==================== imem_loader_flat
**imem_loader_flat: clock routing**

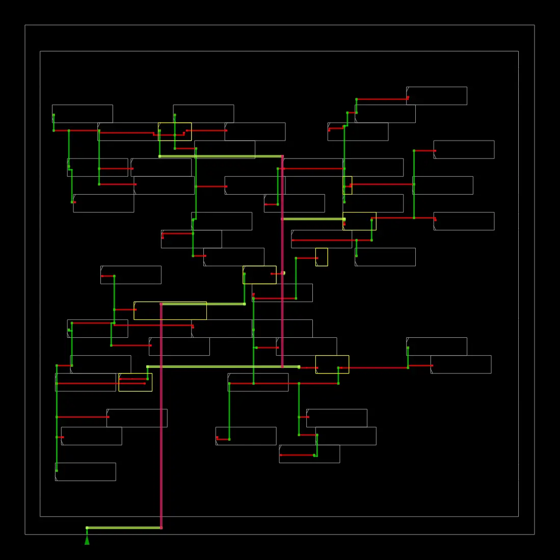

[src/rtl/imem_loader_if.sv]
// Stream-in / byte-write-out bundle for the instruction memory loader.
// master = program source plus memory observer, slave = the loader.
interface imem_loader_if #(
  parameter int ADDR_W = 6
) ();
  logic              in_valid;
  logic [31:0]       in_data;
  logic              in_last;
  logic              in_ready;
  logic              wr_en;
  logic [ADDR_W-1:0] wr_addr;
  logic [7:0]        wr_data;

  modport master (
    output in_valid, in_data, in_last,
    input  in_ready, wr_en, wr_addr, wr_data
  );

  modport slave (
    input  in_valid, in_data, in_last,
    output in_ready, wr_en, wr_addr, wr_data
  );
endinterface

[src/rtl/imem_loader.sv]
// Loads 32-bit instruction words into a byte-wide imem, MSB byte first,
// holding the CPU until the program (plus an optional zero halt word) is written.
//
// state    | meaning
// ACCEPT   | waiting for the next program word, in_ready=1
// WRITE    | emitting the latched word, one byte per cycle
// PAD      | emitting the 0x00000000 halt word after the last word
// DONE     | program resident, CPU released, new words flag overflow
module imem_loader #(
  parameter int ADDR_W   = 6,
  parameter bit PAD_HALT = 1'b1
) (
  input  logic          clk,
  input  logic          rst,
  imem_loader_if.slave  bus,
  input  logic          i_load_start,
  output logic          o_cpu_hold,
  output logic          o_load_done,
  output logic          o_overflow
);

  typedef enum logic [1:0] {
    S_ACCEPT = 2'd0,
    S_WRITE  = 2'd1,
    S_PAD    = 2'd2,
    S_DONE   = 2'd3
  } state_t;

  localparam logic [ADDR_W-1:0] ADDR_ONE  = {{(ADDR_W-1){1'b0}}, 1'b1};
  localparam logic [ADDR_W-1:0] ADDR_LAST = {ADDR_W{1'b1}};

  state_t            r_state;
  state_t            w_state_nxt;
  logic [ADDR_W-1:0] r_addr;
  logic [ADDR_W-1:0] w_addr_nxt;
  logic [1:0]        r_byte_idx;
  logic [1:0]        w_byte_idx_nxt;
  logic [31:0]       r_word;
  logic [31:0]       w_word_nxt;
  logic              r_last;
  logic              w_last_nxt;
  logic              r_overflow;
  logic              w_overflow_nxt;

  logic              w_in_ready;
  logic              w_handshake;
  logic              w_last_byte;
  logic              w_addr_wrap;
  logic [7:0]        w_word_byte;

  assign w_in_ready  = (r_state == S_ACCEPT);
  assign w_handshake = bus.in_valid & w_in_ready;
  assign w_last_byte = (r_byte_idx == 2'd3);
  // Writing the top byte address means the increment wraps: memory is full.
  assign w_addr_wrap = (r_addr == ADDR_LAST);

  always_ff @(posedge clk or posedge rst) begin
    if (rst) begin
      r_state <= S_ACCEPT;
    end else begin
      r_state <= w_state_nxt;
    end
  end

  always_ff @(posedge clk or posedge rst) begin
    if (rst) begin
      r_addr     <= '0;
      r_byte_idx <= 2'd0;
      r_word     <= 32'h0;
      r_last     <= 1'b0;
      r_overflow <= 1'b0;
    end else begin
      r_addr     <= w_addr_nxt;
      r_byte_idx <= w_byte_idx_nxt;
      r_word     <= w_word_nxt;
      r_last     <= w_last_nxt;
      r_overflow <= w_overflow_nxt;
    end
  end

  always_comb begin
    w_state_nxt    = r_state;
    w_addr_nxt     = r_addr;
    w_byte_idx_nxt = r_byte_idx;
    w_word_nxt     = r_word;
    w_last_nxt     = r_last;
    w_overflow_nxt = r_overflow;

    case (r_state)
      S_ACCEPT: begin
        if (w_handshake) begin
          w_word_nxt     = bus.in_data;
          w_last_nxt     = bus.in_last;
          w_byte_idx_nxt = 2'd0;
          w_state_nxt    = S_WRITE;
        end
      end

      S_WRITE: begin
        w_addr_nxt     = r_addr + ADDR_ONE;
        w_byte_idx_nxt = r_byte_idx + 2'd1;
        if (w_last_byte) begin
          if (w_addr_wrap) begin
            w_state_nxt = S_DONE;
          end else if (r_last && PAD_HALT) begin
            w_state_nxt = S_PAD;
          end else if (r_last) begin
            w_state_nxt = S_DONE;
          end else begin
            w_state_nxt = S_ACCEPT;
          end
        end
      end

      S_PAD: begin
        w_addr_nxt     = r_addr + ADDR_ONE;
        w_byte_idx_nxt = r_byte_idx + 2'd1;
        if (w_last_byte) begin
          w_state_nxt = S_DONE;
        end
      end

      S_DONE: begin
        // Restart takes priority over a simultaneously offered word.
        if (i_load_start) begin
          w_state_nxt    = S_ACCEPT;
          w_addr_nxt     = '0;
          w_byte_idx_nxt = 2'd0;
          w_overflow_nxt = 1'b0;
        end else if (bus.in_valid) begin
          w_overflow_nxt = 1'b1;
        end
      end

      default: begin
        w_state_nxt = S_ACCEPT;
      end
    endcase
  end

  always_comb begin
    w_word_byte = 8'h00;
    case (r_byte_idx)
      2'd0:    w_word_byte = r_word[31:24];
      2'd1:    w_word_byte = r_word[23:16];
      2'd2:    w_word_byte = r_word[15:8];
      default: w_word_byte = r_word[7:0];
    endcase
  end

  assign bus.in_ready = w_in_ready;
  assign bus.wr_en    = (r_state == S_WRITE) || (r_state == S_PAD);
  assign bus.wr_addr  = r_addr;
  assign bus.wr_data  = (r_state == S_WRITE) ? w_word_byte : 8'h00;

  assign o_cpu_hold  = (r_state != S_DONE);
  assign o_load_done = (r_state == S_DONE);
  assign o_overflow  = r_overflow;

endmodule
[src/flat_wrapper.sv]
// flat-port wrapper written by rule: the top's interface ports become plain ports
module imem_loader_flat 
#(
  parameter int ADDR_W   = 6,
  parameter bit PAD_HALT = 1'b1
)
  (clk, rst, i_load_start, o_cpu_hold, o_load_done, o_overflow, bus_in_valid, bus_in_data, bus_in_last, bus_in_ready, bus_wr_en, bus_wr_addr, bus_wr_data);
  imem_loader_if #(.ADDR_W(ADDR_W)) bus_i ();
  input  logic clk;
  input  logic rst;
  input  logic i_load_start;
  output logic o_cpu_hold;
  output logic o_load_done;
  output logic o_overflow;
  input wire logic [$bits(bus_i.in_valid)-1:0] bus_in_valid;
  input wire logic [$bits(bus_i.in_data)-1:0] bus_in_data;
  input wire logic [$bits(bus_i.in_last)-1:0] bus_in_last;
  output wire logic [$bits(bus_i.in_ready)-1:0] bus_in_ready;
  output wire logic [$bits(bus_i.wr_en)-1:0] bus_wr_en;
  output wire logic [$bits(bus_i.wr_addr)-1:0] bus_wr_addr;
  output wire logic [$bits(bus_i.wr_data)-1:0] bus_wr_data;
  assign bus_i.in_valid = bus_in_valid;
  assign bus_i.in_data = bus_in_data;
  assign bus_i.in_last = bus_in_last;
  assign bus_in_ready = bus_i.in_ready;
  assign bus_wr_en = bus_i.wr_en;
  assign bus_wr_addr = bus_i.wr_addr;
  assign bus_wr_data = bus_i.wr_data;
  imem_loader #(.ADDR_W(ADDR_W), .PAD_HALT(PAD_HALT)) u_core (.clk(clk), .rst(rst), .bus(bus_i), .i_load_start(i_load_start), .o_cpu_hold(o_cpu_hold), .o_load_done(o_load_done), .o_overflow(o_overflow));
endmodule
[config.mk]
export PLATFORM = sky130hd
export DESIGN_NAME = imem_loader_flat
export DESIGN_NICKNAME = d
export VERILOG_FILES = /design/src/rtl/imem_loader_if.sv /design/src/rtl/imem_loader.sv /design/src/flat_wrapper.sv
export SDC_FILE = /design/constraint.sdc
export NUM_CORES = 1
export LEC_CHECK = 0
export CAP_MARGIN = 20
export CORE_MARGIN = 2
export CORE_UTILIZATION = 40
export DETAILED_ROUTE_END_ITERATION = 10
export PLACE_DENSITY = 0.66
export SYNTH_ARGS = -nofsm -noshare
export SYNTH_HDL_FRONTEND = slang
export SYNTH_SLANG_ARGS = --single-unit
[constraint.sdc]
create_clock -name clk -period 3.2 [get_ports clk]
set_input_delay 0.64 -clock clk [delete_from_list [all_inputs] [get_ports clk]]
set_output_delay 0.64 -clock clk [all_outputs]
set_load 0.01 [all_outputs]
==================== alu_arbiter
File: config.mk
export PLATFORM = sky130hd
export DESIGN_NAME = alu_arbiter
export DESIGN_NICKNAME = d
export VERILOG_FILES = /design/src/rtl/alu_arbiter.sv
export SDC_FILE = /design/constraint.sdc
export NUM_CORES = 1
export LEC_CHECK = 0
export CORE_AREA = 3 3 74 76
export CTS_CLUSTER_SIZE = 10
export DETAILED_ROUTE_END_ITERATION = 10
export DIE_AREA = 0 0 77 79
export GPL_ROUTABILITY_DRIVEN = 0
export PLACE_DENSITY = 0.85
export SLEW_MARGIN = 0
export SYNTH_ARGS = -nofsm -noshare
export SYNTH_HDL_FRONTEND = slang
export SYNTH_SLANG_ARGS = --single-unit
File: constraint.sdc
create_clock -name clk -period 4.5 [get_ports clk]
set_clock_uncertainty 0.2 [all_clocks]
set_input_delay 0.45 -clock clk [delete_from_list [all_inputs] [get_ports clk]]
set_output_delay 0.45 -clock clk [all_outputs]
set_load 0.02 [all_outputs]
File: src/rtl/alu_arbiter.sv
// alu_arbiter: round-robin arbiter that shares one external ALU between two requesters.
// Define ALU_ARB_PRIV_ST_EN for private per-requester status registers (default: one shared register).
module alu_arbiter (
    input  logic       clk,
    input  logic       reset,
    input  logic       req0,
    input  logic       req1,
    input  logic [3:0] op0,
    input  logic [3:0] op1,
    input  logic [7:0] a0,
    input  logic [7:0] a1,
    input  logic [7:0] b0,
    input  logic [7:0] b1,
    output logic       gnt0,
    output logic       gnt1,
    output logic [3:0] alu_op,
    output logic [7:0] alu_a,
    output logic [7:0] alu_b,
    output logic [7:0] alu_st_in,
    input  logic [7:0] alu_r,
    input  logic [7:0] alu_st_out,
    output logic       rsp_valid,
    output logic       rsp_id,
    output logic [7:0] rsp_r,
    output logic [7:0] rsp_st,
    input  logic       rsp_ready,
    output logic [7:0] st,
    output logic       busy
);
    localparam logic [1:0] S_IDLE = 2'd0;
    localparam logic [1:0] S_EXEC = 2'd1;
    localparam logic [1:0] S_HOLD = 2'd2;

    logic [1:0] r_state;
    logic       r_last;
    logic       r_id;
    logic [3:0] r_op;
    logic [7:0] r_a;
    logic [7:0] r_b;
    logic       r_rsp_id;
    logic [7:0] r_rsp_r;
    logic [7:0] r_rsp_st;
    logic       w_idle;
    logic       w_gnt0;
    logic       w_gnt1;
    logic [7:0] w_ctx_st;

    // Ties go to the requester not granted last; no grant while reset is asserted.
    assign w_idle = (r_state == S_IDLE) && !reset;
    assign w_gnt0 = w_idle && req0 && (!req1 || r_last);
    assign w_gnt1 = w_idle && req1 && (!req0 || !r_last);

`ifdef ALU_ARB_PRIV_ST_EN
    logic [7:0] r_st0;
    logic [7:0] r_st1;

    assign w_ctx_st = r_id ? r_st1 : r_st0;
    assign st       = r_st0;

    always_ff @(posedge clk) begin
        if (reset) begin
            r_st0 <= '0;
            r_st1 <= '0;
        end else if (r_state == S_EXEC) begin
            if (r_id) r_st1 <= alu_st_out;
            else      r_st0 <= alu_st_out;
        end
    end
`else
    logic [7:0] r_st;

    assign w_ctx_st = r_st;
    assign st       = r_st;

    always_ff @(posedge clk) begin
        if (reset)                  r_st <= '0;
        else if (r_state == S_EXEC) r_st <= alu_st_out;
    end
`endif

    always_ff @(posedge clk) begin
        if (reset) begin
            r_state  <= S_IDLE;
            r_last   <= 1'b1;
            r_id     <= 1'b0;
            r_op     <= '0;
            r_a      <= '0;
            r_b      <= '0;
            r_rsp_id <= 1'b0;
            r_rsp_r  <= '0;
            r_rsp_st <= '0;
        end else begin
            case (r_state)
                S_IDLE: begin
                    if (w_gnt0 || w_gnt1) begin
                        r_op    <= w_gnt1 ? op1 : op0;
                        r_a     <= w_gnt1 ? a1 : a0;
                        r_b     <= w_gnt1 ? b1 : b0;
                        r_id    <= w_gnt1;
                        r_last  <= w_gnt1;
                        r_state <= S_EXEC;
                    end
                end
                S_EXEC: begin
                    r_rsp_id <= r_id;
                    r_rsp_r  <= alu_r;
                    r_rsp_st <= alu_st_out;
                    r_state  <= S_HOLD;
                end
                S_HOLD: begin
                    if (rsp_ready) r_state <= S_IDLE;
                end
                default: r_state <= S_IDLE;
            endcase
        end
    end

    assign gnt0      = w_gnt0;
    assign gnt1      = w_gnt1;
    assign alu_op    = r_op;
    assign alu_a     = r_a;
    assign alu_b     = r_b;
    assign alu_st_in = w_ctx_st;
    assign rsp_valid = (r_state == S_HOLD);
    assign rsp_id    = r_rsp_id;
    assign rsp_r     = r_rsp_r;
    assign rsp_st    = r_rsp_st;
    assign busy      = (r_state != S_IDLE);

endmodule

**alu_arbiter: the metal 2 layer**

Drawn at 4 px/um.
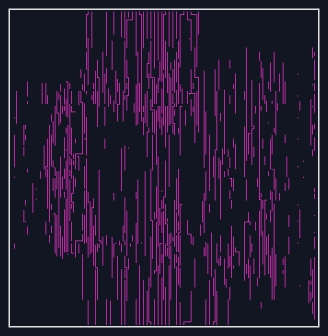
- main direction: vertical
- longest straight run: 31.6 um
- wire length on this layer: 2880 um
global routing usage on met2: 31.0%
via count: 1990
final wirelength: 5.72 mm

==> results_slide.txt, alu_arbiter <==
Physical Implementation Snapshot

Layout
  – Design area: 3020 sq um
  – Nets: 379
  – Top Layout Cells: 116 x clkdlybuf4s50_1, 41 x dfxtp_1, 39 x a21oi_1
  – Share of cells above drive strength 1: 5.02%

Final timing
  – Fmax: around 340 MHz
  – Slew margin rel.: 48.4%
  – Minimum clock period: between 2000 and 3000 ps
  – Final Hold Viols: 0
  – RSZ-0062 raised after global routing: no

Drt
  – Via density: 5.16
  – Initial DRC count: 59
  – WL/cell: 14.8 um
  – TritonRoute pass-1 iters: 4

Critical path
  – Worst setup EP type: output pin
  – Worst EP arrival: ~2300 ps
  – CP max stage cell: clkdlybuf4s50_1
  – Worst-case reg-to-reg path depth: 4

Outcome
  – Status: completed

Yosys
  – Main area contributors: dfxtp_1 43%, a21oi_1 10%, a311oi_1 9.1%
  – Simple Share, Synth: 15.9%
  – Nets at Floorplan: 292
  – Syn Inst Count: 231
  – Area leader share: 42.8%

Die
  – Row cnt: 25
  – Core Box Area: ~4800 sq um

Global route
  – Pin count of the biggest net entering global routing: 43
  – Global routing usage on met3: under 10%

Power and ir drop
  – Lkg Pwr: between 1 and 1.5 nW
  – Clock net power: roughly 0.00026 W

Clock tree
  – Max H-tree Level: 2
[alu_arbiter: critical path, delay by kind of cell]
kind / cells / cell delay [ps]
simple gates: 1 / 560
buf+inv: 2 / 990
compound gates: 1 / 270
[alu_arbiter: final cells by class]
class	instances	area (sq um)	area share, %
multi-input combinational	148	818	27.1
tap	67	83.8	2.78
clock inverter	1	5.00	0.166
clock buffer	7	96.3	3.19
inverter	3	11.3	0.373
sequential	41	821	27.2
timing repair buffer	119	1180	39.2
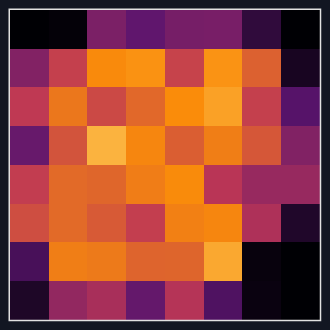
**Above:** imem_loader_flat (cell density map).
Drawn at 4 px/um. 8 x 8 tiles, from black (low) to pale yellow (high), 0 to 100% covered.
- emptiest ninth of the die: south-east
- nearly empty tiles: 7.8%
- densest ninth of the die: centre
Final Core Density: 55.8%
fp util: 41.9%
Core Box Area: 5140 sq um

Notes on 'clock routing' of imem_loader_flat above:
final clock skew: 4.38 ps
Inserted Clock Buffers: 5
CTS Sinks: 44
layout clock buffer count: 6
flip-flops: 44

==> results_slide.txt, imem_loader_flat <==
Physical Implementation Snapshot

Yosys
  – Dominant combinational family: multiplexers
  – Area leader share: roughly half

Drt
  – Drt drc: 0
  – Met2 WL post-DR: 2.28 mm
  – WL/cell: 14.9 um

Final timing
  – Period utilization: just under 90%
  – Final Hold Viols: 0

Placed design
  – Post-place instance area: ~2800 sq um

Global route
  – Grt peak-use layer: met2
  – First-pass GRT wire length: 7.67 mm
  – Met1 usage: 22.1%
  – Initial antenna violation count: 0

Layout
  – Design area: 2870 sq um
  – Top Layout Cells: 55 x clkdlybuf4s50_1, 44 x dfrtp_1, 34 x mux2_2
  – Max-area cell class: sequential cells
  – Non-Filler Instances: 304

Critical path
  – Reg2reg end: u_core.r_state[0]
  – Critical path's top delay family: buffers and inverters

Power and ir drop
  – Lkg Pwr: 1.19 nW
  – Tot Pwr: 0.00270 W

Hold path
  – Hold_sp: u_core.o_overflow

Die
  – # Taps: 70

Outcome
  – Status: completed
[imem_loader_flat: registers in the layout, indices dropped and copies added (netlist names), named ones only]
name,flops
u_core.bus.wr_addr,6
u_core.o_overflow,1
u_core.r_byte_idx,2
u_core.r_last,1
u_core.r_state,1
u_core.r_word,32
[imem_loader_flat: power by group]
part           internal [W]  switching, W
Sequential         0.000835      0.000188
Clock              0.000232      0.000184
Combinational      0.000718      0.000540
Total               0.00179      0.000912

==> screenshots <==
Sequential cells coloured by netlist name.
Drawn at 4 px/um.
panel A
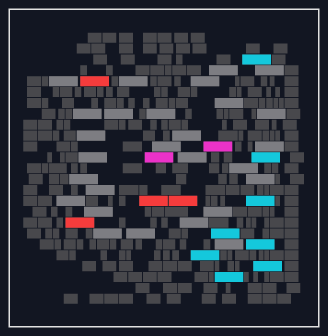
panel B
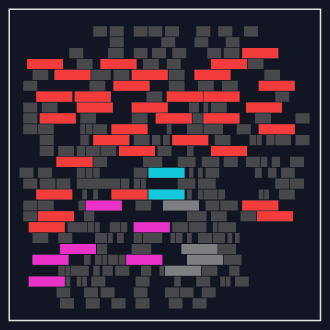
alu_arbiter is panel A.
imem_loader_flat is panel B.
Of these, most cells: panel A

Key to panel A:
- cyan: rsp_st (placed flops 8)
- magenta: r_state (placed flops 2)
- red: alu_op (placed flops 4)
- not coloured: 27


==================== mux_4x1_rr_arbiter
**mux_4x1_rr_arbiter: sequential cells coloured by netlist name**

Drawn at 6 px/um.
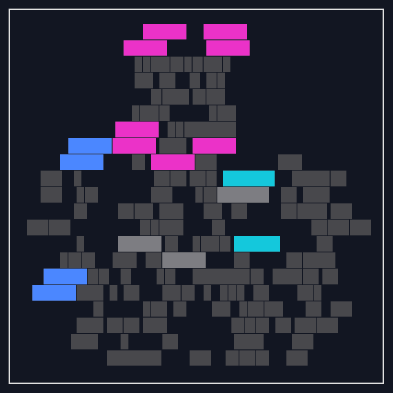

<file path="src/rtl/mux_4x1_rr_arbiter_pkg.sv">
// Shared definitions for the 4:1 mux round-robin arbiter: FSM states and channel geometry.
package mux_4x1_rr_arbiter_pkg;

   typedef enum logic {
      ST_IDLE  = 1'b0,
      ST_GRANT = 1'b1
   } arb_state_e;

   localparam int N_CH = 4;
   localparam int CH_W = 2;

endpackage

</file>
<file path="src/rtl/mux_4x1_rr_arbiter_rr_pick4.sv">
// Combinational round-robin picker: first set bit of mask scanning ptr, ptr+1, ptr+2, ptr+3 (mod 4).
module rr_pick4
   import mux_4x1_rr_arbiter_pkg::*;
(
   input  logic [N_CH-1:0] mask,
   input  logic [CH_W-1:0] ptr,
   output logic            found,
   output logic [CH_W-1:0] idx
);

   logic [CH_W-1:0] cand;

   always_comb begin
      found = 1'b0;
      idx   = ptr;
      cand  = ptr;
      for (int i = 0; i < N_CH; i++) begin
         // 2-bit add wraps 3 -> 0 naturally
         cand = ptr + CH_W'(i);
         if (!found && mask[cand]) begin
            found = 1'b1;
            idx   = cand;
         end
      end
   end

endmodule

</file>
<file path="src/rtl/mux_4x1_rr_arbiter.sv">
// Round-robin arbiter driving a shared 4:1 mux select, with a per-tenure hold limit.
module mux_4x1_rr_arbiter
   import mux_4x1_rr_arbiter_pkg::*;
#(
   parameter int MAX_HOLD = 8,
   parameter int CNT_W    = 8
) (
   input  logic            clk_in,
   input  logic            rst_n_in,
   input  logic [N_CH-1:0] req_in,
   output logic [N_CH-1:0] grant_out,
   output logic [CH_W-1:0] sel_out,
   output logic            valid_out
);

   arb_state_e      state_q, state_d;
   logic [CH_W-1:0] ptr_q, ptr_d;
   logic [CNT_W-1:0] hold_q, hold_d;
   logic [N_CH-1:0] grant_q, grant_d;
   logic [CH_W-1:0] sel_q, sel_d;
   logic            valid_q, valid_d;

   logic [N_CH-1:0] owner_bit;
   logic [N_CH-1:0] pick_mask;
   logic            pick_found;
   logic [CH_W-1:0] pick_idx;

   // While granted, the picker only ever sees the other requesters
   assign owner_bit = N_CH'(1) << sel_q;
   assign pick_mask = (state_q == ST_GRANT) ? (req_in & ~owner_bit) : req_in;

   rr_pick4 u_pick (
      .mask  (pick_mask),
      .ptr   (ptr_q),
      .found (pick_found),
      .idx   (pick_idx)
   );

   always_comb begin
      state_d = state_q;
      ptr_d   = ptr_q;
      hold_d  = hold_q;
      grant_d = grant_q;
      sel_d   = sel_q;
      valid_d = valid_q;

      if ((state_q == ST_IDLE) || !req_in[sel_q] || (hold_q == CNT_W'(MAX_HOLD))) begin
         if (pick_found) begin
            state_d = ST_GRANT;
            ptr_d   = pick_idx + CH_W'(1);
            hold_d  = CNT_W'(1);
            grant_d = N_CH'(1) << pick_idx;
            sel_d   = pick_idx;
            valid_d = 1'b1;
         end else if (state_q == ST_GRANT && req_in[sel_q]) begin
            // Tenure expired with nobody else waiting: owner simply starts a new tenure
            hold_d = CNT_W'(1);
         end else begin
            state_d = ST_IDLE;
            hold_d  = '0;
            grant_d = '0;
            valid_d = 1'b0;
         end
      end else begin
         hold_d = hold_q + CNT_W'(1);
      end
   end

   always_ff @(posedge clk_in) begin
      if (!rst_n_in) begin
         state_q <= ST_IDLE;
         ptr_q   <= '0;
         hold_q  <= '0;
         grant_q <= '0;
         sel_q   <= '0;
         valid_q <= 1'b0;
      end else begin
         state_q <= state_d;
         ptr_q   <= ptr_d;
         hold_q  <= hold_d;
         grant_q <= grant_d;
         sel_q   <= sel_d;
         valid_q <= valid_d;
      end
   end

   assign grant_out = grant_q;
   assign sel_out   = sel_q;
   assign valid_out = valid_q;

endmodule

</file>
<file path="config.mk">
export PLATFORM = sky130hd
export DESIGN_NAME = mux_4x1_rr_arbiter
export DESIGN_NICKNAME = d
export VERILOG_FILES = /design/src/rtl/mux_4x1_rr_arbiter_pkg.sv /design/src/rtl/mux_4x1_rr_arbiter_rr_pick4.sv /design/src/rtl/mux_4x1_rr_arbiter.sv
export SDC_FILE = /design/constraint.sdc
export NUM_CORES = 1
export LEC_CHECK = 0
export CAP_MARGIN = 30
export CORE_MARGIN = 1.5
export CORE_UTILIZATION = 30
export CTS_CLUSTER_SIZE = 28
export DETAILED_ROUTE_END_ITERATION = 7
export PLACE_DENSITY = 0.55
export SLEW_MARGIN = 20
export SYNTH_ARGS = -nofsm -noshare
export SYNTH_HDL_FRONTEND = slang
export SYNTH_HIERARCHICAL = 1
export SYNTH_SLANG_ARGS = --single-unit
</file>
<file path="constraint.sdc">
create_clock -name clk_in -period 2 [get_ports clk_in]
set_input_delay 0.3 -clock clk_in [delete_from_list [all_inputs] [get_ports clk_in]]
set_output_delay 0.3 -clock clk_in [all_outputs]
set_load 0.01 [all_outputs]
</file>
==================== approx_mul_arbiter
[src/rtl/approx_mul_pkg.sv]
// Shared constants and helpers for the approximate multiplier arbiter.
// Optional feature macro used by the top: APPROX_MUL_EXACT_EN.
package approx_mul_pkg;

  localparam int OP_W    = 32;  // operand width
  localparam int PROD_W  = 64;  // product width
  localparam int WIN_MAX = 8;   // window width when a top nibble is set
  localparam int WIN_MID = 7;   // window width when the second nibble is set
  localparam int WIN_MIN = 6;   // window width for small operands
  localparam int NIB_HI  = 28;  // low bit of the top nibble
  localparam int NIB_MID = 24;  // low bit of the second nibble
  localparam int LO_W    = 5;   // width of a leading-one index
  localparam int SHIFT_W = 6;   // width of the total shift (max 48)

  // Index of the most significant set bit; 0 for a zero operand.
  function automatic logic [LO_W-1:0] lead_one(input logic [OP_W-1:0] x);
    lead_one = '0;
    for (int i = 0; i < OP_W; i++) begin
      if (x[i]) lead_one = LO_W'(i);
    end
  endfunction

endpackage

[src/rtl/approx_mul_window.sv]
// Combinational front end: picks the shared window width from the upper
// nibbles of both operands, then keeps the leading `num` bits of each
// operand and reports how far the product must be shifted back.
module approx_mul_window
  import approx_mul_pkg::*;
(
  input  logic [OP_W-1:0]    a,
  input  logic [OP_W-1:0]    b,
  output logic [WIN_MAX-1:0] m,
  output logic [WIN_MAX-1:0] n,
  output logic [SHIFT_W-1:0] s
);

  logic [LO_W-1:0] num;
  logic [LO_W-1:0] k;
  logic [LO_W-1:0] l;
  logic [LO_W-1:0] sa;
  logic [LO_W-1:0] sb;

  // Window width, leading-one positions, windowed operands and total shift.
  always_comb begin
    num = LO_W'(WIN_MIN);
    if ((|a[OP_W-1:NIB_HI]) || (|b[OP_W-1:NIB_HI])) begin
      num = LO_W'(WIN_MAX);
    end else if ((|a[NIB_HI-1:NIB_MID]) || (|b[NIB_HI-1:NIB_MID])) begin
      num = LO_W'(WIN_MID);
    end
    k  = lead_one(a);
    l  = lead_one(b);
    // An operand already narrower than the window is kept whole.
    sa = (k < num) ? '0 : (k - num + LO_W'(1));
    sb = (l < num) ? '0 : (l - num + LO_W'(1));
    // After the shift the leading one sits at bit num-1, so it fits the window.
    m  = WIN_MAX'(a >> sa);
    n  = WIN_MAX'(b >> sb);
    s  = SHIFT_W'(sa) + SHIFT_W'(sb);
  end

endmodule

[src/rtl/approx_mul_arbiter.sv]
// Round-robin arbiter in front of a 2-stage approximate 32x32 multiplier.
// S1 holds the windowed operands, S2 the product. Define
// APPROX_MUL_EXACT_EN to add req_exact, which bypasses the windowing.
//
// Handshake: a transfer happens on a rising edge where valid && ready are
// both high; valid never depends on ready, and out_y/out_id hold while
// out_valid && !out_ready.
module approx_mul_arbiter
  import approx_mul_pkg::*;
#(
  parameter int NUM_REQ   = 4,
  parameter int PIPE_ID_W = $clog2(NUM_REQ)
) (
  input  logic                    clk,
  input  logic                    rst_n,
  input  logic [NUM_REQ-1:0]      req_valid,
  output logic [NUM_REQ-1:0]      req_ready,
  input  logic [NUM_REQ*OP_W-1:0] req_a,
  input  logic [NUM_REQ*OP_W-1:0] req_b,
`ifdef APPROX_MUL_EXACT_EN
  input  logic [NUM_REQ-1:0]      req_exact,
`endif
  output logic                    out_valid,
  input  logic                    out_ready,
  output logic [PROD_W-1:0]       out_y,
  output logic [PIPE_ID_W-1:0]    out_id
);

  logic [PIPE_ID_W-1:0] rr_ptr;
  logic [PIPE_ID_W-1:0] gnt_id;
  logic [PIPE_ID_W-1:0] cand;
  logic [PIPE_ID_W:0]   idx;
  logic                 gnt_found;
  logic                 s2_adv;
  logic                 s1_acc;
  logic                 xfer;
  logic [OP_W-1:0]      sel_a;
  logic [OP_W-1:0]      sel_b;
  logic [WIN_MAX-1:0]   win_m;
  logic [WIN_MAX-1:0]   win_n;
  logic [SHIFT_W-1:0]   win_s;
  logic [OP_W-1:0]      ld_m;
  logic [OP_W-1:0]      ld_n;
  logic [SHIFT_W-1:0]   ld_s;
  logic                 s1_valid;
  logic [OP_W-1:0]      s1_m;
  logic [OP_W-1:0]      s1_n;
  logic [SHIFT_W-1:0]   s1_s;
  logic [PIPE_ID_W-1:0] s1_id;
  logic [PROD_W-1:0]    prod;

  // Round-robin search: first valid requester starting at rr_ptr, wrapping.
  always_comb begin
    gnt_found = 1'b0;
    gnt_id    = '0;
    idx       = '0;
    cand      = '0;
    for (int j = 0; j < NUM_REQ; j++) begin
      idx = {1'b0, rr_ptr} + (PIPE_ID_W+1)'(j);
      if (idx >= (PIPE_ID_W+1)'(NUM_REQ)) idx = idx - (PIPE_ID_W+1)'(NUM_REQ);
      cand = idx[PIPE_ID_W-1:0];
      if (!gnt_found && req_valid[cand]) begin
        gnt_found = 1'b1;
        gnt_id    = cand;
      end
    end
  end

  // Stall chain and the single one-hot ready; ready is forced low in reset.
  always_comb begin
    s2_adv    = !out_valid || out_ready;
    s1_acc    = !s1_valid || s2_adv;
    req_ready = '0;
    if (rst_n && gnt_found && s1_acc) req_ready = NUM_REQ'(1) << gnt_id;
    xfer      = |(req_valid & req_ready);
    sel_a     = req_a[int'(gnt_id)*OP_W +: OP_W];
    sel_b     = req_b[int'(gnt_id)*OP_W +: OP_W];
  end

  approx_mul_window u_window (
    .a (sel_a),
    .b (sel_b),
    .m (win_m),
    .n (win_n),
    .s (win_s)
  );

  // Operands loaded into S1: windowed, or the raw operands for exact requests.
  always_comb begin
    ld_m = OP_W'(win_m);
    ld_n = OP_W'(win_n);
    ld_s = win_s;
`ifdef APPROX_MUL_EXACT_EN
    if (req_exact[gnt_id]) begin
      ld_m = sel_a;
      ld_n = sel_b;
      ld_s = '0;
    end
`endif
  end

  // S1 register and round-robin pointer; pointer moves only on a transfer.
  always_ff @(posedge clk or negedge rst_n) begin
    if (!rst_n) begin
      s1_valid <= 1'b0;
      s1_m     <= '0;
      s1_n     <= '0;
      s1_s     <= '0;
      s1_id    <= '0;
      rr_ptr   <= '0;
    end else if (s1_acc) begin
      s1_valid <= xfer;
      if (xfer) begin
        s1_m   <= ld_m;
        s1_n   <= ld_n;
        s1_s   <= ld_s;
        s1_id  <= gnt_id;
        rr_ptr <= (gnt_id == PIPE_ID_W'(NUM_REQ-1)) ? '0 : gnt_id + PIPE_ID_W'(1);
      end
    end
  end

  // Multiply and shift back into the original magnitude.
  always_comb begin
    prod = (PROD_W'(s1_m) * PROD_W'(s1_n)) << s1_s;
  end

  // S2 result register; holds its contents while downstream stalls.
  always_ff @(posedge clk or negedge rst_n) begin
    if (!rst_n) begin
      out_valid <= 1'b0;
      out_y     <= '0;
      out_id    <= '0;
    end else if (s2_adv) begin
      out_valid <= s1_valid;
      if (s1_valid) begin
        out_y  <= prod;
        out_id <= s1_id;
      end
    end
  end

endmodule

[config.mk]
export PLATFORM = sky130hd
export DESIGN_NAME = approx_mul_arbiter
export DESIGN_NICKNAME = d
export VERILOG_FILES = /design/src/rtl/approx_mul_pkg.sv /design/src/rtl/approx_mul_window.sv /design/src/rtl/approx_mul_arbiter.sv
export SDC_FILE = /design/constraint.sdc
export NUM_CORES = 1
export LEC_CHECK = 0
export ABC_AREA = 1
export CAP_MARGIN = 10
export CORE_UTILIZATION = 46
export DETAILED_ROUTE_END_ITERATION = 16
export PLACE_DENSITY = 0.79
export SETUP_SLACK_MARGIN = 0.1
export SLEW_MARGIN = 15
export SYNTH_ARGS = -nofsm -noshare
export SYNTH_HDL_FRONTEND = slang
export SYNTH_SLANG_ARGS = --single-unit
[constraint.sdc]
create_clock -name clk -period 6.1 [get_ports clk]
set_input_delay 0.915 -clock clk [delete_from_list [all_inputs] [get_ports clk]]
set_output_delay 0.915 -clock clk [all_outputs]
set_load 0.03 [all_outputs]

==> gallery <==
Clock routing.
picture 1
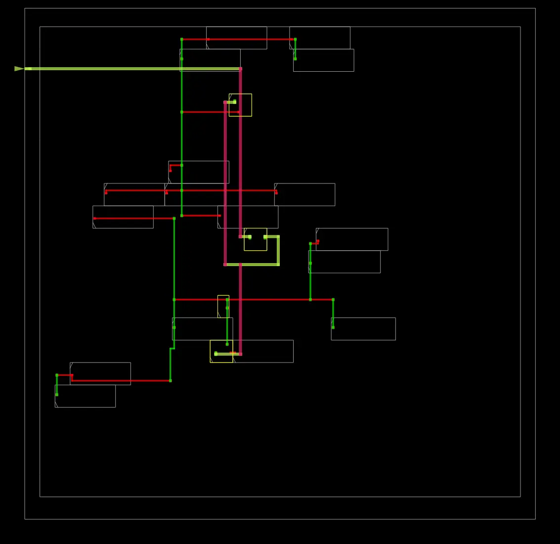
picture 2
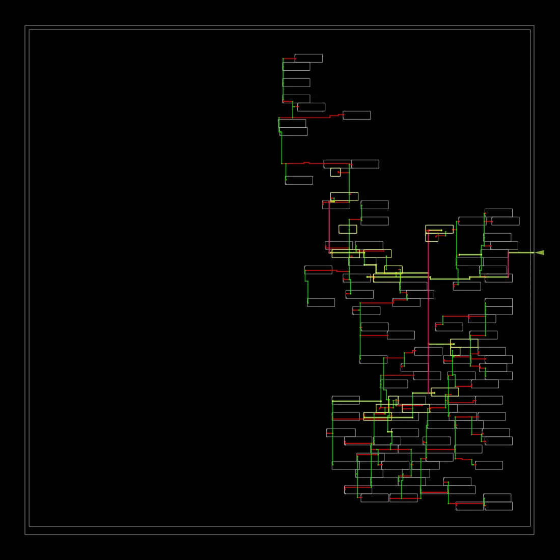
picture 2: approx_mul_arbiter
picture 1: mux_4x1_rr_arbiter
The one with the most clock buffers is picture 2.
The one with the most sequential cells is picture 2.

**mux_4x1_rr_arbiter: power grid**

Drawn at 6 px/um. Pins as bars on the die edge.
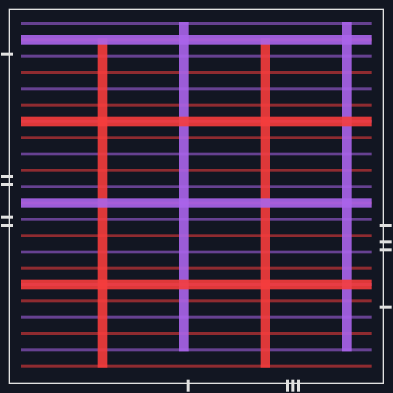
- red: VSS
- purple: VDD
- met1 rails: 22
- rows: 21
- signal pins: 13
- met4 straps: 4
Core Box Area: 3340 sq um
Die H: 62.1 um
width of the die: 62.1 um

## Picture notes: 'sequential cells coloured by netlist name' of mux_4x1_rr_arbiter
- blue: grant_out (placed flops 4)
- cyan: sel_out (placed flops 2)
- magenta: hold_q (placed flops 8; where north)
- not coloured: 3
Final Core Density: 42.5%
flop share of the area: 24.6%

==> results_slide.txt, mux_4x1_rr_arbiter <==
Physical Implementation Snapshot

Yosys
  – Adder share: 7.17%
  – Yosys stat cell total: 118
  – Ys async rst share: 0%

Final timing
  – Final setup viols: 1
  – Final Hold Viols: 0
  – Fin Hold WS: 488 ps
  – Max-slew violations: 0
  – Period utilization: 101%
  – Setup WS post-layout: -25.4 ps

Outcome
  – Violated checks: setup timing
  – Status: complete, but fails checks

Placed design
  – Dpl cells: 186

Die
  – I/O pins: 13

Drt
  – Final wirelength: 2.32 mm

Critical path
  – Worst path required time: 2200 ps

Layout
  – Ant. Diodes: 0
-- mux_4x1_rr_arbiter: metal layers --
| layer | global-route usage [%] | share of wire (%) | vias up |
|---|---|---|---|
| li1 | - | - | 478 |
| met5 | 0 | 0 | - |
| met2 | 19.6 | 47 | 18 |
| met4 | 7.29 | 2.2 | 0 |
| met3 | 2.48 | 3.6 | 6 |
| met1 | 16.8 | 47 | 458 |
-- mux_4x1_rr_arbiter: worst reg2reg max path: cells and delay by family (launching register included) --
family | cells | cell delay [ps]
compound gates | 2 | 360
flops | 1 | 380
buf+inv | 2 | 230
fa+ha+maj | 1 | 200
simple gates | 6 | 760
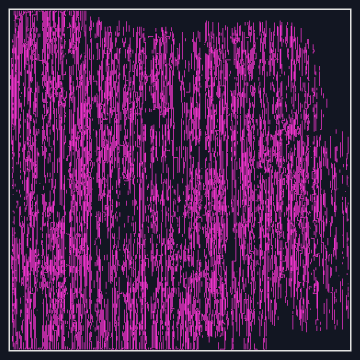
**Above:** approx_mul_arbiter (the metal 2 layer).
Drawn at 2 px/um.
- share of all routed wire: 50%
- longest straight run: 69.2 um
- main direction: vertical
- nets with wire on the layer: 2470
- wire length on this layer: 24.1 mm
via count: 16300
final wirelength: 48.2 mm

==> results_slide.txt, approx_mul_arbiter <==
Physical Implementation Snapshot

Outcome
  – Status: completed

Layout
  – Nets: 3032
  – Layout clock buffer count: 9
  – Flip-flops: 94

Drt
  – Via density: 5.33

Final timing
  – RSZ-0062 raised after global routing: yes
  – Fmax: approximately 170 MHz
  – Setup WS post-layout: 293 ps
  – Final setup viols: 0

Yosys
  – Area leader share: 23.5%
  – Simple Share, Synth: between 30 and 40%

Critical path
  – Worst path required time: 6330 ps
  – Crit path kind: reg -> reg
  – Max incr delay on CP: 470 ps
  – Worst EP arrival: roughly 6000 ps

Die
  – Width of the die: 170 um
  – Die H: around 170 um

Run
  – OpenROAD warning count: 34

Global route
  – GRT Resource Usage Total: 32.1%
[approx_mul_arbiter: registers in the layout (all words and copies together), names as in the netlist]
| name | count |
|---|---|
| s1_n | 8 |
| rr_ptr | 2 |
| out_valid | 1 |
| s1_id | 2 |
| s1_m | 8 |
| out_id | 2 |
| out_y | 64 |
| s1_valid | 1 |
| s1_s | 6 |
[approx_mul_arbiter: routing by layer]
layer  wire (um)  track usage, %
met5           0               0
met4        1940            11.4
met3        2940            3.19
met2       24100            58.5
met1       19200            39.0

==================== shift_cmd_sequencer
**shift_cmd_sequencer: power grid**

Drawn at 4 px/um. Pins as bars on the die edge.
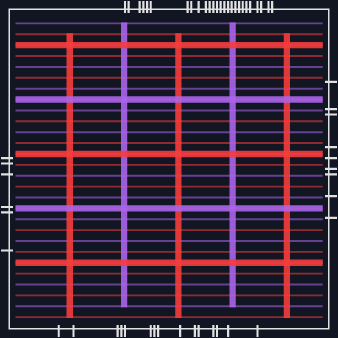

==> config.mk <==
export PLATFORM = sky130hd
export DESIGN_NAME = shift_cmd_sequencer
export DESIGN_NICKNAME = d
export VERILOG_FILES = /design/src/rtl/shift_cmd_sequencer.sv
export SDC_FILE = /design/constraint.sdc
export NUM_CORES = 1
export LEC_CHECK = 0
export ABC_AREA = 1
export CORE_UTILIZATION = 52
export DETAILED_ROUTE_END_ITERATION = 8
export GPL_TIMING_DRIVEN = 0
export PLACE_DENSITY = 0.87
export SYNTH_ARGS = -nofsm -noshare
export SYNTH_HDL_FRONTEND = slang
export SYNTH_SLANG_ARGS = --single-unit
==> constraint.sdc <==
create_clock -name clk -period 2.4 [get_ports clk]
set_input_delay 0.24 -clock clk [delete_from_list [all_inputs] [get_ports clk]]
set_output_delay 0.24 -clock clk [all_outputs]
set_load 0.01 [all_outputs]
==> src/rtl/shift_cmd_sequencer.sv <==
// ---------------------------------------------------------------------------
// shift_cmd_sequencer
//
// Command stage in front of an 8-bit combinational right barrel shifter.
// Shift commands {data, amt, lar} are queued in a DEPTH-entry FIFO. The FIFO
// head is presented to the shifter straight from storage registers, so the
// shifter operands never glitch. The shifter result is captured in an output
// register and handed to the consumer with a valid/ready handshake.
// Total in-flight capacity is DEPTH + 1 (FIFO plus the output register).
//
// Parameters
//   DEPTH      FIFO entries; power of two, 2..16
//
// Ports
//   clk        clock, all state updates on the rising edge
//   rst_n      asynchronous active-low reset
//   flush      synchronous clear of FIFO and output valid
//   in_valid   upstream command valid
//   in_ready   command accepted when in_valid & in_ready at the edge
//   in_a       operand to shift
//   in_amt     shift amount 0..7
//   in_lar     shifter mode: 00 logic, 01 arith, 1x rotate
//   sh_a       shifter operand (FIFO head data, 0 when FIFO empty)
//   sh_amt     shifter amount  (FIFO head amt,  0 when FIFO empty)
//   sh_lar     shifter mode    (FIFO head lar,  0 when FIFO empty)
//   sh_o       shifter result, combinational in sh_a/sh_amt/sh_lar
//   out_valid  result valid
//   out_ready  consumer takes the result when out_valid & out_ready
//   out_data   captured shifter result
//   out_lar    mode of the command that produced out_data
//   count      commands held in the FIFO (0..DEPTH), output register excluded
// ---------------------------------------------------------------------------
module shift_cmd_sequencer #(
  parameter int DEPTH = 4
) (
  input  logic       clk,
  input  logic       rst_n,
  input  logic       flush,
  input  logic       in_valid,
  output logic       in_ready,
  input  logic [7:0] in_a,
  input  logic [2:0] in_amt,
  input  logic [1:0] in_lar,
  output logic [7:0] sh_a,
  output logic [2:0] sh_amt,
  output logic [1:0] sh_lar,
  input  logic [7:0] sh_o,
  output logic       out_valid,
  input  logic       out_ready,
  output logic [7:0] out_data,
  output logic [1:0] out_lar,
  output logic [4:0] count
);

  localparam int         PtrW      = (DEPTH > 1) ? $clog2(DEPTH) : 1;
  localparam logic [4:0] FullCount = 5'(DEPTH);

  typedef enum logic {
    StEmpty = 1'b0,
    StFull  = 1'b1
  } outState_e;

  // FIFO storage, deliberately without reset: an entry is only ever read
  // after it has been written, and the sh_* outputs are masked while empty.
  logic [7:0]      memA_q   [DEPTH];
  logic [2:0]      memAmt_q [DEPTH];
  logic [1:0]      memLar_q [DEPTH];

  logic [PtrW-1:0] wrPtr_q, wrPtr_d;
  logic [PtrW-1:0] rdPtr_q, rdPtr_d;
  logic [4:0]      count_q, count_d;
  outState_e       state_q, state_d;
  logic [7:0]      outData_q, outData_d;
  logic [1:0]      outLar_q, outLar_d;

  logic            fifoFull;
  logic            fifoEmpty;
  logic            push;
  logic            pop;
  logic [7:0]      headA;
  logic [2:0]      headAmt;
  logic [1:0]      headLar;

  // Full/empty come from the occupancy counter; pointer equality is ambiguous.
  assign fifoFull  = (count_q == FullCount);
  assign fifoEmpty = (count_q == 5'd0);

  // No bypass when full: a pop in the same cycle does not free a slot early.
  assign in_ready  = !fifoFull && !flush;
  assign push      = in_valid && in_ready;

  assign headA     = memA_q[rdPtr_q];
  assign headAmt   = memAmt_q[rdPtr_q];
  assign headLar   = memLar_q[rdPtr_q];

  assign sh_a      = fifoEmpty ? 8'd0 : headA;
  assign sh_amt    = fifoEmpty ? 3'd0 : headAmt;
  assign sh_lar    = fifoEmpty ? 2'd0 : headLar;

  assign out_valid = (state_q == StFull);
  assign out_data  = outData_q;
  assign out_lar   = outLar_q;
  assign count     = count_q;

  // Write the incoming command into the slot at the write pointer.
  always_ff @(posedge clk) begin
    if (push) begin
      memA_q[wrPtr_q]   <= in_a;
      memAmt_q[wrPtr_q] <= in_amt;
      memLar_q[wrPtr_q] <= in_lar;
    end
  end

  // Output register FSM: decides when the head is captured and popped.
  // The captured value is the shifter's response to the current head, which
  // is only valid because sh_* are driven from that same head entry.
  always_comb begin
    state_d   = state_q;
    outData_d = outData_q;
    outLar_d  = outLar_q;
    pop       = 1'b0;
    if (flush) begin
      state_d = StEmpty;
    end else begin
      case (state_q)
        StEmpty: begin
          if (!fifoEmpty) begin
            pop       = 1'b1;
            outData_d = sh_o;
            outLar_d  = headLar;
            state_d   = StFull;
          end
        end
        StFull: begin
          if (out_ready) begin
            if (!fifoEmpty) begin
              pop       = 1'b1;
              outData_d = sh_o;
              outLar_d  = headLar;
            end else begin
              state_d = StEmpty;
            end
          end
        end
        default: state_d = StEmpty;
      endcase
    end
  end

  // Pointer and occupancy bookkeeping. Pointers wrap naturally because DEPTH
  // is a power of two. A flush discards everything that is queued.
  always_comb begin
    wrPtr_d = wrPtr_q;
    rdPtr_d = rdPtr_q;
    count_d = count_q;
    if (flush) begin
      wrPtr_d = '0;
      rdPtr_d = '0;
      count_d = 5'd0;
    end else begin
      if (push) begin
        wrPtr_d = wrPtr_q + PtrW'(1);
      end
      if (pop) begin
        rdPtr_d = rdPtr_q + PtrW'(1);
      end
      case ({push, pop})
        2'b10:   count_d = count_q + 5'd1;
        2'b01:   count_d = count_q - 5'd1;
        default: count_d = count_q;
      endcase
    end
  end

  // State registers; reset clears everything including the held result.
  always_ff @(posedge clk or negedge rst_n) begin
    if (!rst_n) begin
      wrPtr_q   <= '0;
      rdPtr_q   <= '0;
      count_q   <= 5'd0;
      state_q   <= StEmpty;
      outData_q <= 8'd0;
      outLar_q  <= 2'd0;
    end else begin
      wrPtr_q   <= wrPtr_d;
      rdPtr_q   <= rdPtr_d;
      count_q   <= count_d;
      state_q   <= state_d;
      outData_q <= outData_d;
      outLar_q  <= outLar_d;
    end
  end

endmodule

==================== reg_xfer_ctrl_flat
==> src/rtl/reg_xfer_ctrl_pkg.sv <==
// Shared types for the register-transfer controller: op encodings,
// FSM state encoding and default widths.
package reg_xfer_ctrl_pkg;

  localparam int DEF_DATA_W = 8;
  localparam int DEF_SEL_W  = 2;

  typedef enum logic [1:0] {
    OP_MOV = 2'b00,
    OP_MVI = 2'b01,
    OP_RDR = 2'b10,
    OP_SWP = 2'b11
  } op_e;

  typedef enum logic [2:0] {
    S_IDLE,
    S_RD_A,
    S_CAP_A,
    S_RD_B,
    S_CAP_B,
    S_WR_A,
    S_WR_B,
    S_DONE
  } state_e;

endpackage

==> src/rtl/reg_xfer_ctrl_if.sv <==
// Command/response port (decoder side) and register-bank port (bank side).
interface reg_cmd_if
  import reg_xfer_ctrl_pkg::*;
#(
  parameter int DATA_W = DEF_DATA_W,
  parameter int SEL_W  = DEF_SEL_W
);
  logic              cmd_valid;
  logic              cmd_ready;
  op_e               cmd_op;
  logic [SEL_W-1:0]  cmd_dst;
  logic [SEL_W-1:0]  cmd_src;
  logic [DATA_W-1:0] cmd_imm;
  logic              rsp_valid;
  logic [DATA_W-1:0] rsp_data;
  logic              busy;

  modport master (output cmd_valid, cmd_op, cmd_dst, cmd_src, cmd_imm,
                  input  cmd_ready, rsp_valid, rsp_data, busy);
  modport slave  (input  cmd_valid, cmd_op, cmd_dst, cmd_src, cmd_imm,
                  output cmd_ready, rsp_valid, rsp_data, busy);
endinterface

interface reg_bank_if
  import reg_xfer_ctrl_pkg::*;
#(
  parameter int DATA_W = DEF_DATA_W,
  parameter int SEL_W  = DEF_SEL_W
);
  logic [SEL_W-1:0]  bank_select;
  logic              bank_rd;
  logic              bank_wr;
  logic [DATA_W-1:0] bank_wdata;
  logic [DATA_W-1:0] bank_rdata;

  modport master (output bank_select, bank_rd, bank_wr, bank_wdata,
                  input  bank_rdata);
  modport slave  (input  bank_select, bank_rd, bank_wr, bank_wdata,
                  output bank_rdata);
endinterface

==> src/rtl/reg_xfer_ctrl.sv <==
// Register-transfer controller: sequences MOV/MVI/RDR/SWP into bank
// read, capture and write cycles, one command at a time.
module reg_xfer_ctrl
  import reg_xfer_ctrl_pkg::*;
#(
  parameter int DATA_W = DEF_DATA_W,
  parameter int SEL_W  = DEF_SEL_W
) (
  input  logic       reg_clk,
  input  logic       reg_rst,
  reg_cmd_if.slave   cmd,
  reg_bank_if.master bank
);

  state_e            state_q;
  op_e               op_q;
  logic [SEL_W-1:0]  dst_q, src_q, sel_q;
  logic [DATA_W-1:0] imm_q, tmp_a_q, tmp_b_q, rsp_data_q;
  logic              rd_q, wr_q, rsp_valid_q, ready_q;
  logic [DATA_W-1:0] wdata;

  // Write data is a pure decode of registered state; only the WR states
  // put anything on the bus.
  always_comb begin
    wdata = '0;
    case (state_q)
      S_WR_A:  wdata = (op_q == OP_MVI) ? imm_q :
                       (op_q == OP_SWP) ? tmp_b_q : tmp_a_q;
      S_WR_B:  wdata = tmp_a_q;
      default: wdata = '0;
    endcase
  end

  // Sequencer: state, latched command, temporaries and registered outputs.
  // Strobes default low so each RD/WR state strobes for exactly one cycle.
  always_ff @(posedge reg_clk or posedge reg_rst) begin
    if (reg_rst) begin
      state_q     <= S_IDLE;
      op_q        <= OP_MOV;
      dst_q       <= '0;
      src_q       <= '0;
      sel_q       <= '0;
      imm_q       <= '0;
      tmp_a_q     <= '0;
      tmp_b_q     <= '0;
      rsp_data_q  <= '0;
      rd_q        <= 1'b0;
      wr_q        <= 1'b0;
      rsp_valid_q <= 1'b0;
      ready_q     <= 1'b1;
    end else begin
      rd_q        <= 1'b0;
      wr_q        <= 1'b0;
      rsp_valid_q <= 1'b0;
      case (state_q)
        S_IDLE: if (cmd.cmd_valid) begin
          op_q    <= cmd.cmd_op;
          dst_q   <= cmd.cmd_dst;
          src_q   <= cmd.cmd_src;
          imm_q   <= cmd.cmd_imm;
          ready_q <= 1'b0;
          if (cmd.cmd_op == OP_MVI) begin
            state_q <= S_WR_A;
            wr_q    <= 1'b1;
            sel_q   <= cmd.cmd_dst;
          end else begin
            // SWP reads r1 (dst) first; MOV/RDR read the source.
            state_q <= S_RD_A;
            rd_q    <= 1'b1;
            sel_q   <= (cmd.cmd_op == OP_SWP) ? cmd.cmd_dst : cmd.cmd_src;
          end
        end
        S_RD_A: state_q <= S_CAP_A;
        S_CAP_A: begin
          tmp_a_q <= bank.bank_rdata;
          case (op_q)
            OP_RDR: begin
              state_q     <= S_DONE;
              rsp_valid_q <= 1'b1;
              rsp_data_q  <= bank.bank_rdata;
            end
            OP_SWP: begin
              state_q <= S_RD_B;
              rd_q    <= 1'b1;
              sel_q   <= src_q;
            end
            default: begin
              state_q <= S_WR_A;
              wr_q    <= 1'b1;
              sel_q   <= dst_q;
            end
          endcase
        end
        S_RD_B: state_q <= S_CAP_B;
        S_CAP_B: begin
          tmp_b_q <= bank.bank_rdata;
          state_q <= S_WR_A;
          wr_q    <= 1'b1;
          sel_q   <= dst_q;
        end
        S_WR_A: begin
          if (op_q == OP_SWP) begin
            state_q <= S_WR_B;
            wr_q    <= 1'b1;
            sel_q   <= src_q;
          end else begin
            state_q     <= S_DONE;
            rsp_valid_q <= 1'b1;
            rsp_data_q  <= wdata;
          end
        end
        S_WR_B: begin
          state_q     <= S_DONE;
          rsp_valid_q <= 1'b1;
          rsp_data_q  <= wdata;
        end
        S_DONE: begin
          state_q <= S_IDLE;
          ready_q <= 1'b1;
        end
        default: state_q <= S_IDLE;
      endcase
    end
  end

  assign cmd.cmd_ready   = ready_q;
  assign cmd.busy        = !ready_q;
  assign cmd.rsp_valid   = rsp_valid_q;
  assign cmd.rsp_data    = rsp_data_q;
  assign bank.bank_select = sel_q;
  assign bank.bank_rd     = rd_q;
  assign bank.bank_wr     = wr_q;
  assign bank.bank_wdata  = wdata;

endmodule

==> src/flat_wrapper.sv <==
// flat-port wrapper written by rule: the top's interface ports become plain ports
module reg_xfer_ctrl_flat import reg_xfer_ctrl_pkg::*;
#(
  parameter int DATA_W = DEF_DATA_W,
  parameter int SEL_W  = DEF_SEL_W
)
  (reg_clk, reg_rst, cmd_cmd_valid, cmd_cmd_op, cmd_cmd_dst, cmd_cmd_src, cmd_cmd_imm, cmd_cmd_ready, cmd_rsp_valid, cmd_rsp_data, cmd_busy, bank_bank_select, bank_bank_rd, bank_bank_wr, bank_bank_wdata, bank_bank_rdata);
  reg_cmd_if #(.DATA_W(DATA_W), .SEL_W(SEL_W)) cmd_i ();
  reg_bank_if #(.DATA_W(DATA_W), .SEL_W(SEL_W)) bank_i ();
  input  logic reg_clk;
  input  logic reg_rst;
  input wire logic [$bits(cmd_i.cmd_valid)-1:0] cmd_cmd_valid;
  input wire logic [$bits(cmd_i.cmd_op)-1:0] cmd_cmd_op;
  input wire logic [$bits(cmd_i.cmd_dst)-1:0] cmd_cmd_dst;
  input wire logic [$bits(cmd_i.cmd_src)-1:0] cmd_cmd_src;
  input wire logic [$bits(cmd_i.cmd_imm)-1:0] cmd_cmd_imm;
  output wire logic [$bits(cmd_i.cmd_ready)-1:0] cmd_cmd_ready;
  output wire logic [$bits(cmd_i.rsp_valid)-1:0] cmd_rsp_valid;
  output wire logic [$bits(cmd_i.rsp_data)-1:0] cmd_rsp_data;
  output wire logic [$bits(cmd_i.busy)-1:0] cmd_busy;
  output wire logic [$bits(bank_i.bank_select)-1:0] bank_bank_select;
  output wire logic [$bits(bank_i.bank_rd)-1:0] bank_bank_rd;
  output wire logic [$bits(bank_i.bank_wr)-1:0] bank_bank_wr;
  output wire logic [$bits(bank_i.bank_wdata)-1:0] bank_bank_wdata;
  input wire logic [$bits(bank_i.bank_rdata)-1:0] bank_bank_rdata;
  assign cmd_i.cmd_valid = cmd_cmd_valid;
  assign cmd_i.cmd_op = cmd_cmd_op;
  assign cmd_i.cmd_dst = cmd_cmd_dst;
  assign cmd_i.cmd_src = cmd_cmd_src;
  assign cmd_i.cmd_imm = cmd_cmd_imm;
  assign cmd_cmd_ready = cmd_i.cmd_ready;
  assign cmd_rsp_valid = cmd_i.rsp_valid;
  assign cmd_rsp_data = cmd_i.rsp_data;
  assign cmd_busy = cmd_i.busy;
  assign bank_bank_select = bank_i.bank_select;
  assign bank_bank_rd = bank_i.bank_rd;
  assign bank_bank_wr = bank_i.bank_wr;
  assign bank_bank_wdata = bank_i.bank_wdata;
  assign bank_i.bank_rdata = bank_bank_rdata;
  reg_xfer_ctrl #(.DATA_W(DATA_W), .SEL_W(SEL_W)) u_core (.reg_clk(reg_clk), .reg_rst(reg_rst), .cmd(cmd_i), .bank(bank_i));
endmodule
==> config.mk <==
export PLATFORM = sky130hd
export DESIGN_NAME = reg_xfer_ctrl_flat
export DESIGN_NICKNAME = d
export VERILOG_FILES = /design/src/rtl/reg_xfer_ctrl_pkg.sv /design/src/rtl/reg_xfer_ctrl_if.sv /design/src/rtl/reg_xfer_ctrl.sv /design/src/flat_wrapper.sv
export SDC_FILE = /design/constraint.sdc
export NUM_CORES = 1
export LEC_CHECK = 0
export ABC_AREA = 1
export CORE_ASPECT_RATIO = 0.8
export CORE_UTILIZATION = 51
export CTS_CLUSTER_SIZE = 30
export DETAILED_ROUTE_END_ITERATION = 12
export HOLD_SLACK_MARGIN = 0.1
export PLACE_DENSITY = 0.89
export SKIP_CTS_REPAIR_TIMING = 1
export SYNTH_ARGS = -nofsm -noshare
export SYNTH_HDL_FRONTEND = slang
export SYNTH_SLANG_ARGS = --single-unit
==> constraint.sdc <==
create_clock -name reg_clk -period 1.8 [get_ports reg_clk]
set_input_delay 0.36 -clock reg_clk [delete_from_list [all_inputs] [get_ports reg_clk]]
set_output_delay 0.36 -clock reg_clk [all_outputs]
set_load 0.01 [all_outputs]
**shift_cmd_sequencer: the metal 2 layer**

Drawn at 4 px/um.
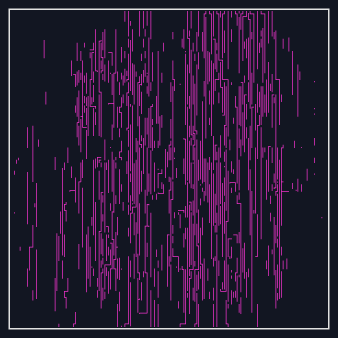
- wire length on this layer: 3560 um
- share of all routed wire: 50%
final wirelength: 7.08 mm
global routing usage on met2: 39.5%
via count: 2346

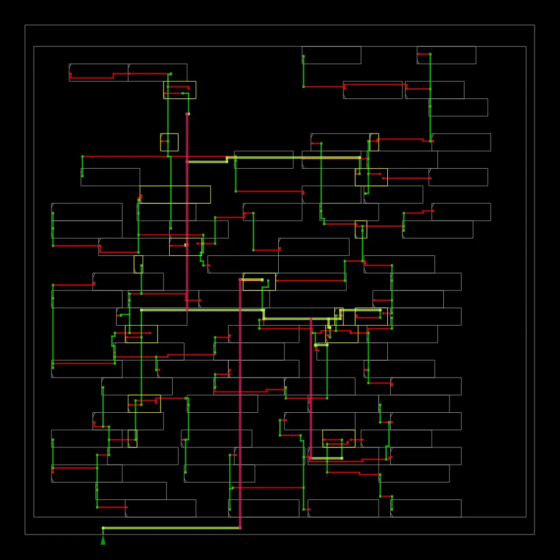
**Above:** shift_cmd_sequencer (clock routing).
CTS Sinks: 72
Inserted Clock Buffers: 9
Clock net power: 0.000927 W

About 'power grid' of shift_cmd_sequencer:
- red: VSS
- purple: VDD
- met5 straps: 5
- rows: 27
- met1 rails: 28
- met4 straps: 5
Max VDD drop: 0.610 mV
Die H: 79.5 um
width of the die: 79.5 um
Core Box Area: 5640 sq um

==> results_slide.txt, shift_cmd_sequencer <==
Physical Implementation Snapshot

Critical path
  – CP startpoint: rdPtr_q[1]
  – Crit path kind: reg -> out
  – Worst-case reg-to-reg path depth: 14

Global route
  – Initial antenna violation count: 0

Layout
  – Area grow syn2layout: 28.2%

Yosys
  – Main area contributors: edfxtp_1 50%, dfrtp_1 16%, nor2_1 6.6%
  – Post-synth cell types: 28
  – Top FF cell, synth: edfxtp_1

Placed design
  – Post-place instance area: 3760 sq um
  – Global placement routability congestion: 0.829

Power and ir drop
  – Highest-power group: combinational logic
  – Switching share of power: roughly 37%
  – Switching power: between 0.0015 and 0.002 W
  – Lkg Pwr: 1.67 nW
  – P_int: 0.00301 W

Outcome
  – Status: completed

Final timing
  – Fmax: ~430 MHz
  – Worst Tran Pin Value: 915 ps

Drt
  – TritonRoute pass-1 iters: 5
==> shift_cmd_sequencer: layer usage <==
layer / vias to the layer above / share of wire [%]
met3: 19 / 5.2
met5: - / 0
met1: 1118 / 42
met2: 95 / 50
li1: 1114 / -
met4: 0 / 2.8
==> shift_cmd_sequencer: how the worst max path moves through the flow <==
stage | endpoint | cells after the start
floorplan | memA_q[0][0] | 5
CTS | sh_a[4] | 6
global route | sh_lar[1] | 6
global placement | memLar_q[3][1] | 5
detailed placement | memA_q[3][6] | 5
finish | sh_a[5] | 5
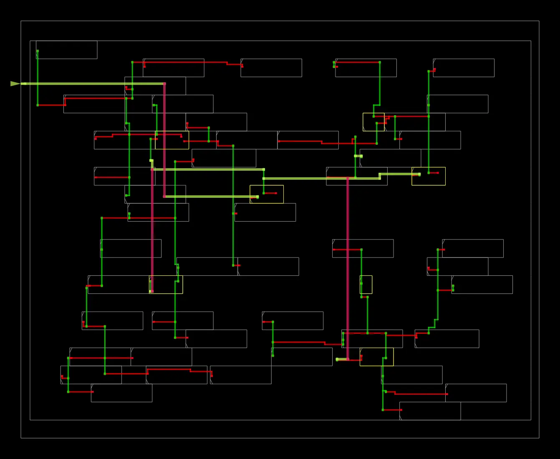
**Above:** reg_xfer_ctrl_flat (clock routing).
final clock skew: 8.29 ps
Clock net power: 0.000639 W
layout clock buffer count: 5

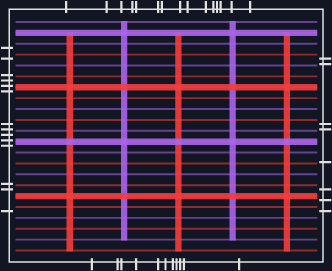
**Above:** reg_xfer_ctrl_flat (power grid).
Drawn at 4 px/um. Pins as bars on the die edge.
- purple: VDD
- red: VSS
- signal pins: 48
- met4 straps: 5
- met5 straps: 4
Die H: 62.8 um
Max VDD drop: 0.908 mV
Core Box Area: 4310 sq um
width of the die: 78.1 um

==> results_slide.txt, reg_xfer_ctrl_flat <==
Physical Implementation Snapshot

Final timing
  – Setup WS post-layout: -114 ps
  – Fin Hold WS: 345 ps
  – Final setup viols: 8
  – Period utilization: 106%
  – RSZ-0062 raised after global routing: yes

Yosys
  – Dominant combinational family: simple AND/OR/NAND/NOR gates
  – Multiplexer share: 0%
  – Registers, synthesis: 47
  – Yosys stat cell total: 313
  – Simple Share, Synth: 37.5%

Layout
  – Design area: about 3300 sq um
  – Flip-flops: about 47
  – Clk tree area frac: 2.53%

Die
  – Die footprint: 4900 sq um

Power and ir drop
  – Seq pwr share: 33.2%

Global route
  – Pin count of the biggest net entering global routing: 19
  – First-pass GRT wire length: 10.4 mm
  – Grt peak-use layer: met2

Critical path
  – Worst Path Buf+Inv: 3
  – Max incr delay on CP: 440 ps
  – Critical Path Most Common Cell: nand3_1

Clock tree
  – Clock-pin slew on the worst setup and hold paths: 90 ps

Drt
  – Initial DRC count: 366
  – Met2 WL post-DR: 3.63 mm

Outcome
  – Violated checks: setup timing
  – Status: complete, but fails checks

Placed design
  – Dpl ws: -5.81 ps
reg_xfer_ctrl_flat: path summary, 6_finish.rpt:
path	endpoint	slack, ps	cells after the start	startpoint
min in group reg_clk	u_core.cmd.rsp_data[7]	490	2	u_core.cmd.rsp_data[7]
hold / removal	u_core.bank.bank_wr	350	2	reg_rst
hold reg to reg	u_core.cmd.rsp_data[7]	490	2	u_core.cmd.rsp_data[7]
setup reg to reg	u_core.cmd.rsp_data[6]	80	9	u_core.state_q[0]
max in group asynchronous	u_core.op_q[0]	1010	3	reg_rst
setup / recovery	bank_bank_wdata[5]	-110	7	u_core.op_q[1]

==> gallery <==
Sequential cells coloured by netlist name.
Drawn at 4 px/um.
image #1
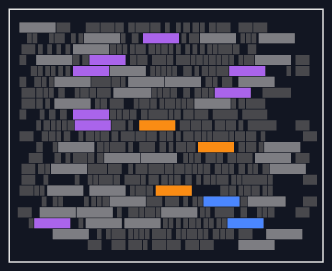
image #2
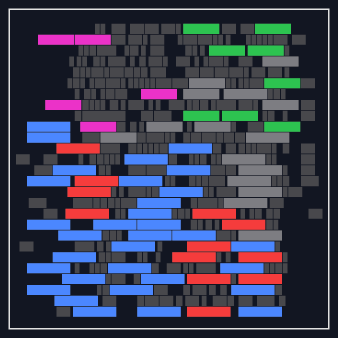
- largest die: image #2
Image #2 is shift_cmd_sequencer.
Image #1 is reg_xfer_ctrl_flat.

Key to image #1:
- orange: u_core.state_q (placed flops 3)
- purple: u_core.tmp_a_q (placed flops 8)
- blue: u_core.dst_q (placed flops 2)
- not coloured: 34


==================== class_onehot_enc
**class_onehot_enc: clock routing**

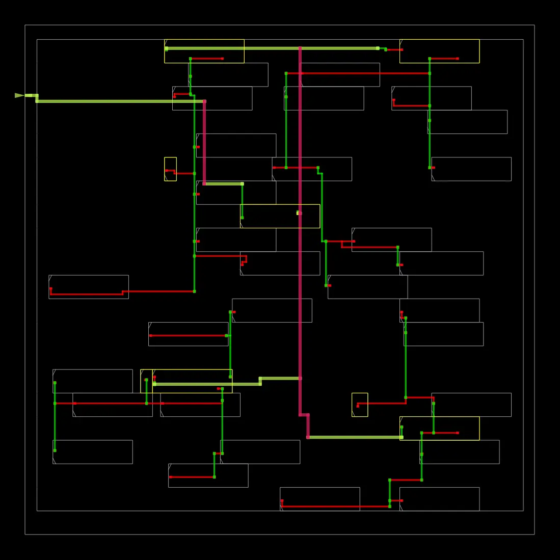

`src/rtl/class_onehot_enc.sv`:
```
// class_onehot_enc: streaming one-hot to 1-based binary class index encoder.
// Accepts one-hot class vectors from the argmax stage over valid/ready and
// returns the encoded index through a 2-entry skid buffer (main + skid slot).
// Non-one-hot vectors produce idx 0 with out_err set and bump a saturating
// error counter.
//
// Ports:
//   clk, rst          clock (rising edge), async active-high reset
//   in_valid/in_ready input handshake; in_ready is registered
//   in_classes        one-hot class vector, bit i = class i
//   out_valid/out_ready output handshake
//   out_idx, out_err  encoded class (i+1, 0 = invalid) and per-result error
//   clear_cnt         synchronous clear of err_cnt (wins over increment)
//   err_cnt           saturating count of accepted malformed vectors
//
// Optional feature macro: CLASS_ONEHOT_ENC_PRIORITY_EN
//   defined   : multi-hot encodes to lowest set bit + 1 (still flagged as error)
//   undefined : multi-hot encodes to 0 with error
module class_onehot_enc #(
  parameter int unsigned N_CLASSES = 10,
  parameter int unsigned IDX_W     = $clog2(N_CLASSES + 1),
  parameter int unsigned CNT_W     = 16
) (
  input  logic                 clk,
  input  logic                 rst,
  input  logic                 in_valid,
  output logic                 in_ready,
  input  logic [N_CLASSES-1:0] in_classes,
  output logic                 out_valid,
  input  logic                 out_ready,
  output logic [IDX_W-1:0]     out_idx,
  output logic                 out_err,
  input  logic                 clear_cnt,
  output logic [CNT_W-1:0]     err_cnt
);

  typedef struct packed {
    logic [IDX_W-1:0] idx;
    logic             err;
  } res_t;

  localparam logic [1:0] EMPTY = 2'd0;
  localparam logic [1:0] FULL1 = 2'd1;
  localparam logic [1:0] FULL2 = 2'd2;

  localparam logic [CNT_W-1:0] CNT_MAX = {CNT_W{1'b1}};

  logic [1:0] state, state_nxt;
  res_t       main_q, main_nxt;
  res_t       skid_q, skid_nxt;
  logic       in_ready_nxt, out_valid_nxt;
  res_t       enc;
  logic       accept, deliver;

  assign accept  = in_valid && in_ready;
  assign deliver = out_valid && out_ready;

  // Encoder: scan high to low so the last hit seen is the lowest set bit;
  // a second hit marks the vector as multi-hot.
  always_comb begin
    logic             hit;
    logic             multi;
    logic [IDX_W-1:0] low;
    hit   = 1'b0;
    multi = 1'b0;
    low   = '0;
    for (int i = N_CLASSES - 1; i >= 0; i--) begin
      if (in_classes[i]) begin
        if (hit) multi = 1'b1;
        hit = 1'b1;
        low = IDX_W'(i + 1);
      end
    end
    enc.err = !hit || multi;
`ifdef CLASS_ONEHOT_ENC_PRIORITY_EN
    enc.idx = hit ? low : '0;
`else
    enc.idx = (hit && !multi) ? low : '0;
`endif
  end

  // Next-state and slot-update logic derived from buffer occupancy.
  always_comb begin
    state_nxt = state;
    main_nxt  = main_q;
    skid_nxt  = skid_q;
    case (state)
      EMPTY: begin
        if (accept) begin
          main_nxt  = enc;
          state_nxt = FULL1;
        end
      end
      FULL1: begin
        if (accept && deliver) begin
          main_nxt = enc;
        end else if (accept) begin
          skid_nxt  = enc;
          state_nxt = FULL2;
        end else if (deliver) begin
          state_nxt = EMPTY;
        end
      end
      FULL2: begin
        if (deliver) begin
          main_nxt  = skid_q;
          state_nxt = FULL1;
        end
      end
      default: state_nxt = EMPTY;
    endcase
    in_ready_nxt  = (state_nxt != FULL2);
    out_valid_nxt = (state_nxt != EMPTY);
  end

  // State, slot and handshake registers.
  always_ff @(posedge clk or posedge rst) begin
    if (rst) begin
      state     <= EMPTY;
      main_q    <= '0;
      skid_q    <= '0;
      in_ready  <= 1'b1;
      out_valid <= 1'b0;
    end else begin
      state     <= state_nxt;
      main_q    <= main_nxt;
      skid_q    <= skid_nxt;
      in_ready  <= in_ready_nxt;
      out_valid <= out_valid_nxt;
    end
  end

  assign out_idx = main_q.idx;
  assign out_err = main_q.err;

  // Saturating error counter; clear takes priority over increment.
  always_ff @(posedge clk or posedge rst) begin
    if (rst) begin
      err_cnt <= '0;
    end else if (clear_cnt) begin
      err_cnt <= '0;
    end else if (accept && enc.err && (err_cnt != CNT_MAX)) begin
      err_cnt <= err_cnt + CNT_W'(1);
    end
  end

endmodule

```
`config.mk`:
```
export PLATFORM = sky130hd
export DESIGN_NAME = class_onehot_enc
export DESIGN_NICKNAME = d
export VERILOG_FILES = /design/src/rtl/class_onehot_enc.sv
export SDC_FILE = /design/constraint.sdc
export NUM_CORES = 1
export LEC_CHECK = 0
export CAP_MARGIN = 20
export CORE_UTILIZATION = 54
export CTS_BUF_LIST = sky130_fd_sc_hd__clkbuf_16
export DETAILED_ROUTE_END_ITERATION = 12
export PLACE_DENSITY_LB_ADDON = 0.15
export SYNTH_ARGS = -nofsm -noshare
export SYNTH_HDL_FRONTEND = slang
export SYNTH_SLANG_ARGS = --single-unit
```
`constraint.sdc`:
```
create_clock -name clk -period 5.1 [get_ports clk]
set_clock_uncertainty 0.05 [all_clocks]
set_input_delay 1.53 -clock clk [delete_from_list [all_inputs] [get_ports clk]]
set_output_delay 1.53 -clock clk [all_outputs]
set_load 0.02 [all_outputs]
```
==================== paint_ctrl_multi
## config.mk

```make
export PLATFORM = sky130hd
export DESIGN_NAME = paint_ctrl_multi
export DESIGN_NICKNAME = d
export VERILOG_FILES = /design/src/rtl/paint_pkg.sv /design/src/rtl/brush_scan.sv /design/src/rtl/paint_ctrl_multi.sv
export SDC_FILE = /design/constraint.sdc
export NUM_CORES = 1
export LEC_CHECK = 0
export ABC_AREA = 1
export CAP_MARGIN = 10
export CORE_AREA = 2 2 85 87
export CTS_CLUSTER_DIAMETER = 80
export DETAILED_ROUTE_END_ITERATION = 8
export DIE_AREA = 0 0 87 89
export PLACE_DENSITY = 0.78
export SLEW_MARGIN = 20
export SYNTH_ARGS = -nofsm -noshare
export SYNTH_HDL_FRONTEND = slang
export SYNTH_SLANG_ARGS = --single-unit
```

## constraint.sdc

```tcl
create_clock -name clk -period 3.8 [get_ports clk]
set_clock_uncertainty 0.05 [all_clocks]
set_input_delay 0.57 -clock clk [delete_from_list [all_inputs] [get_ports clk]]
set_output_delay 0.57 -clock clk [all_outputs]
set_load 0.02 [all_outputs]
```

## src/rtl/paint_pkg.sv

```systemverilog
// Shared types for the paint controller: FSM states, stamp sources and
// the brush-width helper used to size the brush register.
package paint_pkg;

  typedef enum logic [2:0] {
    IDLE,
    SAMPLE,
    DISPATCH,
    CURSOR,
    PAL_CURSOR,
    PAL_WAIT,
    CHANGE_COLOR,
    STAMP
  } state_t;

  // Which value a stamp writes: the current paint color or the background.
  typedef enum logic {
    SRC_COLOR = 1'b0,
    SRC_BG    = 1'b1
  } stamp_src_t;

  function automatic int brush_w(input int bmax);
    return $clog2(bmax + 1);
  endfunction

endpackage

```

## src/rtl/brush_scan.sv

```systemverilog
// dx/dy raster counter for the brush stamp. The target/clip outputs describe
// the position the counter moves to on this edge, so the caller can register it.
module brush_scan #(
  parameter int COORD_W = 8,
  parameter int BW      = 3
) (
  input  logic               clk,
  input  logic               rst,
  input  logic               start,
  input  logic               step,
  input  logic [BW-1:0]      brush,
  input  logic [COORD_W-1:0] base_x,
  input  logic [COORD_W-1:0] base_y,
  output logic [COORD_W-1:0] nxt_x,
  output logic [COORD_W-1:0] nxt_y,
  output logic               clip,
  output logic               last
);

  logic [BW-1:0]    dx, dy, dx_n, dy_n;
  logic [COORD_W:0] sum_x, sum_y;

  always_comb begin
    dx_n = dx;
    dy_n = dy;
    if (start) begin
      dx_n = '0;
      dy_n = '0;
    end else if (step) begin
      if (dx == brush - BW'(1)) begin
        dx_n = '0;
        dy_n = dy + BW'(1);
      end else begin
        dx_n = dx + BW'(1);
      end
    end
  end

  // One extra bit so a carry past the canvas edge shows up as clip.
  always_comb begin
    sum_x = {1'b0, base_x} + (COORD_W+1)'(dx_n);
    sum_y = {1'b0, base_y} + (COORD_W+1)'(dy_n);
    nxt_x = sum_x[COORD_W-1:0];
    nxt_y = sum_y[COORD_W-1:0];
    clip  = sum_x[COORD_W] | sum_y[COORD_W];
    last  = (dx == brush - BW'(1)) && (dy == brush - BW'(1));
  end

  always_ff @(posedge clk) begin
    if (rst) begin
      dx <= '0;
      dy <= '0;
    end else begin
      dx <= dx_n;
      dy <= dy_n;
    end
  end

endmodule

```

## src/rtl/paint_ctrl_multi.sv

```systemverilog
// Painting controller: cursor redraw, palette pick, brush paint/erase and
// brush resize. wr_valid/wr_ready: a beat transfers on the edge where both are high.
module paint_ctrl_multi
  import paint_pkg::*;
#(
  parameter int COORD_W   = 8,
  parameter int COLOR_W   = 8,
  parameter int BRUSH_MAX = 4,
  parameter int BG_COLOR  = 0
) (
  input  logic                          clk,
  input  logic                          rst,
  input  logic                          init,
  input  logic [COORD_W-1:0]            in_x,
  input  logic [COORD_W-1:0]            in_y,
  input  logic                          key_pal,
  input  logic                          key_enter,
  input  logic                          key_erase,
  input  logic                          key_bup,
  input  logic                          key_bdn,
  input  logic                          pal_enter,
  input  logic [COLOR_W-1:0]            cursor_px,
  input  logic [COLOR_W-1:0]            pal_px,
  input  logic                          cursor_done,
  input  logic                          pal_done,
  input  logic                          wr_ready,
  output logic                          cursor_start,
  output logic                          pal_start,
  output logic                          pal_active,
  output logic                          wr_valid,
  output logic [COORD_W-1:0]            wr_x,
  output logic [COORD_W-1:0]            wr_y,
  output logic [COLOR_W-1:0]            wr_data,
  output logic [COLOR_W-1:0]            color,
  output logic [brush_w(BRUSH_MAX)-1:0] brush,
  output logic                          busy,
  output state_t                        state_dbg
);

  localparam int BW = brush_w(BRUSH_MAX);
  localparam int HW = COLOR_W / 2;

  state_t             state, state_n;
  stamp_src_t         src;
  logic [COORD_W-1:0] base_x, base_y;
  logic [COORD_W-1:0] scan_x, scan_y;
  logic               scan_start, scan_step, scan_clip, scan_last;
  logic [COLOR_W-1:0] stamp_data;

  brush_scan #(.COORD_W(COORD_W), .BW(BW)) u_scan (
    .clk    (clk),
    .rst    (rst),
    .start  (scan_start),
    .step   (scan_step),
    .brush  (brush),
    .base_x (base_x),
    .base_y (base_y),
    .nxt_x  (scan_x),
    .nxt_y  (scan_y),
    .clip   (scan_clip),
    .last   (scan_last)
  );

  always_comb begin
    state_n    = state;
    scan_start = 1'b0;
    scan_step  = 1'b0;
    case (state)
      IDLE:         if (init) state_n = SAMPLE;
      SAMPLE:       state_n = DISPATCH;
      DISPATCH: begin
        if (key_pal) begin
          state_n = PAL_CURSOR;
        end else if (key_enter || key_erase) begin
          state_n    = STAMP;
          scan_start = 1'b1;
        end else begin
          state_n = CURSOR;
        end
      end
      CURSOR:       if (cursor_done) state_n = SAMPLE;
      PAL_CURSOR:   if (pal_done) state_n = PAL_WAIT;
      PAL_WAIT:     state_n = pal_enter ? CHANGE_COLOR : PAL_CURSOR;
      CHANGE_COLOR: state_n = SAMPLE;
      STAMP: begin
        // Skipped (clipped) targets have wr_valid low and advance at once.
        if (!wr_valid || wr_ready) begin
          if (scan_last) state_n = SAMPLE;
          else           scan_step = 1'b1;
        end
      end
      default:      state_n = IDLE;
    endcase
  end

  always_ff @(posedge clk) begin
    if (rst) state <= IDLE;
    else     state <= state_n;
  end

  always_comb begin
    src = key_enter ? SRC_COLOR : SRC_BG;
  end

  always_ff @(posedge clk) begin
    if (rst) begin
      base_x     <= '0;
      base_y     <= '0;
      color      <= COLOR_W'(BG_COLOR);
      brush      <= BW'(1);
      wr_valid   <= 1'b0;
      wr_x       <= '0;
      wr_y       <= '0;
      stamp_data <= '0;
    end else begin
      if (state == SAMPLE) begin
        base_x <= in_x;
        base_y <= in_y;
      end
      if (state == DISPATCH && !key_pal && !key_enter && !key_erase) begin
        if (key_bup && !key_bdn && brush < BW'(BRUSH_MAX))
          brush <= brush + BW'(1);
        else if (key_bdn && !key_bup && brush > BW'(1))
          brush <= brush - BW'(1);
      end
      if (state == CHANGE_COLOR)
        color <= {in_x[HW-1:0], in_y[HW-1:0]};
      if (scan_start) begin
        wr_valid   <= !scan_clip;
        wr_x       <= scan_x;
        wr_y       <= scan_y;
        stamp_data <= (src == SRC_COLOR) ? color : COLOR_W'(BG_COLOR);
      end else if (scan_step) begin
        wr_valid <= !scan_clip;
        wr_x     <= scan_x;
        wr_y     <= scan_y;
      end else if (state == STAMP && state_n != STAMP) begin
        wr_valid <= 1'b0;
      end
      if (state == CURSOR) begin
        wr_x <= in_x;
        wr_y <= in_y;
      end
    end
  end

  always_comb begin
    case (state)
      CURSOR:     wr_data = cursor_px;
      PAL_CURSOR: wr_data = pal_px;
      default:    wr_data = stamp_data;
    endcase
  end

  assign cursor_start = (state == CURSOR);
  assign pal_start    = (state == PAL_CURSOR);
  assign pal_active   = (state == PAL_CURSOR) || (state == PAL_WAIT);
  assign busy         = (state != IDLE);
  assign state_dbg    = state;

endmodule

```

==================== pipe_reg_mem_wb_sf
**src/rtl/pipe_reg_mem_wb_sf.sv**
```systemverilog
// ---------------------------------------------------------------------------
// pipe_reg_mem_wb_sf
//   MEM/WB pipeline register for the RISC-V core. It captures the ALU result,
//   the memory read data, rd and the write-back control bits, and presents
//   the selected write-back value. It supports stall, flush and valid
//   tracking, and keeps saturating retired and bubble counters for debug.
//
// Ports
//   clk, rst              clock (rising edge), asynchronous active-high reset
//   stall_in, flush_in    hold contents / insert a bubble (flush wins)
//   valid_in              incoming instruction is valid
//   reg_write_in          incoming instruction writes rd
//   mem_to_reg_in         1 = write memory data, 0 = write ALU result
//   alu_result_in         ALU result from the MEM stage
//   data_memory_out_in    data memory read value
//   rd_in                 destination register index
//   *_out                 registered copies of the fields above
//   wb_data_out           selected write-back value, from registered fields
//   retired_count         valid instructions that have left the stage
//   bubble_count          bubbles that have left the stage
// ---------------------------------------------------------------------------
module pipe_reg_mem_wb_sf #(
  parameter int unsigned DATA_BITS = 32,
  parameter int unsigned RD_BITS   = 5,
  parameter int unsigned CNT_BITS  = 16
) (
  input  logic                 clk,
  input  logic                 rst,
  input  logic                 stall_in,
  input  logic                 flush_in,
  input  logic                 valid_in,
  input  logic                 reg_write_in,
  input  logic                 mem_to_reg_in,
  input  logic [DATA_BITS-1:0] alu_result_in,
  input  logic [DATA_BITS-1:0] data_memory_out_in,
  input  logic [RD_BITS-1:0]   rd_in,
  output logic                 valid_out,
  output logic                 reg_write_out,
  output logic                 mem_to_reg_out,
  output logic [DATA_BITS-1:0] alu_result_out,
  output logic [DATA_BITS-1:0] data_memory_out_out,
  output logic [RD_BITS-1:0]   rd_out,
  output logic [DATA_BITS-1:0] wb_data_out,
  output logic [CNT_BITS-1:0]  retired_count,
  output logic [CNT_BITS-1:0]  bubble_count
);

  // The stage contents move on whenever a flush occurs or no stall is present.
  logic advance;
  assign advance = flush_in | ~stall_in;

  always_ff @(posedge clk or posedge rst) begin
    if (rst) begin
      valid_out           <= 1'b0;
      reg_write_out       <= 1'b0;
      mem_to_reg_out      <= 1'b0;
      alu_result_out      <= '0;
      data_memory_out_out <= '0;
      rd_out              <= '0;
    end else if (flush_in) begin
      valid_out           <= 1'b0;
      reg_write_out       <= 1'b0;
      mem_to_reg_out      <= 1'b0;
      alu_result_out      <= '0;
      data_memory_out_out <= '0;
      rd_out              <= '0;
    end else if (!stall_in) begin
      valid_out           <= valid_in;
      // Writes to x0 are dropped here, so WB never has to check rd.
      reg_write_out       <= reg_write_in & valid_in & (rd_in != '0);
      mem_to_reg_out      <= mem_to_reg_in & valid_in;
      alu_result_out      <= alu_result_in;
      data_memory_out_out <= data_memory_out_in;
      rd_out              <= rd_in;
    end
  end

  // The pre-edge valid_out classifies what leaves the stage on an advance.
  always_ff @(posedge clk or posedge rst) begin
    if (rst) begin
      retired_count <= '0;
      bubble_count  <= '0;
    end else if (advance) begin
      if (valid_out) begin
        if (retired_count != '1) retired_count <= retired_count + CNT_BITS'(1);
      end else begin
        if (bubble_count != '1) bubble_count <= bubble_count + CNT_BITS'(1);
      end
    end
  end

  always_comb begin
    wb_data_out = mem_to_reg_out ? data_memory_out_out : alu_result_out;
  end

endmodule
```
**config.mk**
```make
export PLATFORM = sky130hd
export DESIGN_NAME = pipe_reg_mem_wb_sf
export DESIGN_NICKNAME = d
export VERILOG_FILES = /design/src/rtl/pipe_reg_mem_wb_sf.sv
export SDC_FILE = /design/constraint.sdc
export NUM_CORES = 1
export LEC_CHECK = 0
export CAP_MARGIN = 20
export CORE_AREA = 5 5 94 96
export DETAILED_ROUTE_END_ITERATION = 8
export DIE_AREA = 0 0 99 101
export DONT_BUFFER_PORTS = 1
export PLACE_DENSITY = 0.78
export SYNTH_ARGS = -nofsm -noshare
export SYNTH_HDL_FRONTEND = slang
export SYNTH_SLANG_ARGS = --single-unit
```
**constraint.sdc**
```tcl
create_clock -name clk -period 3.4 [get_ports clk]
set_input_delay 0.34 -clock clk [delete_from_list [all_inputs] [get_ports clk]]
set_output_delay 0.34 -clock clk [all_outputs]
set_load 0.01 [all_outputs]
```
==================== approx_mult_error_sweep_flat
$ cat src/rtl/approx_mult_error_sweep_if.sv
// Operand/product bus between the error-sweep engine
// and an approximate multiplier under test.
interface approx_mult_error_sweep_if #(
  parameter int WIDTH = 8
);
  logic [WIDTH-1:0]   x_o;
  logic [WIDTH-1:0]   y_o;
  logic [2*WIDTH-1:0] z_i;

  modport master (output x_o, output y_o, input z_i);
  modport slave  (input x_o, input y_o, output z_i);
endinterface

$ cat src/rtl/approx_mult_error_sweep.sv
// Exhaustive operand sweep engine that scores a multiplier
// under test against an exact product and accumulates error stats.
module approx_mult_error_sweep #(
  parameter int WIDTH   = 8,
  parameter int LATENCY = 0
) (
  input  logic                 clk,
  input  logic                 rst,
  input  logic                 start,
  output logic                 busy,
  output logic                 done,
  approx_mult_error_sweep_if.master mul,
  output logic [2*WIDTH:0]     err_count,
  output logic [4*WIDTH-1:0]   sum_abs_err,
  output logic [2*WIDTH-1:0]   max_abs_err,
  output logic [4*WIDTH:0]     sum_signed_err
);
  localparam int PW = 2 * WIDTH;
  localparam int DW = (LATENCY > 1) ? $clog2(LATENCY) : 1;

  typedef enum logic [1:0] {
    IDLE, SWEEP, DRAIN, DONE
  } state_e;

  state_e state_q, state_d;
  logic [PW-1:0] n_q, n_d;
  logic [DW-1:0] dcnt_q, dcnt_d;

  logic [PW:0]     cnt_q, cnt_d;
  logic [4*WIDTH-1:0] sabs_q, sabs_d;
  logic [PW-1:0]   mx_q, mx_d;
  logic [4*WIDTH:0] ssgn_q, ssgn_d;

  logic            go;
  logic            last_pair;
  logic            drain_end;
  logic [WIDTH-1:0] x_c, y_c;
  logic [PW-1:0]   exact_in, exact_o;
  logic            valid_in, valid_o;
  logic [PW:0]     e;
  logic [PW-1:0]   a;

  assign go        = start && (state_q == IDLE || state_q == DONE);
  assign last_pair = &n_q;
  assign drain_end = dcnt_q == DW'(LATENCY - 1);

  always_ff @(posedge clk or posedge rst) begin
    if (rst) state_q <= IDLE;
    else     state_q <= state_d;
  end

  always_comb begin
    state_d = state_q;
    unique case (state_q)
      IDLE:  if (start) state_d = SWEEP;
      SWEEP: if (last_pair)
               state_d = (LATENCY == 0) ? DONE : DRAIN;
      DRAIN: if (drain_end) state_d = DONE;
      DONE:  state_d = start ? SWEEP : IDLE;
    endcase
  end

  always_comb begin
    busy     = state_q == SWEEP || state_q == DRAIN;
    done     = state_q == DONE;
    valid_in = state_q == SWEEP;
    x_c      = '0;
    y_c      = '0;
    if (state_q == SWEEP) begin
      x_c = n_q[WIDTH-1:0];
      y_c = n_q[PW-1:WIDTH];
    end
  end

  assign mul.x_o  = x_c;
  assign mul.y_o  = y_c;
  assign exact_in = PW'(x_c) * PW'(y_c);

  always_comb begin
    n_d    = n_q;
    dcnt_d = '0;
    if (go)                    n_d = '0;
    else if (state_q == SWEEP) n_d = n_q + 1'b1;
    if (state_q == DRAIN)      dcnt_d = dcnt_q + 1'b1;
  end

  always_ff @(posedge clk or posedge rst) begin
    if (rst) begin
      n_q    <= '0;
      dcnt_q <= '0;
    end else begin
      n_q    <= n_d;
      dcnt_q <= dcnt_d;
    end
  end

  // Exact product rides a delay line matched to the multiplier latency
  if (LATENCY == 0) begin : g_comb
    assign exact_o = exact_in;
    assign valid_o = valid_in;
  end else begin : g_pipe
    logic [PW-1:0]      ex_q [LATENCY];
    logic [PW-1:0]      ex_d [LATENCY];
    logic [LATENCY-1:0] v_q, v_d;

    always_comb begin
      ex_d[0] = exact_in;
      v_d[0]  = valid_in;
      for (int i = 1; i < LATENCY; i++) begin
        ex_d[i] = ex_q[i-1];
        v_d[i]  = v_q[i-1];
      end
    end

    always_ff @(posedge clk or posedge rst) begin
      if (rst) begin
        for (int i = 0; i < LATENCY; i++) ex_q[i] <= '0;
        v_q <= '0;
      end else begin
        for (int i = 0; i < LATENCY; i++) ex_q[i] <= ex_d[i];
        v_q <= v_d;
      end
    end

    assign exact_o = ex_q[LATENCY-1];
    assign valid_o = v_q[LATENCY-1];
  end

  assign e = {1'b0, mul.z_i} - {1'b0, exact_o};
  assign a = e[PW] ? (exact_o - mul.z_i) : (mul.z_i - exact_o);

  always_comb begin
    cnt_d  = cnt_q;
    sabs_d = sabs_q;
    mx_d   = mx_q;
    ssgn_d = ssgn_q;
    if (go) begin
      cnt_d  = '0;
      sabs_d = '0;
      mx_d   = '0;
      ssgn_d = '0;
    end else if (valid_o) begin
      cnt_d  = cnt_q + {{PW{1'b0}}, |e};
      sabs_d = sabs_q + {{PW{1'b0}}, a};
      ssgn_d = ssgn_q + {{PW{e[PW]}}, e};
      if (a > mx_q) mx_d = a;
    end
  end

  always_ff @(posedge clk or posedge rst) begin
    if (rst) begin
      cnt_q  <= '0;
      sabs_q <= '0;
      mx_q   <= '0;
      ssgn_q <= '0;
    end else begin
      cnt_q  <= cnt_d;
      sabs_q <= sabs_d;
      mx_q   <= mx_d;
      ssgn_q <= ssgn_d;
    end
  end

  assign err_count      = cnt_q;
  assign sum_abs_err    = sabs_q;
  assign max_abs_err    = mx_q;
  assign sum_signed_err = ssgn_q;
endmodule

$ cat src/flat_wrapper.sv
// flat-port wrapper written by rule: the top's interface ports become plain ports
module approx_mult_error_sweep_flat 
#(
  parameter int WIDTH   = 8,
  parameter int LATENCY = 0
)
  (clk, rst, start, busy, done, err_count, sum_abs_err, max_abs_err, sum_signed_err, mul_x_o, mul_y_o, mul_z_i);
  approx_mult_error_sweep_if #(.WIDTH(WIDTH)) mul_i ();
  input  logic clk;
  input  logic rst;
  input  logic start;
  output logic busy;
  output logic done;
  output logic [2*WIDTH:0] err_count;
  output logic [4*WIDTH-1:0] sum_abs_err;
  output logic [2*WIDTH-1:0] max_abs_err;
  output logic [4*WIDTH:0] sum_signed_err;
  output wire logic [$bits(mul_i.x_o)-1:0] mul_x_o;
  output wire logic [$bits(mul_i.y_o)-1:0] mul_y_o;
  input wire logic [$bits(mul_i.z_i)-1:0] mul_z_i;
  assign mul_x_o = mul_i.x_o;
  assign mul_y_o = mul_i.y_o;
  assign mul_i.z_i = mul_z_i;
  approx_mult_error_sweep #(.WIDTH(WIDTH), .LATENCY(LATENCY)) u_core (.clk(clk), .rst(rst), .start(start), .busy(busy), .done(done), .mul(mul_i), .err_count(err_count), .sum_abs_err(sum_abs_err), .max_abs_err(max_abs_err), .sum_signed_err(sum_signed_err));
endmodule
$ cat config.mk
export PLATFORM = sky130hd
export DESIGN_NAME = approx_mult_error_sweep_flat
export DESIGN_NICKNAME = d
export VERILOG_FILES = /design/src/rtl/approx_mult_error_sweep_if.sv /design/src/rtl/approx_mult_error_sweep.sv /design/src/flat_wrapper.sv
export SDC_FILE = /design/constraint.sdc
export NUM_CORES = 1
export LEC_CHECK = 0
export CORE_UTILIZATION = 40
export CTS_BUF_LIST = sky130_fd_sc_hd__clkbuf_4 sky130_fd_sc_hd__clkbuf_8
export DETAILED_ROUTE_END_ITERATION = 8
export SLEW_MARGIN = 20
export SYNTH_ARGS = -nofsm -noshare
export SYNTH_HDL_FRONTEND = slang
export SYNTH_SLANG_ARGS = --single-unit
$ cat constraint.sdc
create_clock -name clk -period 12.6 [get_ports clk]
set_clock_uncertainty 0.05 [all_clocks]
set_input_delay 2.52 -clock clk [delete_from_list [all_inputs] [get_ports clk]]
set_output_delay 2.52 -clock clk [all_outputs]
set_load 0.02 [all_outputs]
==================== read_requester
File: src/rtl/read_requester.sv
// Reduction read front end: latches one command, hands its descriptor to the
// collector, then broadcasts READ requests to every masked port.
package tswitch_pkg;
  localparam int TAG_WIDTH = 8;
endpackage

module read_requester_lane (
  input  logic clk,
  input  logic rst_n,
  input  logic clr,
  input  logic issue,
  input  logic want,
  input  logic ready,
  output logic valid,
  output logic fire,
  output logic issued
);
  // issued sticks once this port has taken the read for the current command
  always_ff @(posedge clk or negedge rst_n) begin
    if (!rst_n)     issued <= 1'b0;
    else if (clr)   issued <= 1'b0;
    else if (fire)  issued <= 1'b1;
  end

  assign valid = issue & want & ~issued;
  assign fire  = valid & ready;
endmodule

module read_requester
  import tswitch_pkg::*;
#(
  parameter int NUM_PORTS  = 4,
  parameter int ADDR_WIDTH = 32,
  localparam int PORT_BITS = $clog2(NUM_PORTS)
) (
  input  logic                  clk,
  input  logic                  rst_n,
  input  logic                  cmd_valid,
  input  logic [NUM_PORTS-1:0]  cmd_mask,
  input  logic [ADDR_WIDTH-1:0] cmd_addr,
  input  logic [TAG_WIDTH-1:0]  cmd_tag,
  input  logic [PORT_BITS-1:0]  cmd_src_port,
  output logic                  cmd_ready,
  output logic                  pending_valid,
  output logic [NUM_PORTS-1:0]  pending_mask,
  output logic [TAG_WIDTH-1:0]  pending_tag,
  output logic [PORT_BITS-1:0]  pending_src_port,
  input  logic                  pending_ready,
  output logic [NUM_PORTS-1:0]  rd_req_valid,
  output logic [ADDR_WIDTH-1:0] rd_req_addr,
  output logic [TAG_WIDTH-1:0]  rd_req_tag,
  input  logic [NUM_PORTS-1:0]  rd_req_ready,
  output logic                  busy,
  output logic                  cmd_err
);
  typedef enum logic [1:0] {IDLE, PEND, ISSUE} state_t;

  state_t                state_q, state_d;
  logic [NUM_PORTS-1:0]  mask_q, issued, fire;
  logic [ADDR_WIDTH-1:0] addr_q;
  logic [TAG_WIDTH-1:0]  tag_q;
  logic [PORT_BITS-1:0]  src_q;
  logic                  cmd_fire, load, issue_en;

  assign cmd_fire = cmd_valid & cmd_ready;
  assign load     = cmd_fire & (cmd_mask != '0);
  assign issue_en = (state_q == ISSUE);

  always_ff @(posedge clk or negedge rst_n) begin
    if (!rst_n) begin
      state_q <= IDLE;
      mask_q  <= '0;
      addr_q  <= '0;
      tag_q   <= '0;
      src_q   <= '0;
      cmd_err <= 1'b0;
    end else begin
      state_q <= state_d;
      // zero-mask commands are swallowed and flagged one cycle later
      cmd_err <= cmd_fire & (cmd_mask == '0);
      if (load) begin
        mask_q <= cmd_mask;
        addr_q <= cmd_addr;
        tag_q  <= cmd_tag;
        src_q  <= cmd_src_port;
      end
    end
  end

  for (genvar g = 0; g < NUM_PORTS; g++) begin : g_lane
    read_requester_lane u_lane (
      .clk    (clk),
      .rst_n  (rst_n),
      .clr    (load),
      .issue  (issue_en),
      .want   (mask_q[g]),
      .ready  (rd_req_ready[g]),
      .valid  (rd_req_valid[g]),
      .fire   (fire[g]),
      .issued (issued[g])
    );
  end

  always_comb begin
    state_d       = state_q;
    cmd_ready     = 1'b0;
    pending_valid = 1'b0;
    busy          = 1'b1;
    case (state_q)
      IDLE: begin
        cmd_ready = 1'b1;
        busy      = 1'b0;
        if (load) state_d = PEND;
      end
      PEND: begin
        pending_valid = 1'b1;
        if (pending_ready) state_d = ISSUE;
      end
      ISSUE: begin
        // exit on the same cycle as the final handshake
        if ((issued | fire) == mask_q) state_d = IDLE;
      end
      default: state_d = IDLE;
    endcase
  end

  assign pending_mask     = mask_q;
  assign pending_tag      = tag_q;
  assign pending_src_port = src_q;
  assign rd_req_addr      = addr_q;
  assign rd_req_tag       = tag_q;
endmodule

File: config.mk
export PLATFORM = sky130hd
export DESIGN_NAME = read_requester
export DESIGN_NICKNAME = d
export VERILOG_FILES = /design/src/rtl/read_requester.sv
export SDC_FILE = /design/constraint.sdc
export NUM_CORES = 1
export LEC_CHECK = 0
export CORE_MARGIN = 4
export CORE_UTILIZATION = 44
export DETAILED_ROUTE_END_ITERATION = 8
export PLACE_DENSITY = 0.85
export SLEW_MARGIN = 10
export SYNTH_ARGS = -nofsm -noshare
export SYNTH_HDL_FRONTEND = slang
export SYNTH_SLANG_ARGS = --single-unit
File: constraint.sdc
create_clock -name clk -period 4.03 [get_ports clk]
set_input_delay 0.806 -clock clk [delete_from_list [all_inputs] [get_ports clk]]
set_output_delay 0.806 -clock clk [all_outputs]
set_load 0.01 [all_outputs]

==> screenshots <==
Clock routing.
(a)
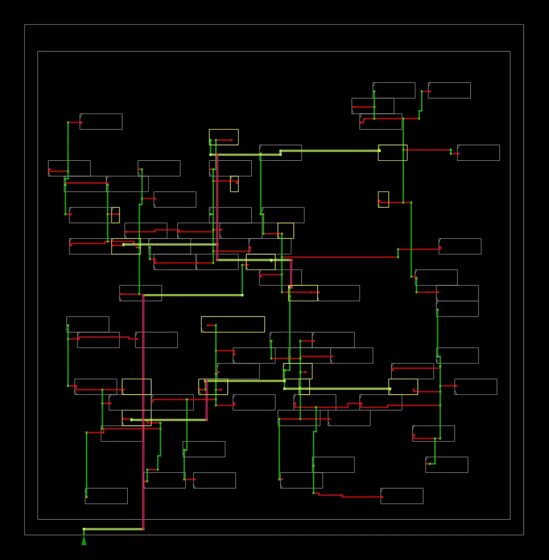
(b)
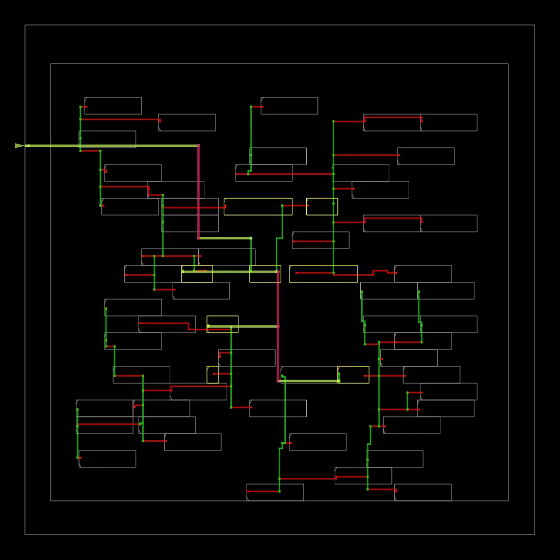
(c)
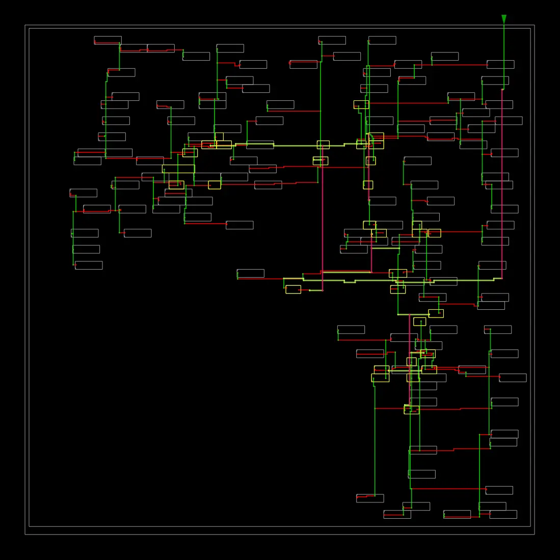
(d)
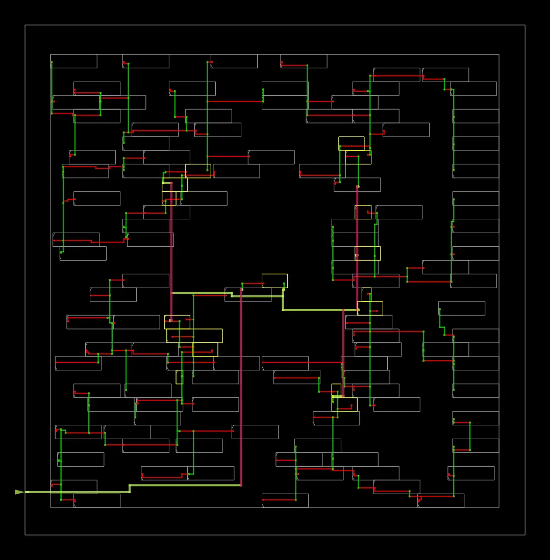
(c) comes from approx_mult_error_sweep_flat.
(a) comes from paint_ctrl_multi.
(d) comes from pipe_reg_mem_wb_sf.
(b) comes from read_requester.

**approx_mult_error_sweep_flat: sequential cells coloured by netlist name**

Drawn at 2 px/um.
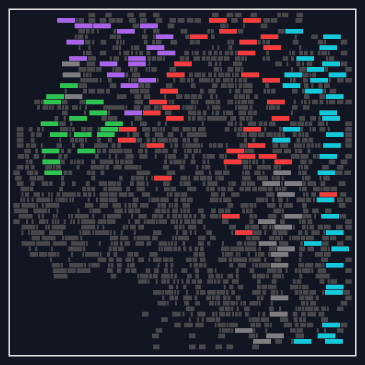
- cyan: u_core.sum_abs_err (placed flops 32; where a column on the right)
- purple: u_core.err_count (placed flops 17)
- green: u_core.n_q (placed flops 16)
- red: u_core.sum_signed_err (placed flops 33)
- not coloured: 19
flop share of the area: 21.5%
Final Core Density: 47.7%

==> results_slide.txt, approx_mult_error_sweep_flat <==
Physical Implementation Snapshot

Critical path
  – Worst setup EP type: flip-flop
  – Critical path peak fanout: 71
  – R2R Setup Slk: 1930 ps

Final timing
  – Slew margin rel.: between 40% and 50%
  – Fin Hold WS: between 300 and 400 ps
  – Minimum clock period: 10670 ps

Run
  – OpenROAD warning count: 49

Layout
  – Layout clock buffer count: 17

Global route
  – Number of global-route vias before repair: roughly 9500
  – Grt peak-use layer: met2

Die
  – Die H: 172 um
  – Width of the die: 172 um
  – # Taps: around 380

Outcome
  – Status: completed

Drt
  – Drt drc: 0

Clock tree
  – Clock-pin slew on the worst setup and hold paths: roughly 100 ps
approx_mult_error_sweep_flat: cells in the final DEF, fill, tap and decap left out, drive strengths merged, types with 40 or more instances in the layout:
cell	count
fa	40
xor2	59
o21ai	45
dfrtp	117
clkdlybuf4s50	134
nor2	145
ha	131
nand2	99
a21oi	69
and3	59
inv	116
xnor2	47
approx_mult_error_sweep_flat: power by group:
part | total, W | internal [W] | switching (W)
sequential | 0.000613 | 0.000481 | 0.000132
combinational | 0.00145 | 0.000607 | 0.000842
clock | 0.000384 | 0.000170 | 0.000215
total | 0.00245 | 0.00126 | 0.00119
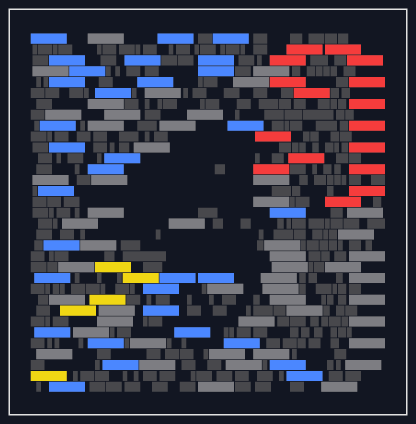
**Above:** pipe_reg_mem_wb_sf (sequential cells coloured by netlist name).
Drawn at 4 px/um.
- red: retired_count (placed flops 16)
- blue: alu_result_out (placed flops 32)
- yellow: rd_out (placed flops 5; where south-west)
- not coloured: 51
flop share of the area: 50.8%
Final Core Density: 64.3%
Seq power: 0.00154 W

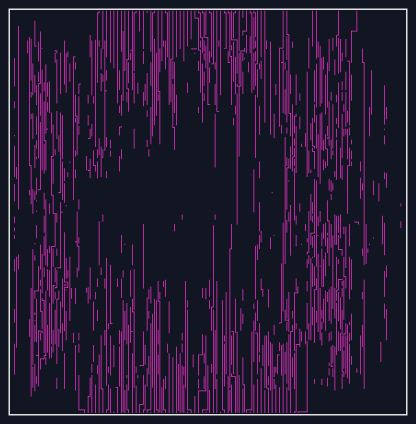
**Above:** pipe_reg_mem_wb_sf (the metal 2 layer).
Drawn at 4 px/um.
- share of all routed wire: 51%
- main direction: vertical
- longest straight run: 50.7 um
- nets with wire on the layer: 420
global routing usage on met2: 35.4%
final wirelength: 10.9 mm

==> results_slide.txt, pipe_reg_mem_wb_sf <==
Physical Implementation Snapshot

Outcome
  – Status: completed

Clock tree
  – Post-cts sizing count: 0

Global route
  – Pin count of the biggest net entering global routing: 75
  – First-pass GRT wire length: 17.4 mm

Yosys
  – Multiplexer share: 23.0%
  – Main area contributors: dfrtp_1 54%, mux2i_1 14%, mux2_2 8.3%

Hold path
  – Hold depth: 1
  – Hold_sp: flush_in

Power and ir drop
  – P_int: 0.00186 W
  – Max VDD drop: 0.275 mV

Critical path
  – CP startpoint: bubble_count[0]

Drt
  – Met2 WL post-DR: 5.56 mm
  – Metal-1 WL: 4.20 mm
  – Met3 WL post-DR: around 1 mm

Final timing
  – Final Hold Viols: 0
  – Worst Tran Pin Value: around 850 ps
  – Fmax: roughly 460 MHz

Layout
  – Ant. Diodes: 0
  – Top Layout Cells: 104 x dfrtp_1, 75 x nor2_1, 70 x mux2i_1
  – Layout clock buffer count: 11
-- pipe_reg_mem_wb_sf: through the flow --
stage	instance area [sq um]	total power, W	hold WS [ps]	setup slack (ps)	utilization (%)
final	5120	0.00260	41.2	1220	64.3
after floorplan	4860	0.00180	493	328	-
after global routing	5120	0.00272	10.6	1110	64.3
after detailed placement	4910	0.00186	326	1290	61.7
after CTS	5120	0.00262	21.9	1230	64.3
after global placement	4910	0.00184	323	1430	61.7
-- pipe_reg_mem_wb_sf: timing repair --
action                                  in CTS  in global routing
hold endpoints to repair                    48                  0
hold buffers                                 1                  0
endpoints found under the setup margin       0                  0
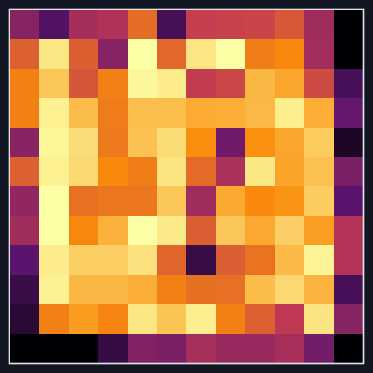
**Above:** class_onehot_enc (cell density map).
Drawn at 6 px/um. 12 x 12 tiles, from black (low) to pale yellow (high), 0 to 100% covered.
- mean over tiles: 65%
- tiles over 75% full: 44%
- fullest tile: 100%
- nearly empty tiles: 4.2%
Final Core Density: 75.4%
Core Box Area: 3050 sq um
fp util: 57.0%

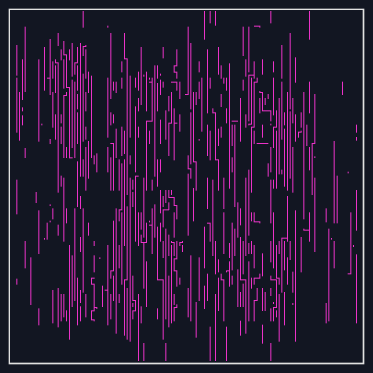
**Above:** class_onehot_enc (the metal 2 layer).
Drawn at 6 px/um.
- share of all routed wire: 49%
- wire length on this layer: 2010 um
- nets with wire on the layer: 216
- longest straight run: 27.2 um
via count: 1645
final wirelength: 4.06 mm
global routing usage on met2: 42.5%

Notes on 'clock routing' of class_onehot_enc above:
Clock net power: 0.000274 W
layout clock buffer count: 5
CTS Sinks: 30

==> results_slide.txt, class_onehot_enc <==
Physical Implementation Snapshot

Yosys
  – Simple Share, Synth: 24.4%
  – Nets at Floorplan: 206
  – Area leader, netlist: dfrtp_1
  – Average cell area after synthesis: 9.17 sq um

Power and ir drop
  – Combinational power: 0.000252 W

Global route
  – Total grt overflow: 0

Die
  – # Taps: about 44

Placed design
  – Port bufs: 37
  – Post-place instance area: approximately 2100 sq um
  – DP HPWL: 2.87 mm

Layout
  – Max-area cell class: combinational gates

Outcome
  – Status: completed

Drt
  – WL/cell: 14.7 um

Critical path
  – Critical Path Start Type: input port
  – R2R Setup Slk: between 2000 and 3000 ps
  – Worst path required time: around 5200 ps
  – CP startpoint: in_classes[7]

Hold path
  – WHS Endpoint: out_err

Final timing
  – Slew margin rel.: about three fifths
  – Minimum clock period: 3690 ps
==> class_onehot_enc: worst register-to-register path: stages (launching register included) <==
cell	delay [ps]
dfrtp_1	450
ha_1	300
and4_1	230
a41oi_2	320
o21ai_4	240
or4_1	520
a21oi_1	170
==> class_onehot_enc: metal layers <==
metal / part of all wire (%) / track usage (%) / vias to the layer above
met3: 4.8 / 7.25 / 8
met5: 0 / 0 / -
met2: 49 / 42.5 / 51
li1: - / - / 793
met4: 1.8 / 10.5 / 0
met1: 44 / 33.0 / 793
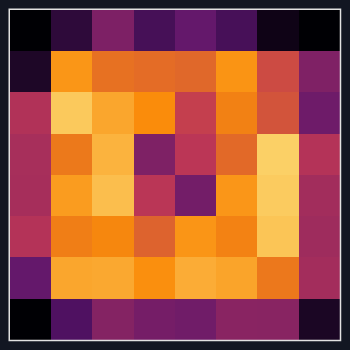
**Above:** read_requester (cell density map).
Drawn at 4 px/um. 8 x 8 tiles, from black (low) to pale yellow (high), 0 to 100% covered.
- nearly empty tiles: 4.7%
- fullest tile: 90%
- emptiest ninth of the die: north-east
- mean over tiles: 52%
- tiles over 75% full: 28%
fp util: 46.5%
Core Box Area: 5240 sq um

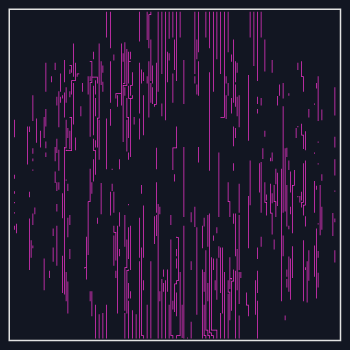
**Above:** read_requester (the metal 2 layer).
Drawn at 4 px/um.
- nets with wire on the layer: 280
- longest straight run: 36.7 um
- main direction: vertical
global routing usage on met2: 26.9%
via count: 1541
final wirelength: 5.39 mm

==> results_slide.txt, read_requester <==
Physical Implementation Snapshot

Die
  – Die footprint: 6790 sq um

Final timing
  – Slew margin rel.: between 40% and 50%
  – Final clock skew: 3.80 ps

Clock tree
  – Inserted Clock Buffers: 5

Layout
  – Ant. Diodes: 0
  – Flop share of the area: 36.7%
  – Non-Filler Instances: 333
  – Non-clock inverters: 6
  – Fillcell total: 397

Critical path
  – Reg2reg end: pending_tag[6]
  – Critical path's top delay family: simple AND/OR/NAND/NOR gates

Global route
  – Initial antenna violation count: 0
  – First-pass GRT wire length: approximately 8.4 mm
  – Total grt overflow: 0

Placed design
  – DP HPWL: 4.09 mm
  – Global placement routability congestion: roughly 0.78

Power and ir drop
  – Combinational Power Share: between 50 and 60%
  – Switching power: roughly 0.00085 W

Yosys
  – Nets at Floorplan: approximately 210
  – Register share after synthesis: around 54%

Hold path
  – Hold_sp: rd_req_addr[2]

Drt
  – Initial DRC count: 17
  – WL/cell: ~16 um

Outcome
  – Status: completed
[read_requester: layer usage]
layer,GRT usage (%),wire (um)
met3,4.77,436
met1,22.1,2330
met4,4.15,56
met5,0,0
met2,26.9,2570
[read_requester: synth_stat cells]
master     n
a211oi_1   1
a21o_1     1
a21oi_1    1
a221oi_1   1
a222oi_1   1
a31oi_1    5
and3_1     1
and3b_1    1
buf_12     4
buf_4     16
buf_6      2
clkbuf_1   1
dfrtp_1   53
inv_1      6
mux2_2     1
mux2_4    45
nand2_1    4
nor2_1    11
nor2b_1    2
nor3b_1    2
nor4_1     1
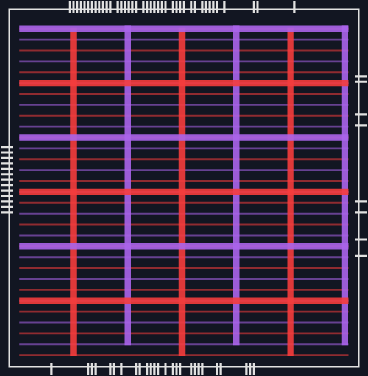
**Above:** paint_ctrl_multi (power grid).
Drawn at 4 px/um. Pins as bars on the die edge.
- red: VSS
- purple: VDD
- met4 straps: 6
- met1 rails: 31
Die H: 89 um
Core Box Area: 6720 sq um
Max VDD drop: 0.292 mV
width of the die: 87 um

==> results_slide.txt, paint_ctrl_multi <==
Physical Implementation Snapshot

Outcome
  – Status: completed

Layout
  – Design area: between 4000 and 5000 sq um
  – #MultiIn Comb: 330

Global route
  – Global routing usage on met2: 39.1%
  – Global routing usage on met3: 5.26%

Drt
  – WL/cell: 14.0 um
  – Met3 WL post-DR: between 300 and 400 um

Yosys
  – Main area contributors: dfxtp_1 37%, nand2_1 11%, a21oi_1 7.2%
  – Nets at Floorplan: 516
  – Top FF cell, synth: dfxtp_1

Die
  – Fp util: 48.7%

Power and ir drop
  – Seq power: about 0.00079 W
  – Pwr dens: 446 nW/um^2
  – Switching share of power: 34.3%
  – P_int: ~0.0013 W
  – Clk pwr share: 29.3%

Critical path
  – Reg2reg end: wr_valid
  – CP max stage cell: fa_1

Final timing
  – Worst Tran Pin Value: between 900 and 1000 ps
  – Slew margin rel.: 34.5%

Clock tree
  – # hold bufs at CTS: 0
  – Clock-pin slew on the worst setup and hold paths: 70 ps
==> paint_ctrl_multi: stage by stage <==
stage | total power, W | instances | hold WS, ps | utilization, %
after floorplan | 0.00116 | 459 | 378 | -
after global placement | 0.00138 | 614 | 390 | 62.6
after detailed placement | 0.00139 | 614 | 395 | 62.6
after CTS | 0.00197 | 630 | 408 | 65.4
after global routing | 0.00207 | 630 | 428 | 65.4
final | 0.00196 | 630 | 411 | 65.4

==================== mem_access_stage
===== config.mk =====
export PLATFORM = sky130hd
export DESIGN_NAME = mem_access_stage
export DESIGN_NICKNAME = d
export VERILOG_FILES = /design/src/rtl/mem_stage_pkg.sv /design/src/rtl/mem_wb_reg.sv /design/src/rtl/mem_access_stage.sv
export SDC_FILE = /design/constraint.sdc
export NUM_CORES = 1
export LEC_CHECK = 0
export CELL_PAD_IN_SITES_DETAIL_PLACEMENT = 1
export CELL_PAD_IN_SITES_GLOBAL_PLACEMENT = 1
export CORE_UTILIZATION = 50
export DETAILED_ROUTE_END_ITERATION = 6
export DONT_BUFFER_PORTS = 1
export GPL_TIMING_DRIVEN = 1
export PLACE_DENSITY = 0.85
export SLEW_MARGIN = 15
export SYNTH_ARGS = -nofsm -noshare
export SYNTH_HDL_FRONTEND = slang
export SYNTH_HIERARCHICAL = 1
export SYNTH_SLANG_ARGS = --single-unit

===== constraint.sdc =====
create_clock -name clk_i -period 4.1 [get_ports clk_i]
set_input_delay 0.41 -clock clk_i [delete_from_list [all_inputs] [get_ports clk_i]]
set_output_delay 0.41 -clock clk_i [all_outputs]
set_load 0.01 [all_outputs]

===== src/rtl/mem_stage_pkg.sv =====
// Shared types and constants for the memory-access pipeline stage.
package mem_stage_pkg;

  typedef enum logic [1:0] {
    IDLE   = 2'd0,
    ACCESS = 2'd1,
    DONE   = 2'd2
  } state_e;

  // Word alignment: the low two address bits are always cleared on the memory port.
  localparam logic [63:0] ALIGN_MASK = 64'hFFFF_FFFF_FFFF_FFFC;

endpackage


===== src/rtl/mem_wb_reg.sv =====
// MEM/WB pipe register: loads when enabled, holds otherwise, synchronous reset.
module mem_wb_reg #(
  parameter int DATA_W = 32
) (
  input  logic              clk_i,
  input  logic              rst_i,
  input  logic              en_i,
  input  logic [DATA_W-1:0] alu_res_i,
  input  logic [DATA_W-1:0] mem_data_i,
  input  logic [4:0]        rd_addr_i,
  input  logic              mem_to_reg_i,
  input  logic              reg_write_i,
  output logic [DATA_W-1:0] alu_res_o,
  output logic [DATA_W-1:0] mem_data_o,
  output logic [4:0]        rd_addr_o,
  output logic              mem_to_reg_o,
  output logic              reg_write_o
);

  always_ff @(posedge clk_i) begin
    if (rst_i) begin
      alu_res_o    <= '0;
      mem_data_o   <= '0;
      rd_addr_o    <= '0;
      mem_to_reg_o <= 1'b0;
      reg_write_o  <= 1'b0;
    end else if (en_i) begin
      alu_res_o    <= alu_res_i;
      mem_data_o   <= mem_data_i;
      rd_addr_o    <= rd_addr_i;
      mem_to_reg_o <= mem_to_reg_i;
      reg_write_o  <= reg_write_i;
    end
  end

endmodule


===== src/rtl/mem_access_stage.sv =====
// Memory stage: runs loads/stores over a req/ack data-memory port, stalls upstream
// while an access is in flight, and owns the MEM/WB pipe register.
module mem_access_stage
  import mem_stage_pkg::*;
#(
  parameter int DATA_W = 32,
  parameter int ADDR_W = 32
) (
  input  logic              clk_i,
  input  logic              rst_i,
  input  logic [DATA_W-1:0] ALU_Res_i,
  input  logic [DATA_W-1:0] Write_Data_i,
  input  logic [4:0]        RdAddr_i,
  input  logic              MemToReg_i,
  input  logic              RegWrite_i,
  input  logic              MemWrite_i,
  input  logic              MemRead_i,
  output logic              memStall_o,
  output logic              mem_req_o,
  output logic              mem_we_o,
  output logic [ADDR_W-1:0] mem_addr_o,
  output logic [DATA_W-1:0] mem_wdata_o,
  input  logic              mem_ack_i,
  input  logic [DATA_W-1:0] mem_rdata_i,
  output logic [DATA_W-1:0] ALU_Res_o,
  output logic [DATA_W-1:0] MemData_o,
  output logic [4:0]        RdAddr_o,
  output logic              MemToReg_o,
  output logic              RegWrite_o,
  output logic [1:0]        dbg_state_o
);

  // Handshake: mem_req_o is held high with addr/wdata/we stable until the
  // cycle mem_ack_i is seen high; read data is valid in that same cycle.
  state_e            state_q, state_d;
  logic [ADDR_W-1:0] addr_q, addr_d;
  logic [DATA_W-1:0] wdata_q, wdata_d;
  logic [DATA_W-1:0] rdata_q, rdata_d;
  logic              we_q, we_d;
  logic              acc;
  logic [DATA_W-1:0] wb_mem_data;

  assign acc = MemRead_i | MemWrite_i;

  always_comb begin
    state_d = state_q;
    addr_d  = addr_q;
    wdata_d = wdata_q;
    rdata_d = rdata_q;
    we_d    = we_q;
    case (state_q)
      IDLE: begin
        if (acc) begin
          addr_d  = ALU_Res_i[ADDR_W-1:0];
          wdata_d = Write_Data_i;
          we_d    = MemWrite_i;
          state_d = ACCESS;
        end
      end
      ACCESS: begin
        if (mem_ack_i) begin
          rdata_d = mem_rdata_i;
          state_d = DONE;
        end
      end
      // DONE keeps the still-present instruction from being restarted.
      DONE:    state_d = IDLE;
      default: state_d = IDLE;
    endcase
  end

  always_ff @(posedge clk_i) begin
    if (rst_i) begin
      state_q <= IDLE;
      addr_q  <= '0;
      wdata_q <= '0;
      rdata_q <= '0;
      we_q    <= 1'b0;
    end else begin
      state_q <= state_d;
      addr_q  <= addr_d;
      wdata_q <= wdata_d;
      rdata_q <= rdata_d;
      we_q    <= we_d;
    end
  end

  assign memStall_o  = ((state_q == IDLE) && acc) || (state_q == ACCESS);
  assign mem_req_o   = (state_q == ACCESS);
  assign mem_we_o    = we_q;
  assign mem_addr_o  = addr_q & ALIGN_MASK[ADDR_W-1:0];
  assign mem_wdata_o = wdata_q;
  assign dbg_state_o = state_q;

  // Only a completed read forwards the buffer; stores and ALU ops write back zero.
  assign wb_mem_data = ((state_q == DONE) && !we_q) ? rdata_q : '0;

  mem_wb_reg #(
    .DATA_W(DATA_W)
  ) u_mem_wb_reg (
    .clk_i        (clk_i),
    .rst_i        (rst_i),
    .en_i         (~memStall_o),
    .alu_res_i    (ALU_Res_i),
    .mem_data_i   (wb_mem_data),
    .rd_addr_i    (RdAddr_i),
    .mem_to_reg_i (MemToReg_i),
    .reg_write_i  (RegWrite_i),
    .alu_res_o    (ALU_Res_o),
    .mem_data_o   (MemData_o),
    .rd_addr_o    (RdAddr_o),
    .mem_to_reg_o (MemToReg_o),
    .reg_write_o  (RegWrite_o)
  );

endmodule


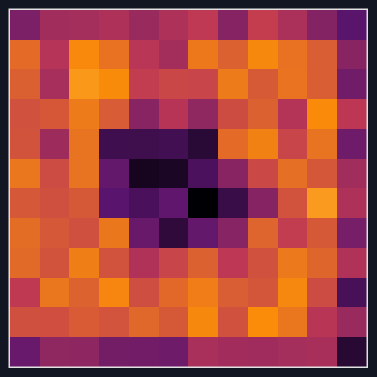
**Above:** mem_access_stage (cell density map).
Drawn at 3 px/um. 12 x 12 tiles, from black (low) to pale yellow (high), 0 to 100% covered.
- mean over tiles: 50%
- nearly empty tiles: 0.70%
- fullest tile: 78%
Final Core Density: 55.0%
fp util: 51.3%
Core Box Area: 13300 sq um

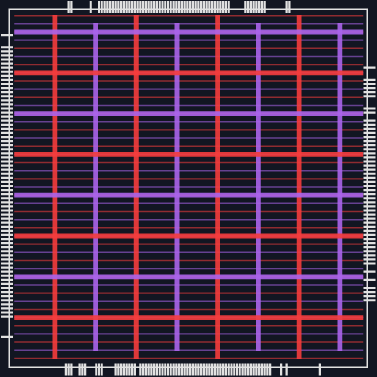
**Above:** mem_access_stage (power grid).
Drawn at 3 px/um. Pins as bars on the die edge.
- red: VSS
- purple: VDD
- rows: 42
- met5 straps: 8
- met4 straps: 8
width of the die: 119 um
Max VDD drop: 0.254 mV

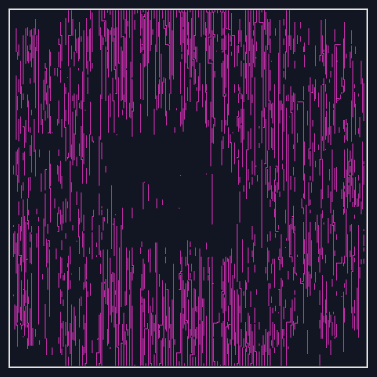
**Above:** mem_access_stage (the metal 2 layer).
Drawn at 3 px/um.
- nets with wire on the layer: 700
- share of all routed wire: 51%
final wirelength: 16.4 mm
via count: 4576
global routing usage on met2: 41.4%

==> results_slide.txt <==
Physical Implementation Snapshot

Outcome
  – Status: completed

Yosys
  – Dominant combinational family: simple AND/OR/NAND/NOR gates
  – Yosys warnings: 6
  – Yosys stat cell total: 692
  – Flip-flops with a built-in enable: 0
  – Multiplexer share: 19.5%
  – Area leader share: 49.3%
  – Adder share: 0%

Placed design
  – DP HPWL: 10.9 mm
  – Dpl cells: 821

Drt
  – TritonRoute pass-1 iters: 4
  – WL/cell: 19.3 um
  – Via density: 5.37
  – Antenna-violating nets left: 0

Final timing
  – Final clock skew: 5.87 ps
  – Final Hold Viols: 0
  – Period utilization: approximately 55%
  – Slew margin rel.: 27.9%

Clock tree
  – # hold bufs at CTS: 0

Power and ir drop
  – Seq power: ~0.0019 W

Die
  – # Taps: about 180

Layout
  – Buffers, non-clock: 4
  – Flip-flops: 168
  – Design area: 7320 sq um

Critical path
  – Crit path kind: reg -> reg

Global route
  – Grt peak-use layer: met2
[path summary, 6_finish.rpt]
kind,endpoint,slack [ps],start,cells after the start
worst min-delay path,u_mem_wb_reg/alu_res_o[12],60,rst_i,1
worst max-delay path,u_mem_wb_reg/alu_res_o[3],1840,dbg_state_o[0],6
worst max register to register,u_mem_wb_reg/alu_res_o[3],1840,dbg_state_o[0],6
worst min register to register,rdata_q[21],450,rdata_q[21],2
[worst reg2reg max path: cells and delay by family, from the launching register on]
family                 cells  cell delay, ps
flip-flops                 1             490
AND-OR/OR-AND              1             140
AND/OR/NAND/NOR            3             780
multiplexers               1             320
buffers and inverters      1             410


==> gallery <==
Power grid.
shot_01.png
Drawn at 4 px/um. Pins as bars on the die edge.
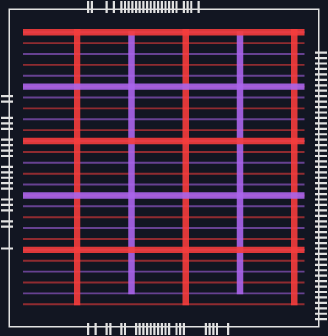
shot_02.png
Drawn at 4 px/um. Pins as bars on the die edge.
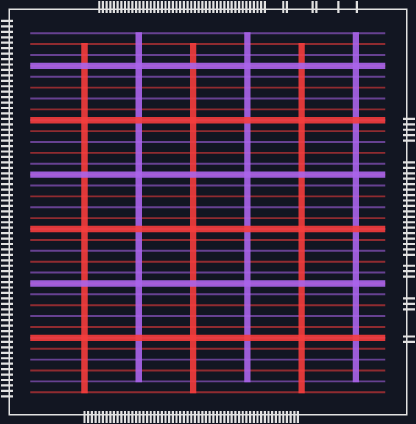
shot_03.png
Drawn at 2 px/um. Pins as bars on the die edge.
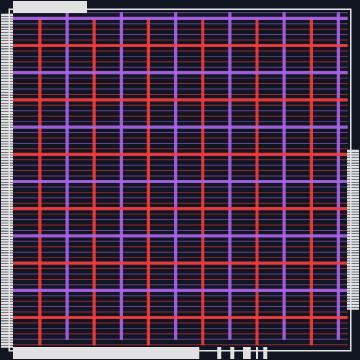
shot_04.png
Drawn at 2 px/um. Pins as bars on the die edge.
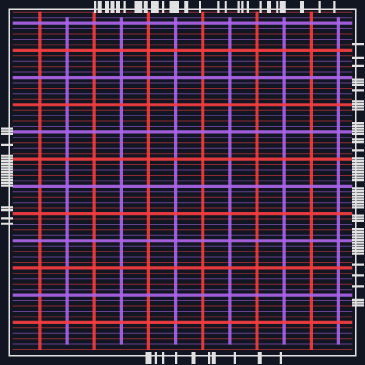
shot_05.png
Drawn at 4 px/um. Pins as bars on the die edge.
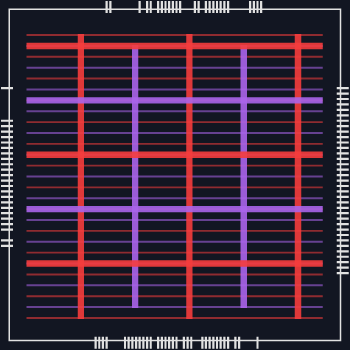
shot_06.png
Drawn at 4 px/um. Pins as bars on the die edge.
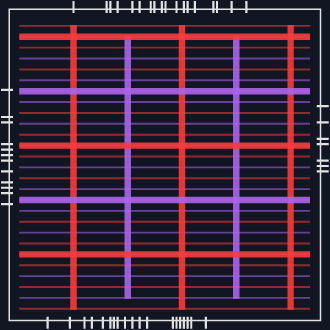
shot_06.png comes from imem_loader_flat.
shot_05.png comes from read_requester.
shot_01.png comes from alu_arbiter.
shot_02.png comes from pipe_reg_mem_wb_sf.
shot_03.png comes from approx_mul_arbiter.
shot_04.png comes from approx_mult_error_sweep_flat.
The one with the fewest pins is shot_06.png.
The one with the most pins is shot_03.png.


==> screenshots <==
Cell density map.
Plate I
Drawn at 4 px/um. 10 x 10 tiles, from black (low) to pale yellow (high), 0 to 100% covered.
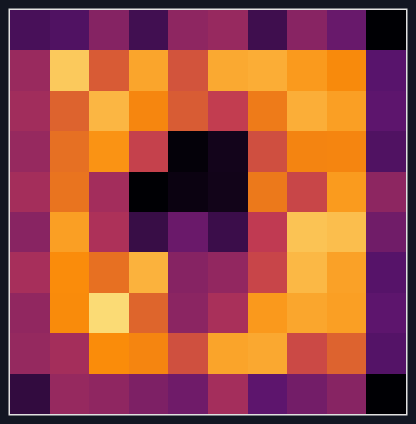
Plate II
Drawn at 6 px/um. 6 x 6 tiles, from black (low) to pale yellow (high), 0 to 100% covered.
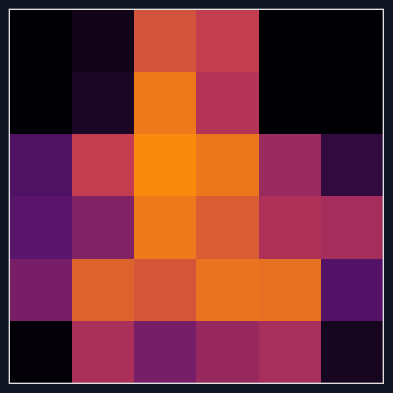
Plate III
Drawn at 2 px/um. 17 x 17 tiles, from black (low) to pale yellow (high), 0 to 100% covered.
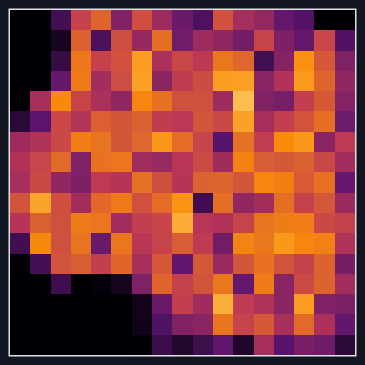
Plate IV
Drawn at 4 px/um. 9 x 9 tiles, from black (low) to pale yellow (high), 0 to 100% covered.
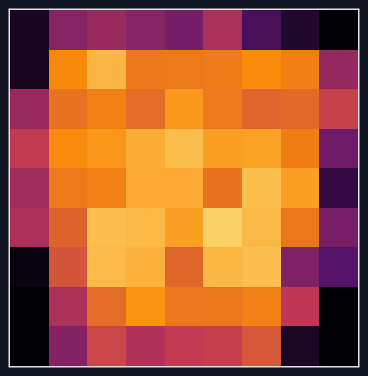
Plate V
Drawn at 2 px/um. 17 x 17 tiles, from black (low) to pale yellow (high), 0 to 100% covered.
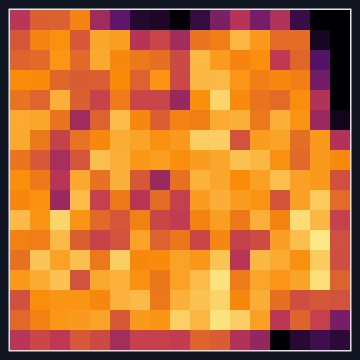
Plate VI
Drawn at 4 px/um. 8 x 6 tiles, from black (low) to pale yellow (high), 0 to 100% covered.
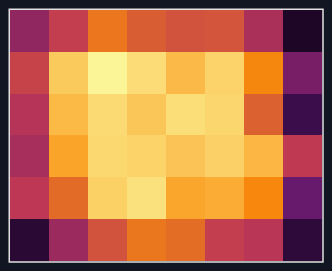
reg_xfer_ctrl_flat is Plate VI.
approx_mult_error_sweep_flat is Plate III.
pipe_reg_mem_wb_sf is Plate I.
approx_mul_arbiter is Plate V.
mux_4x1_rr_arbiter is Plate II.
paint_ctrl_multi is Plate IV.
The one with the smallest die is Plate II.

Power figures rest on the tool's default switching activity, not on a simulated workload.
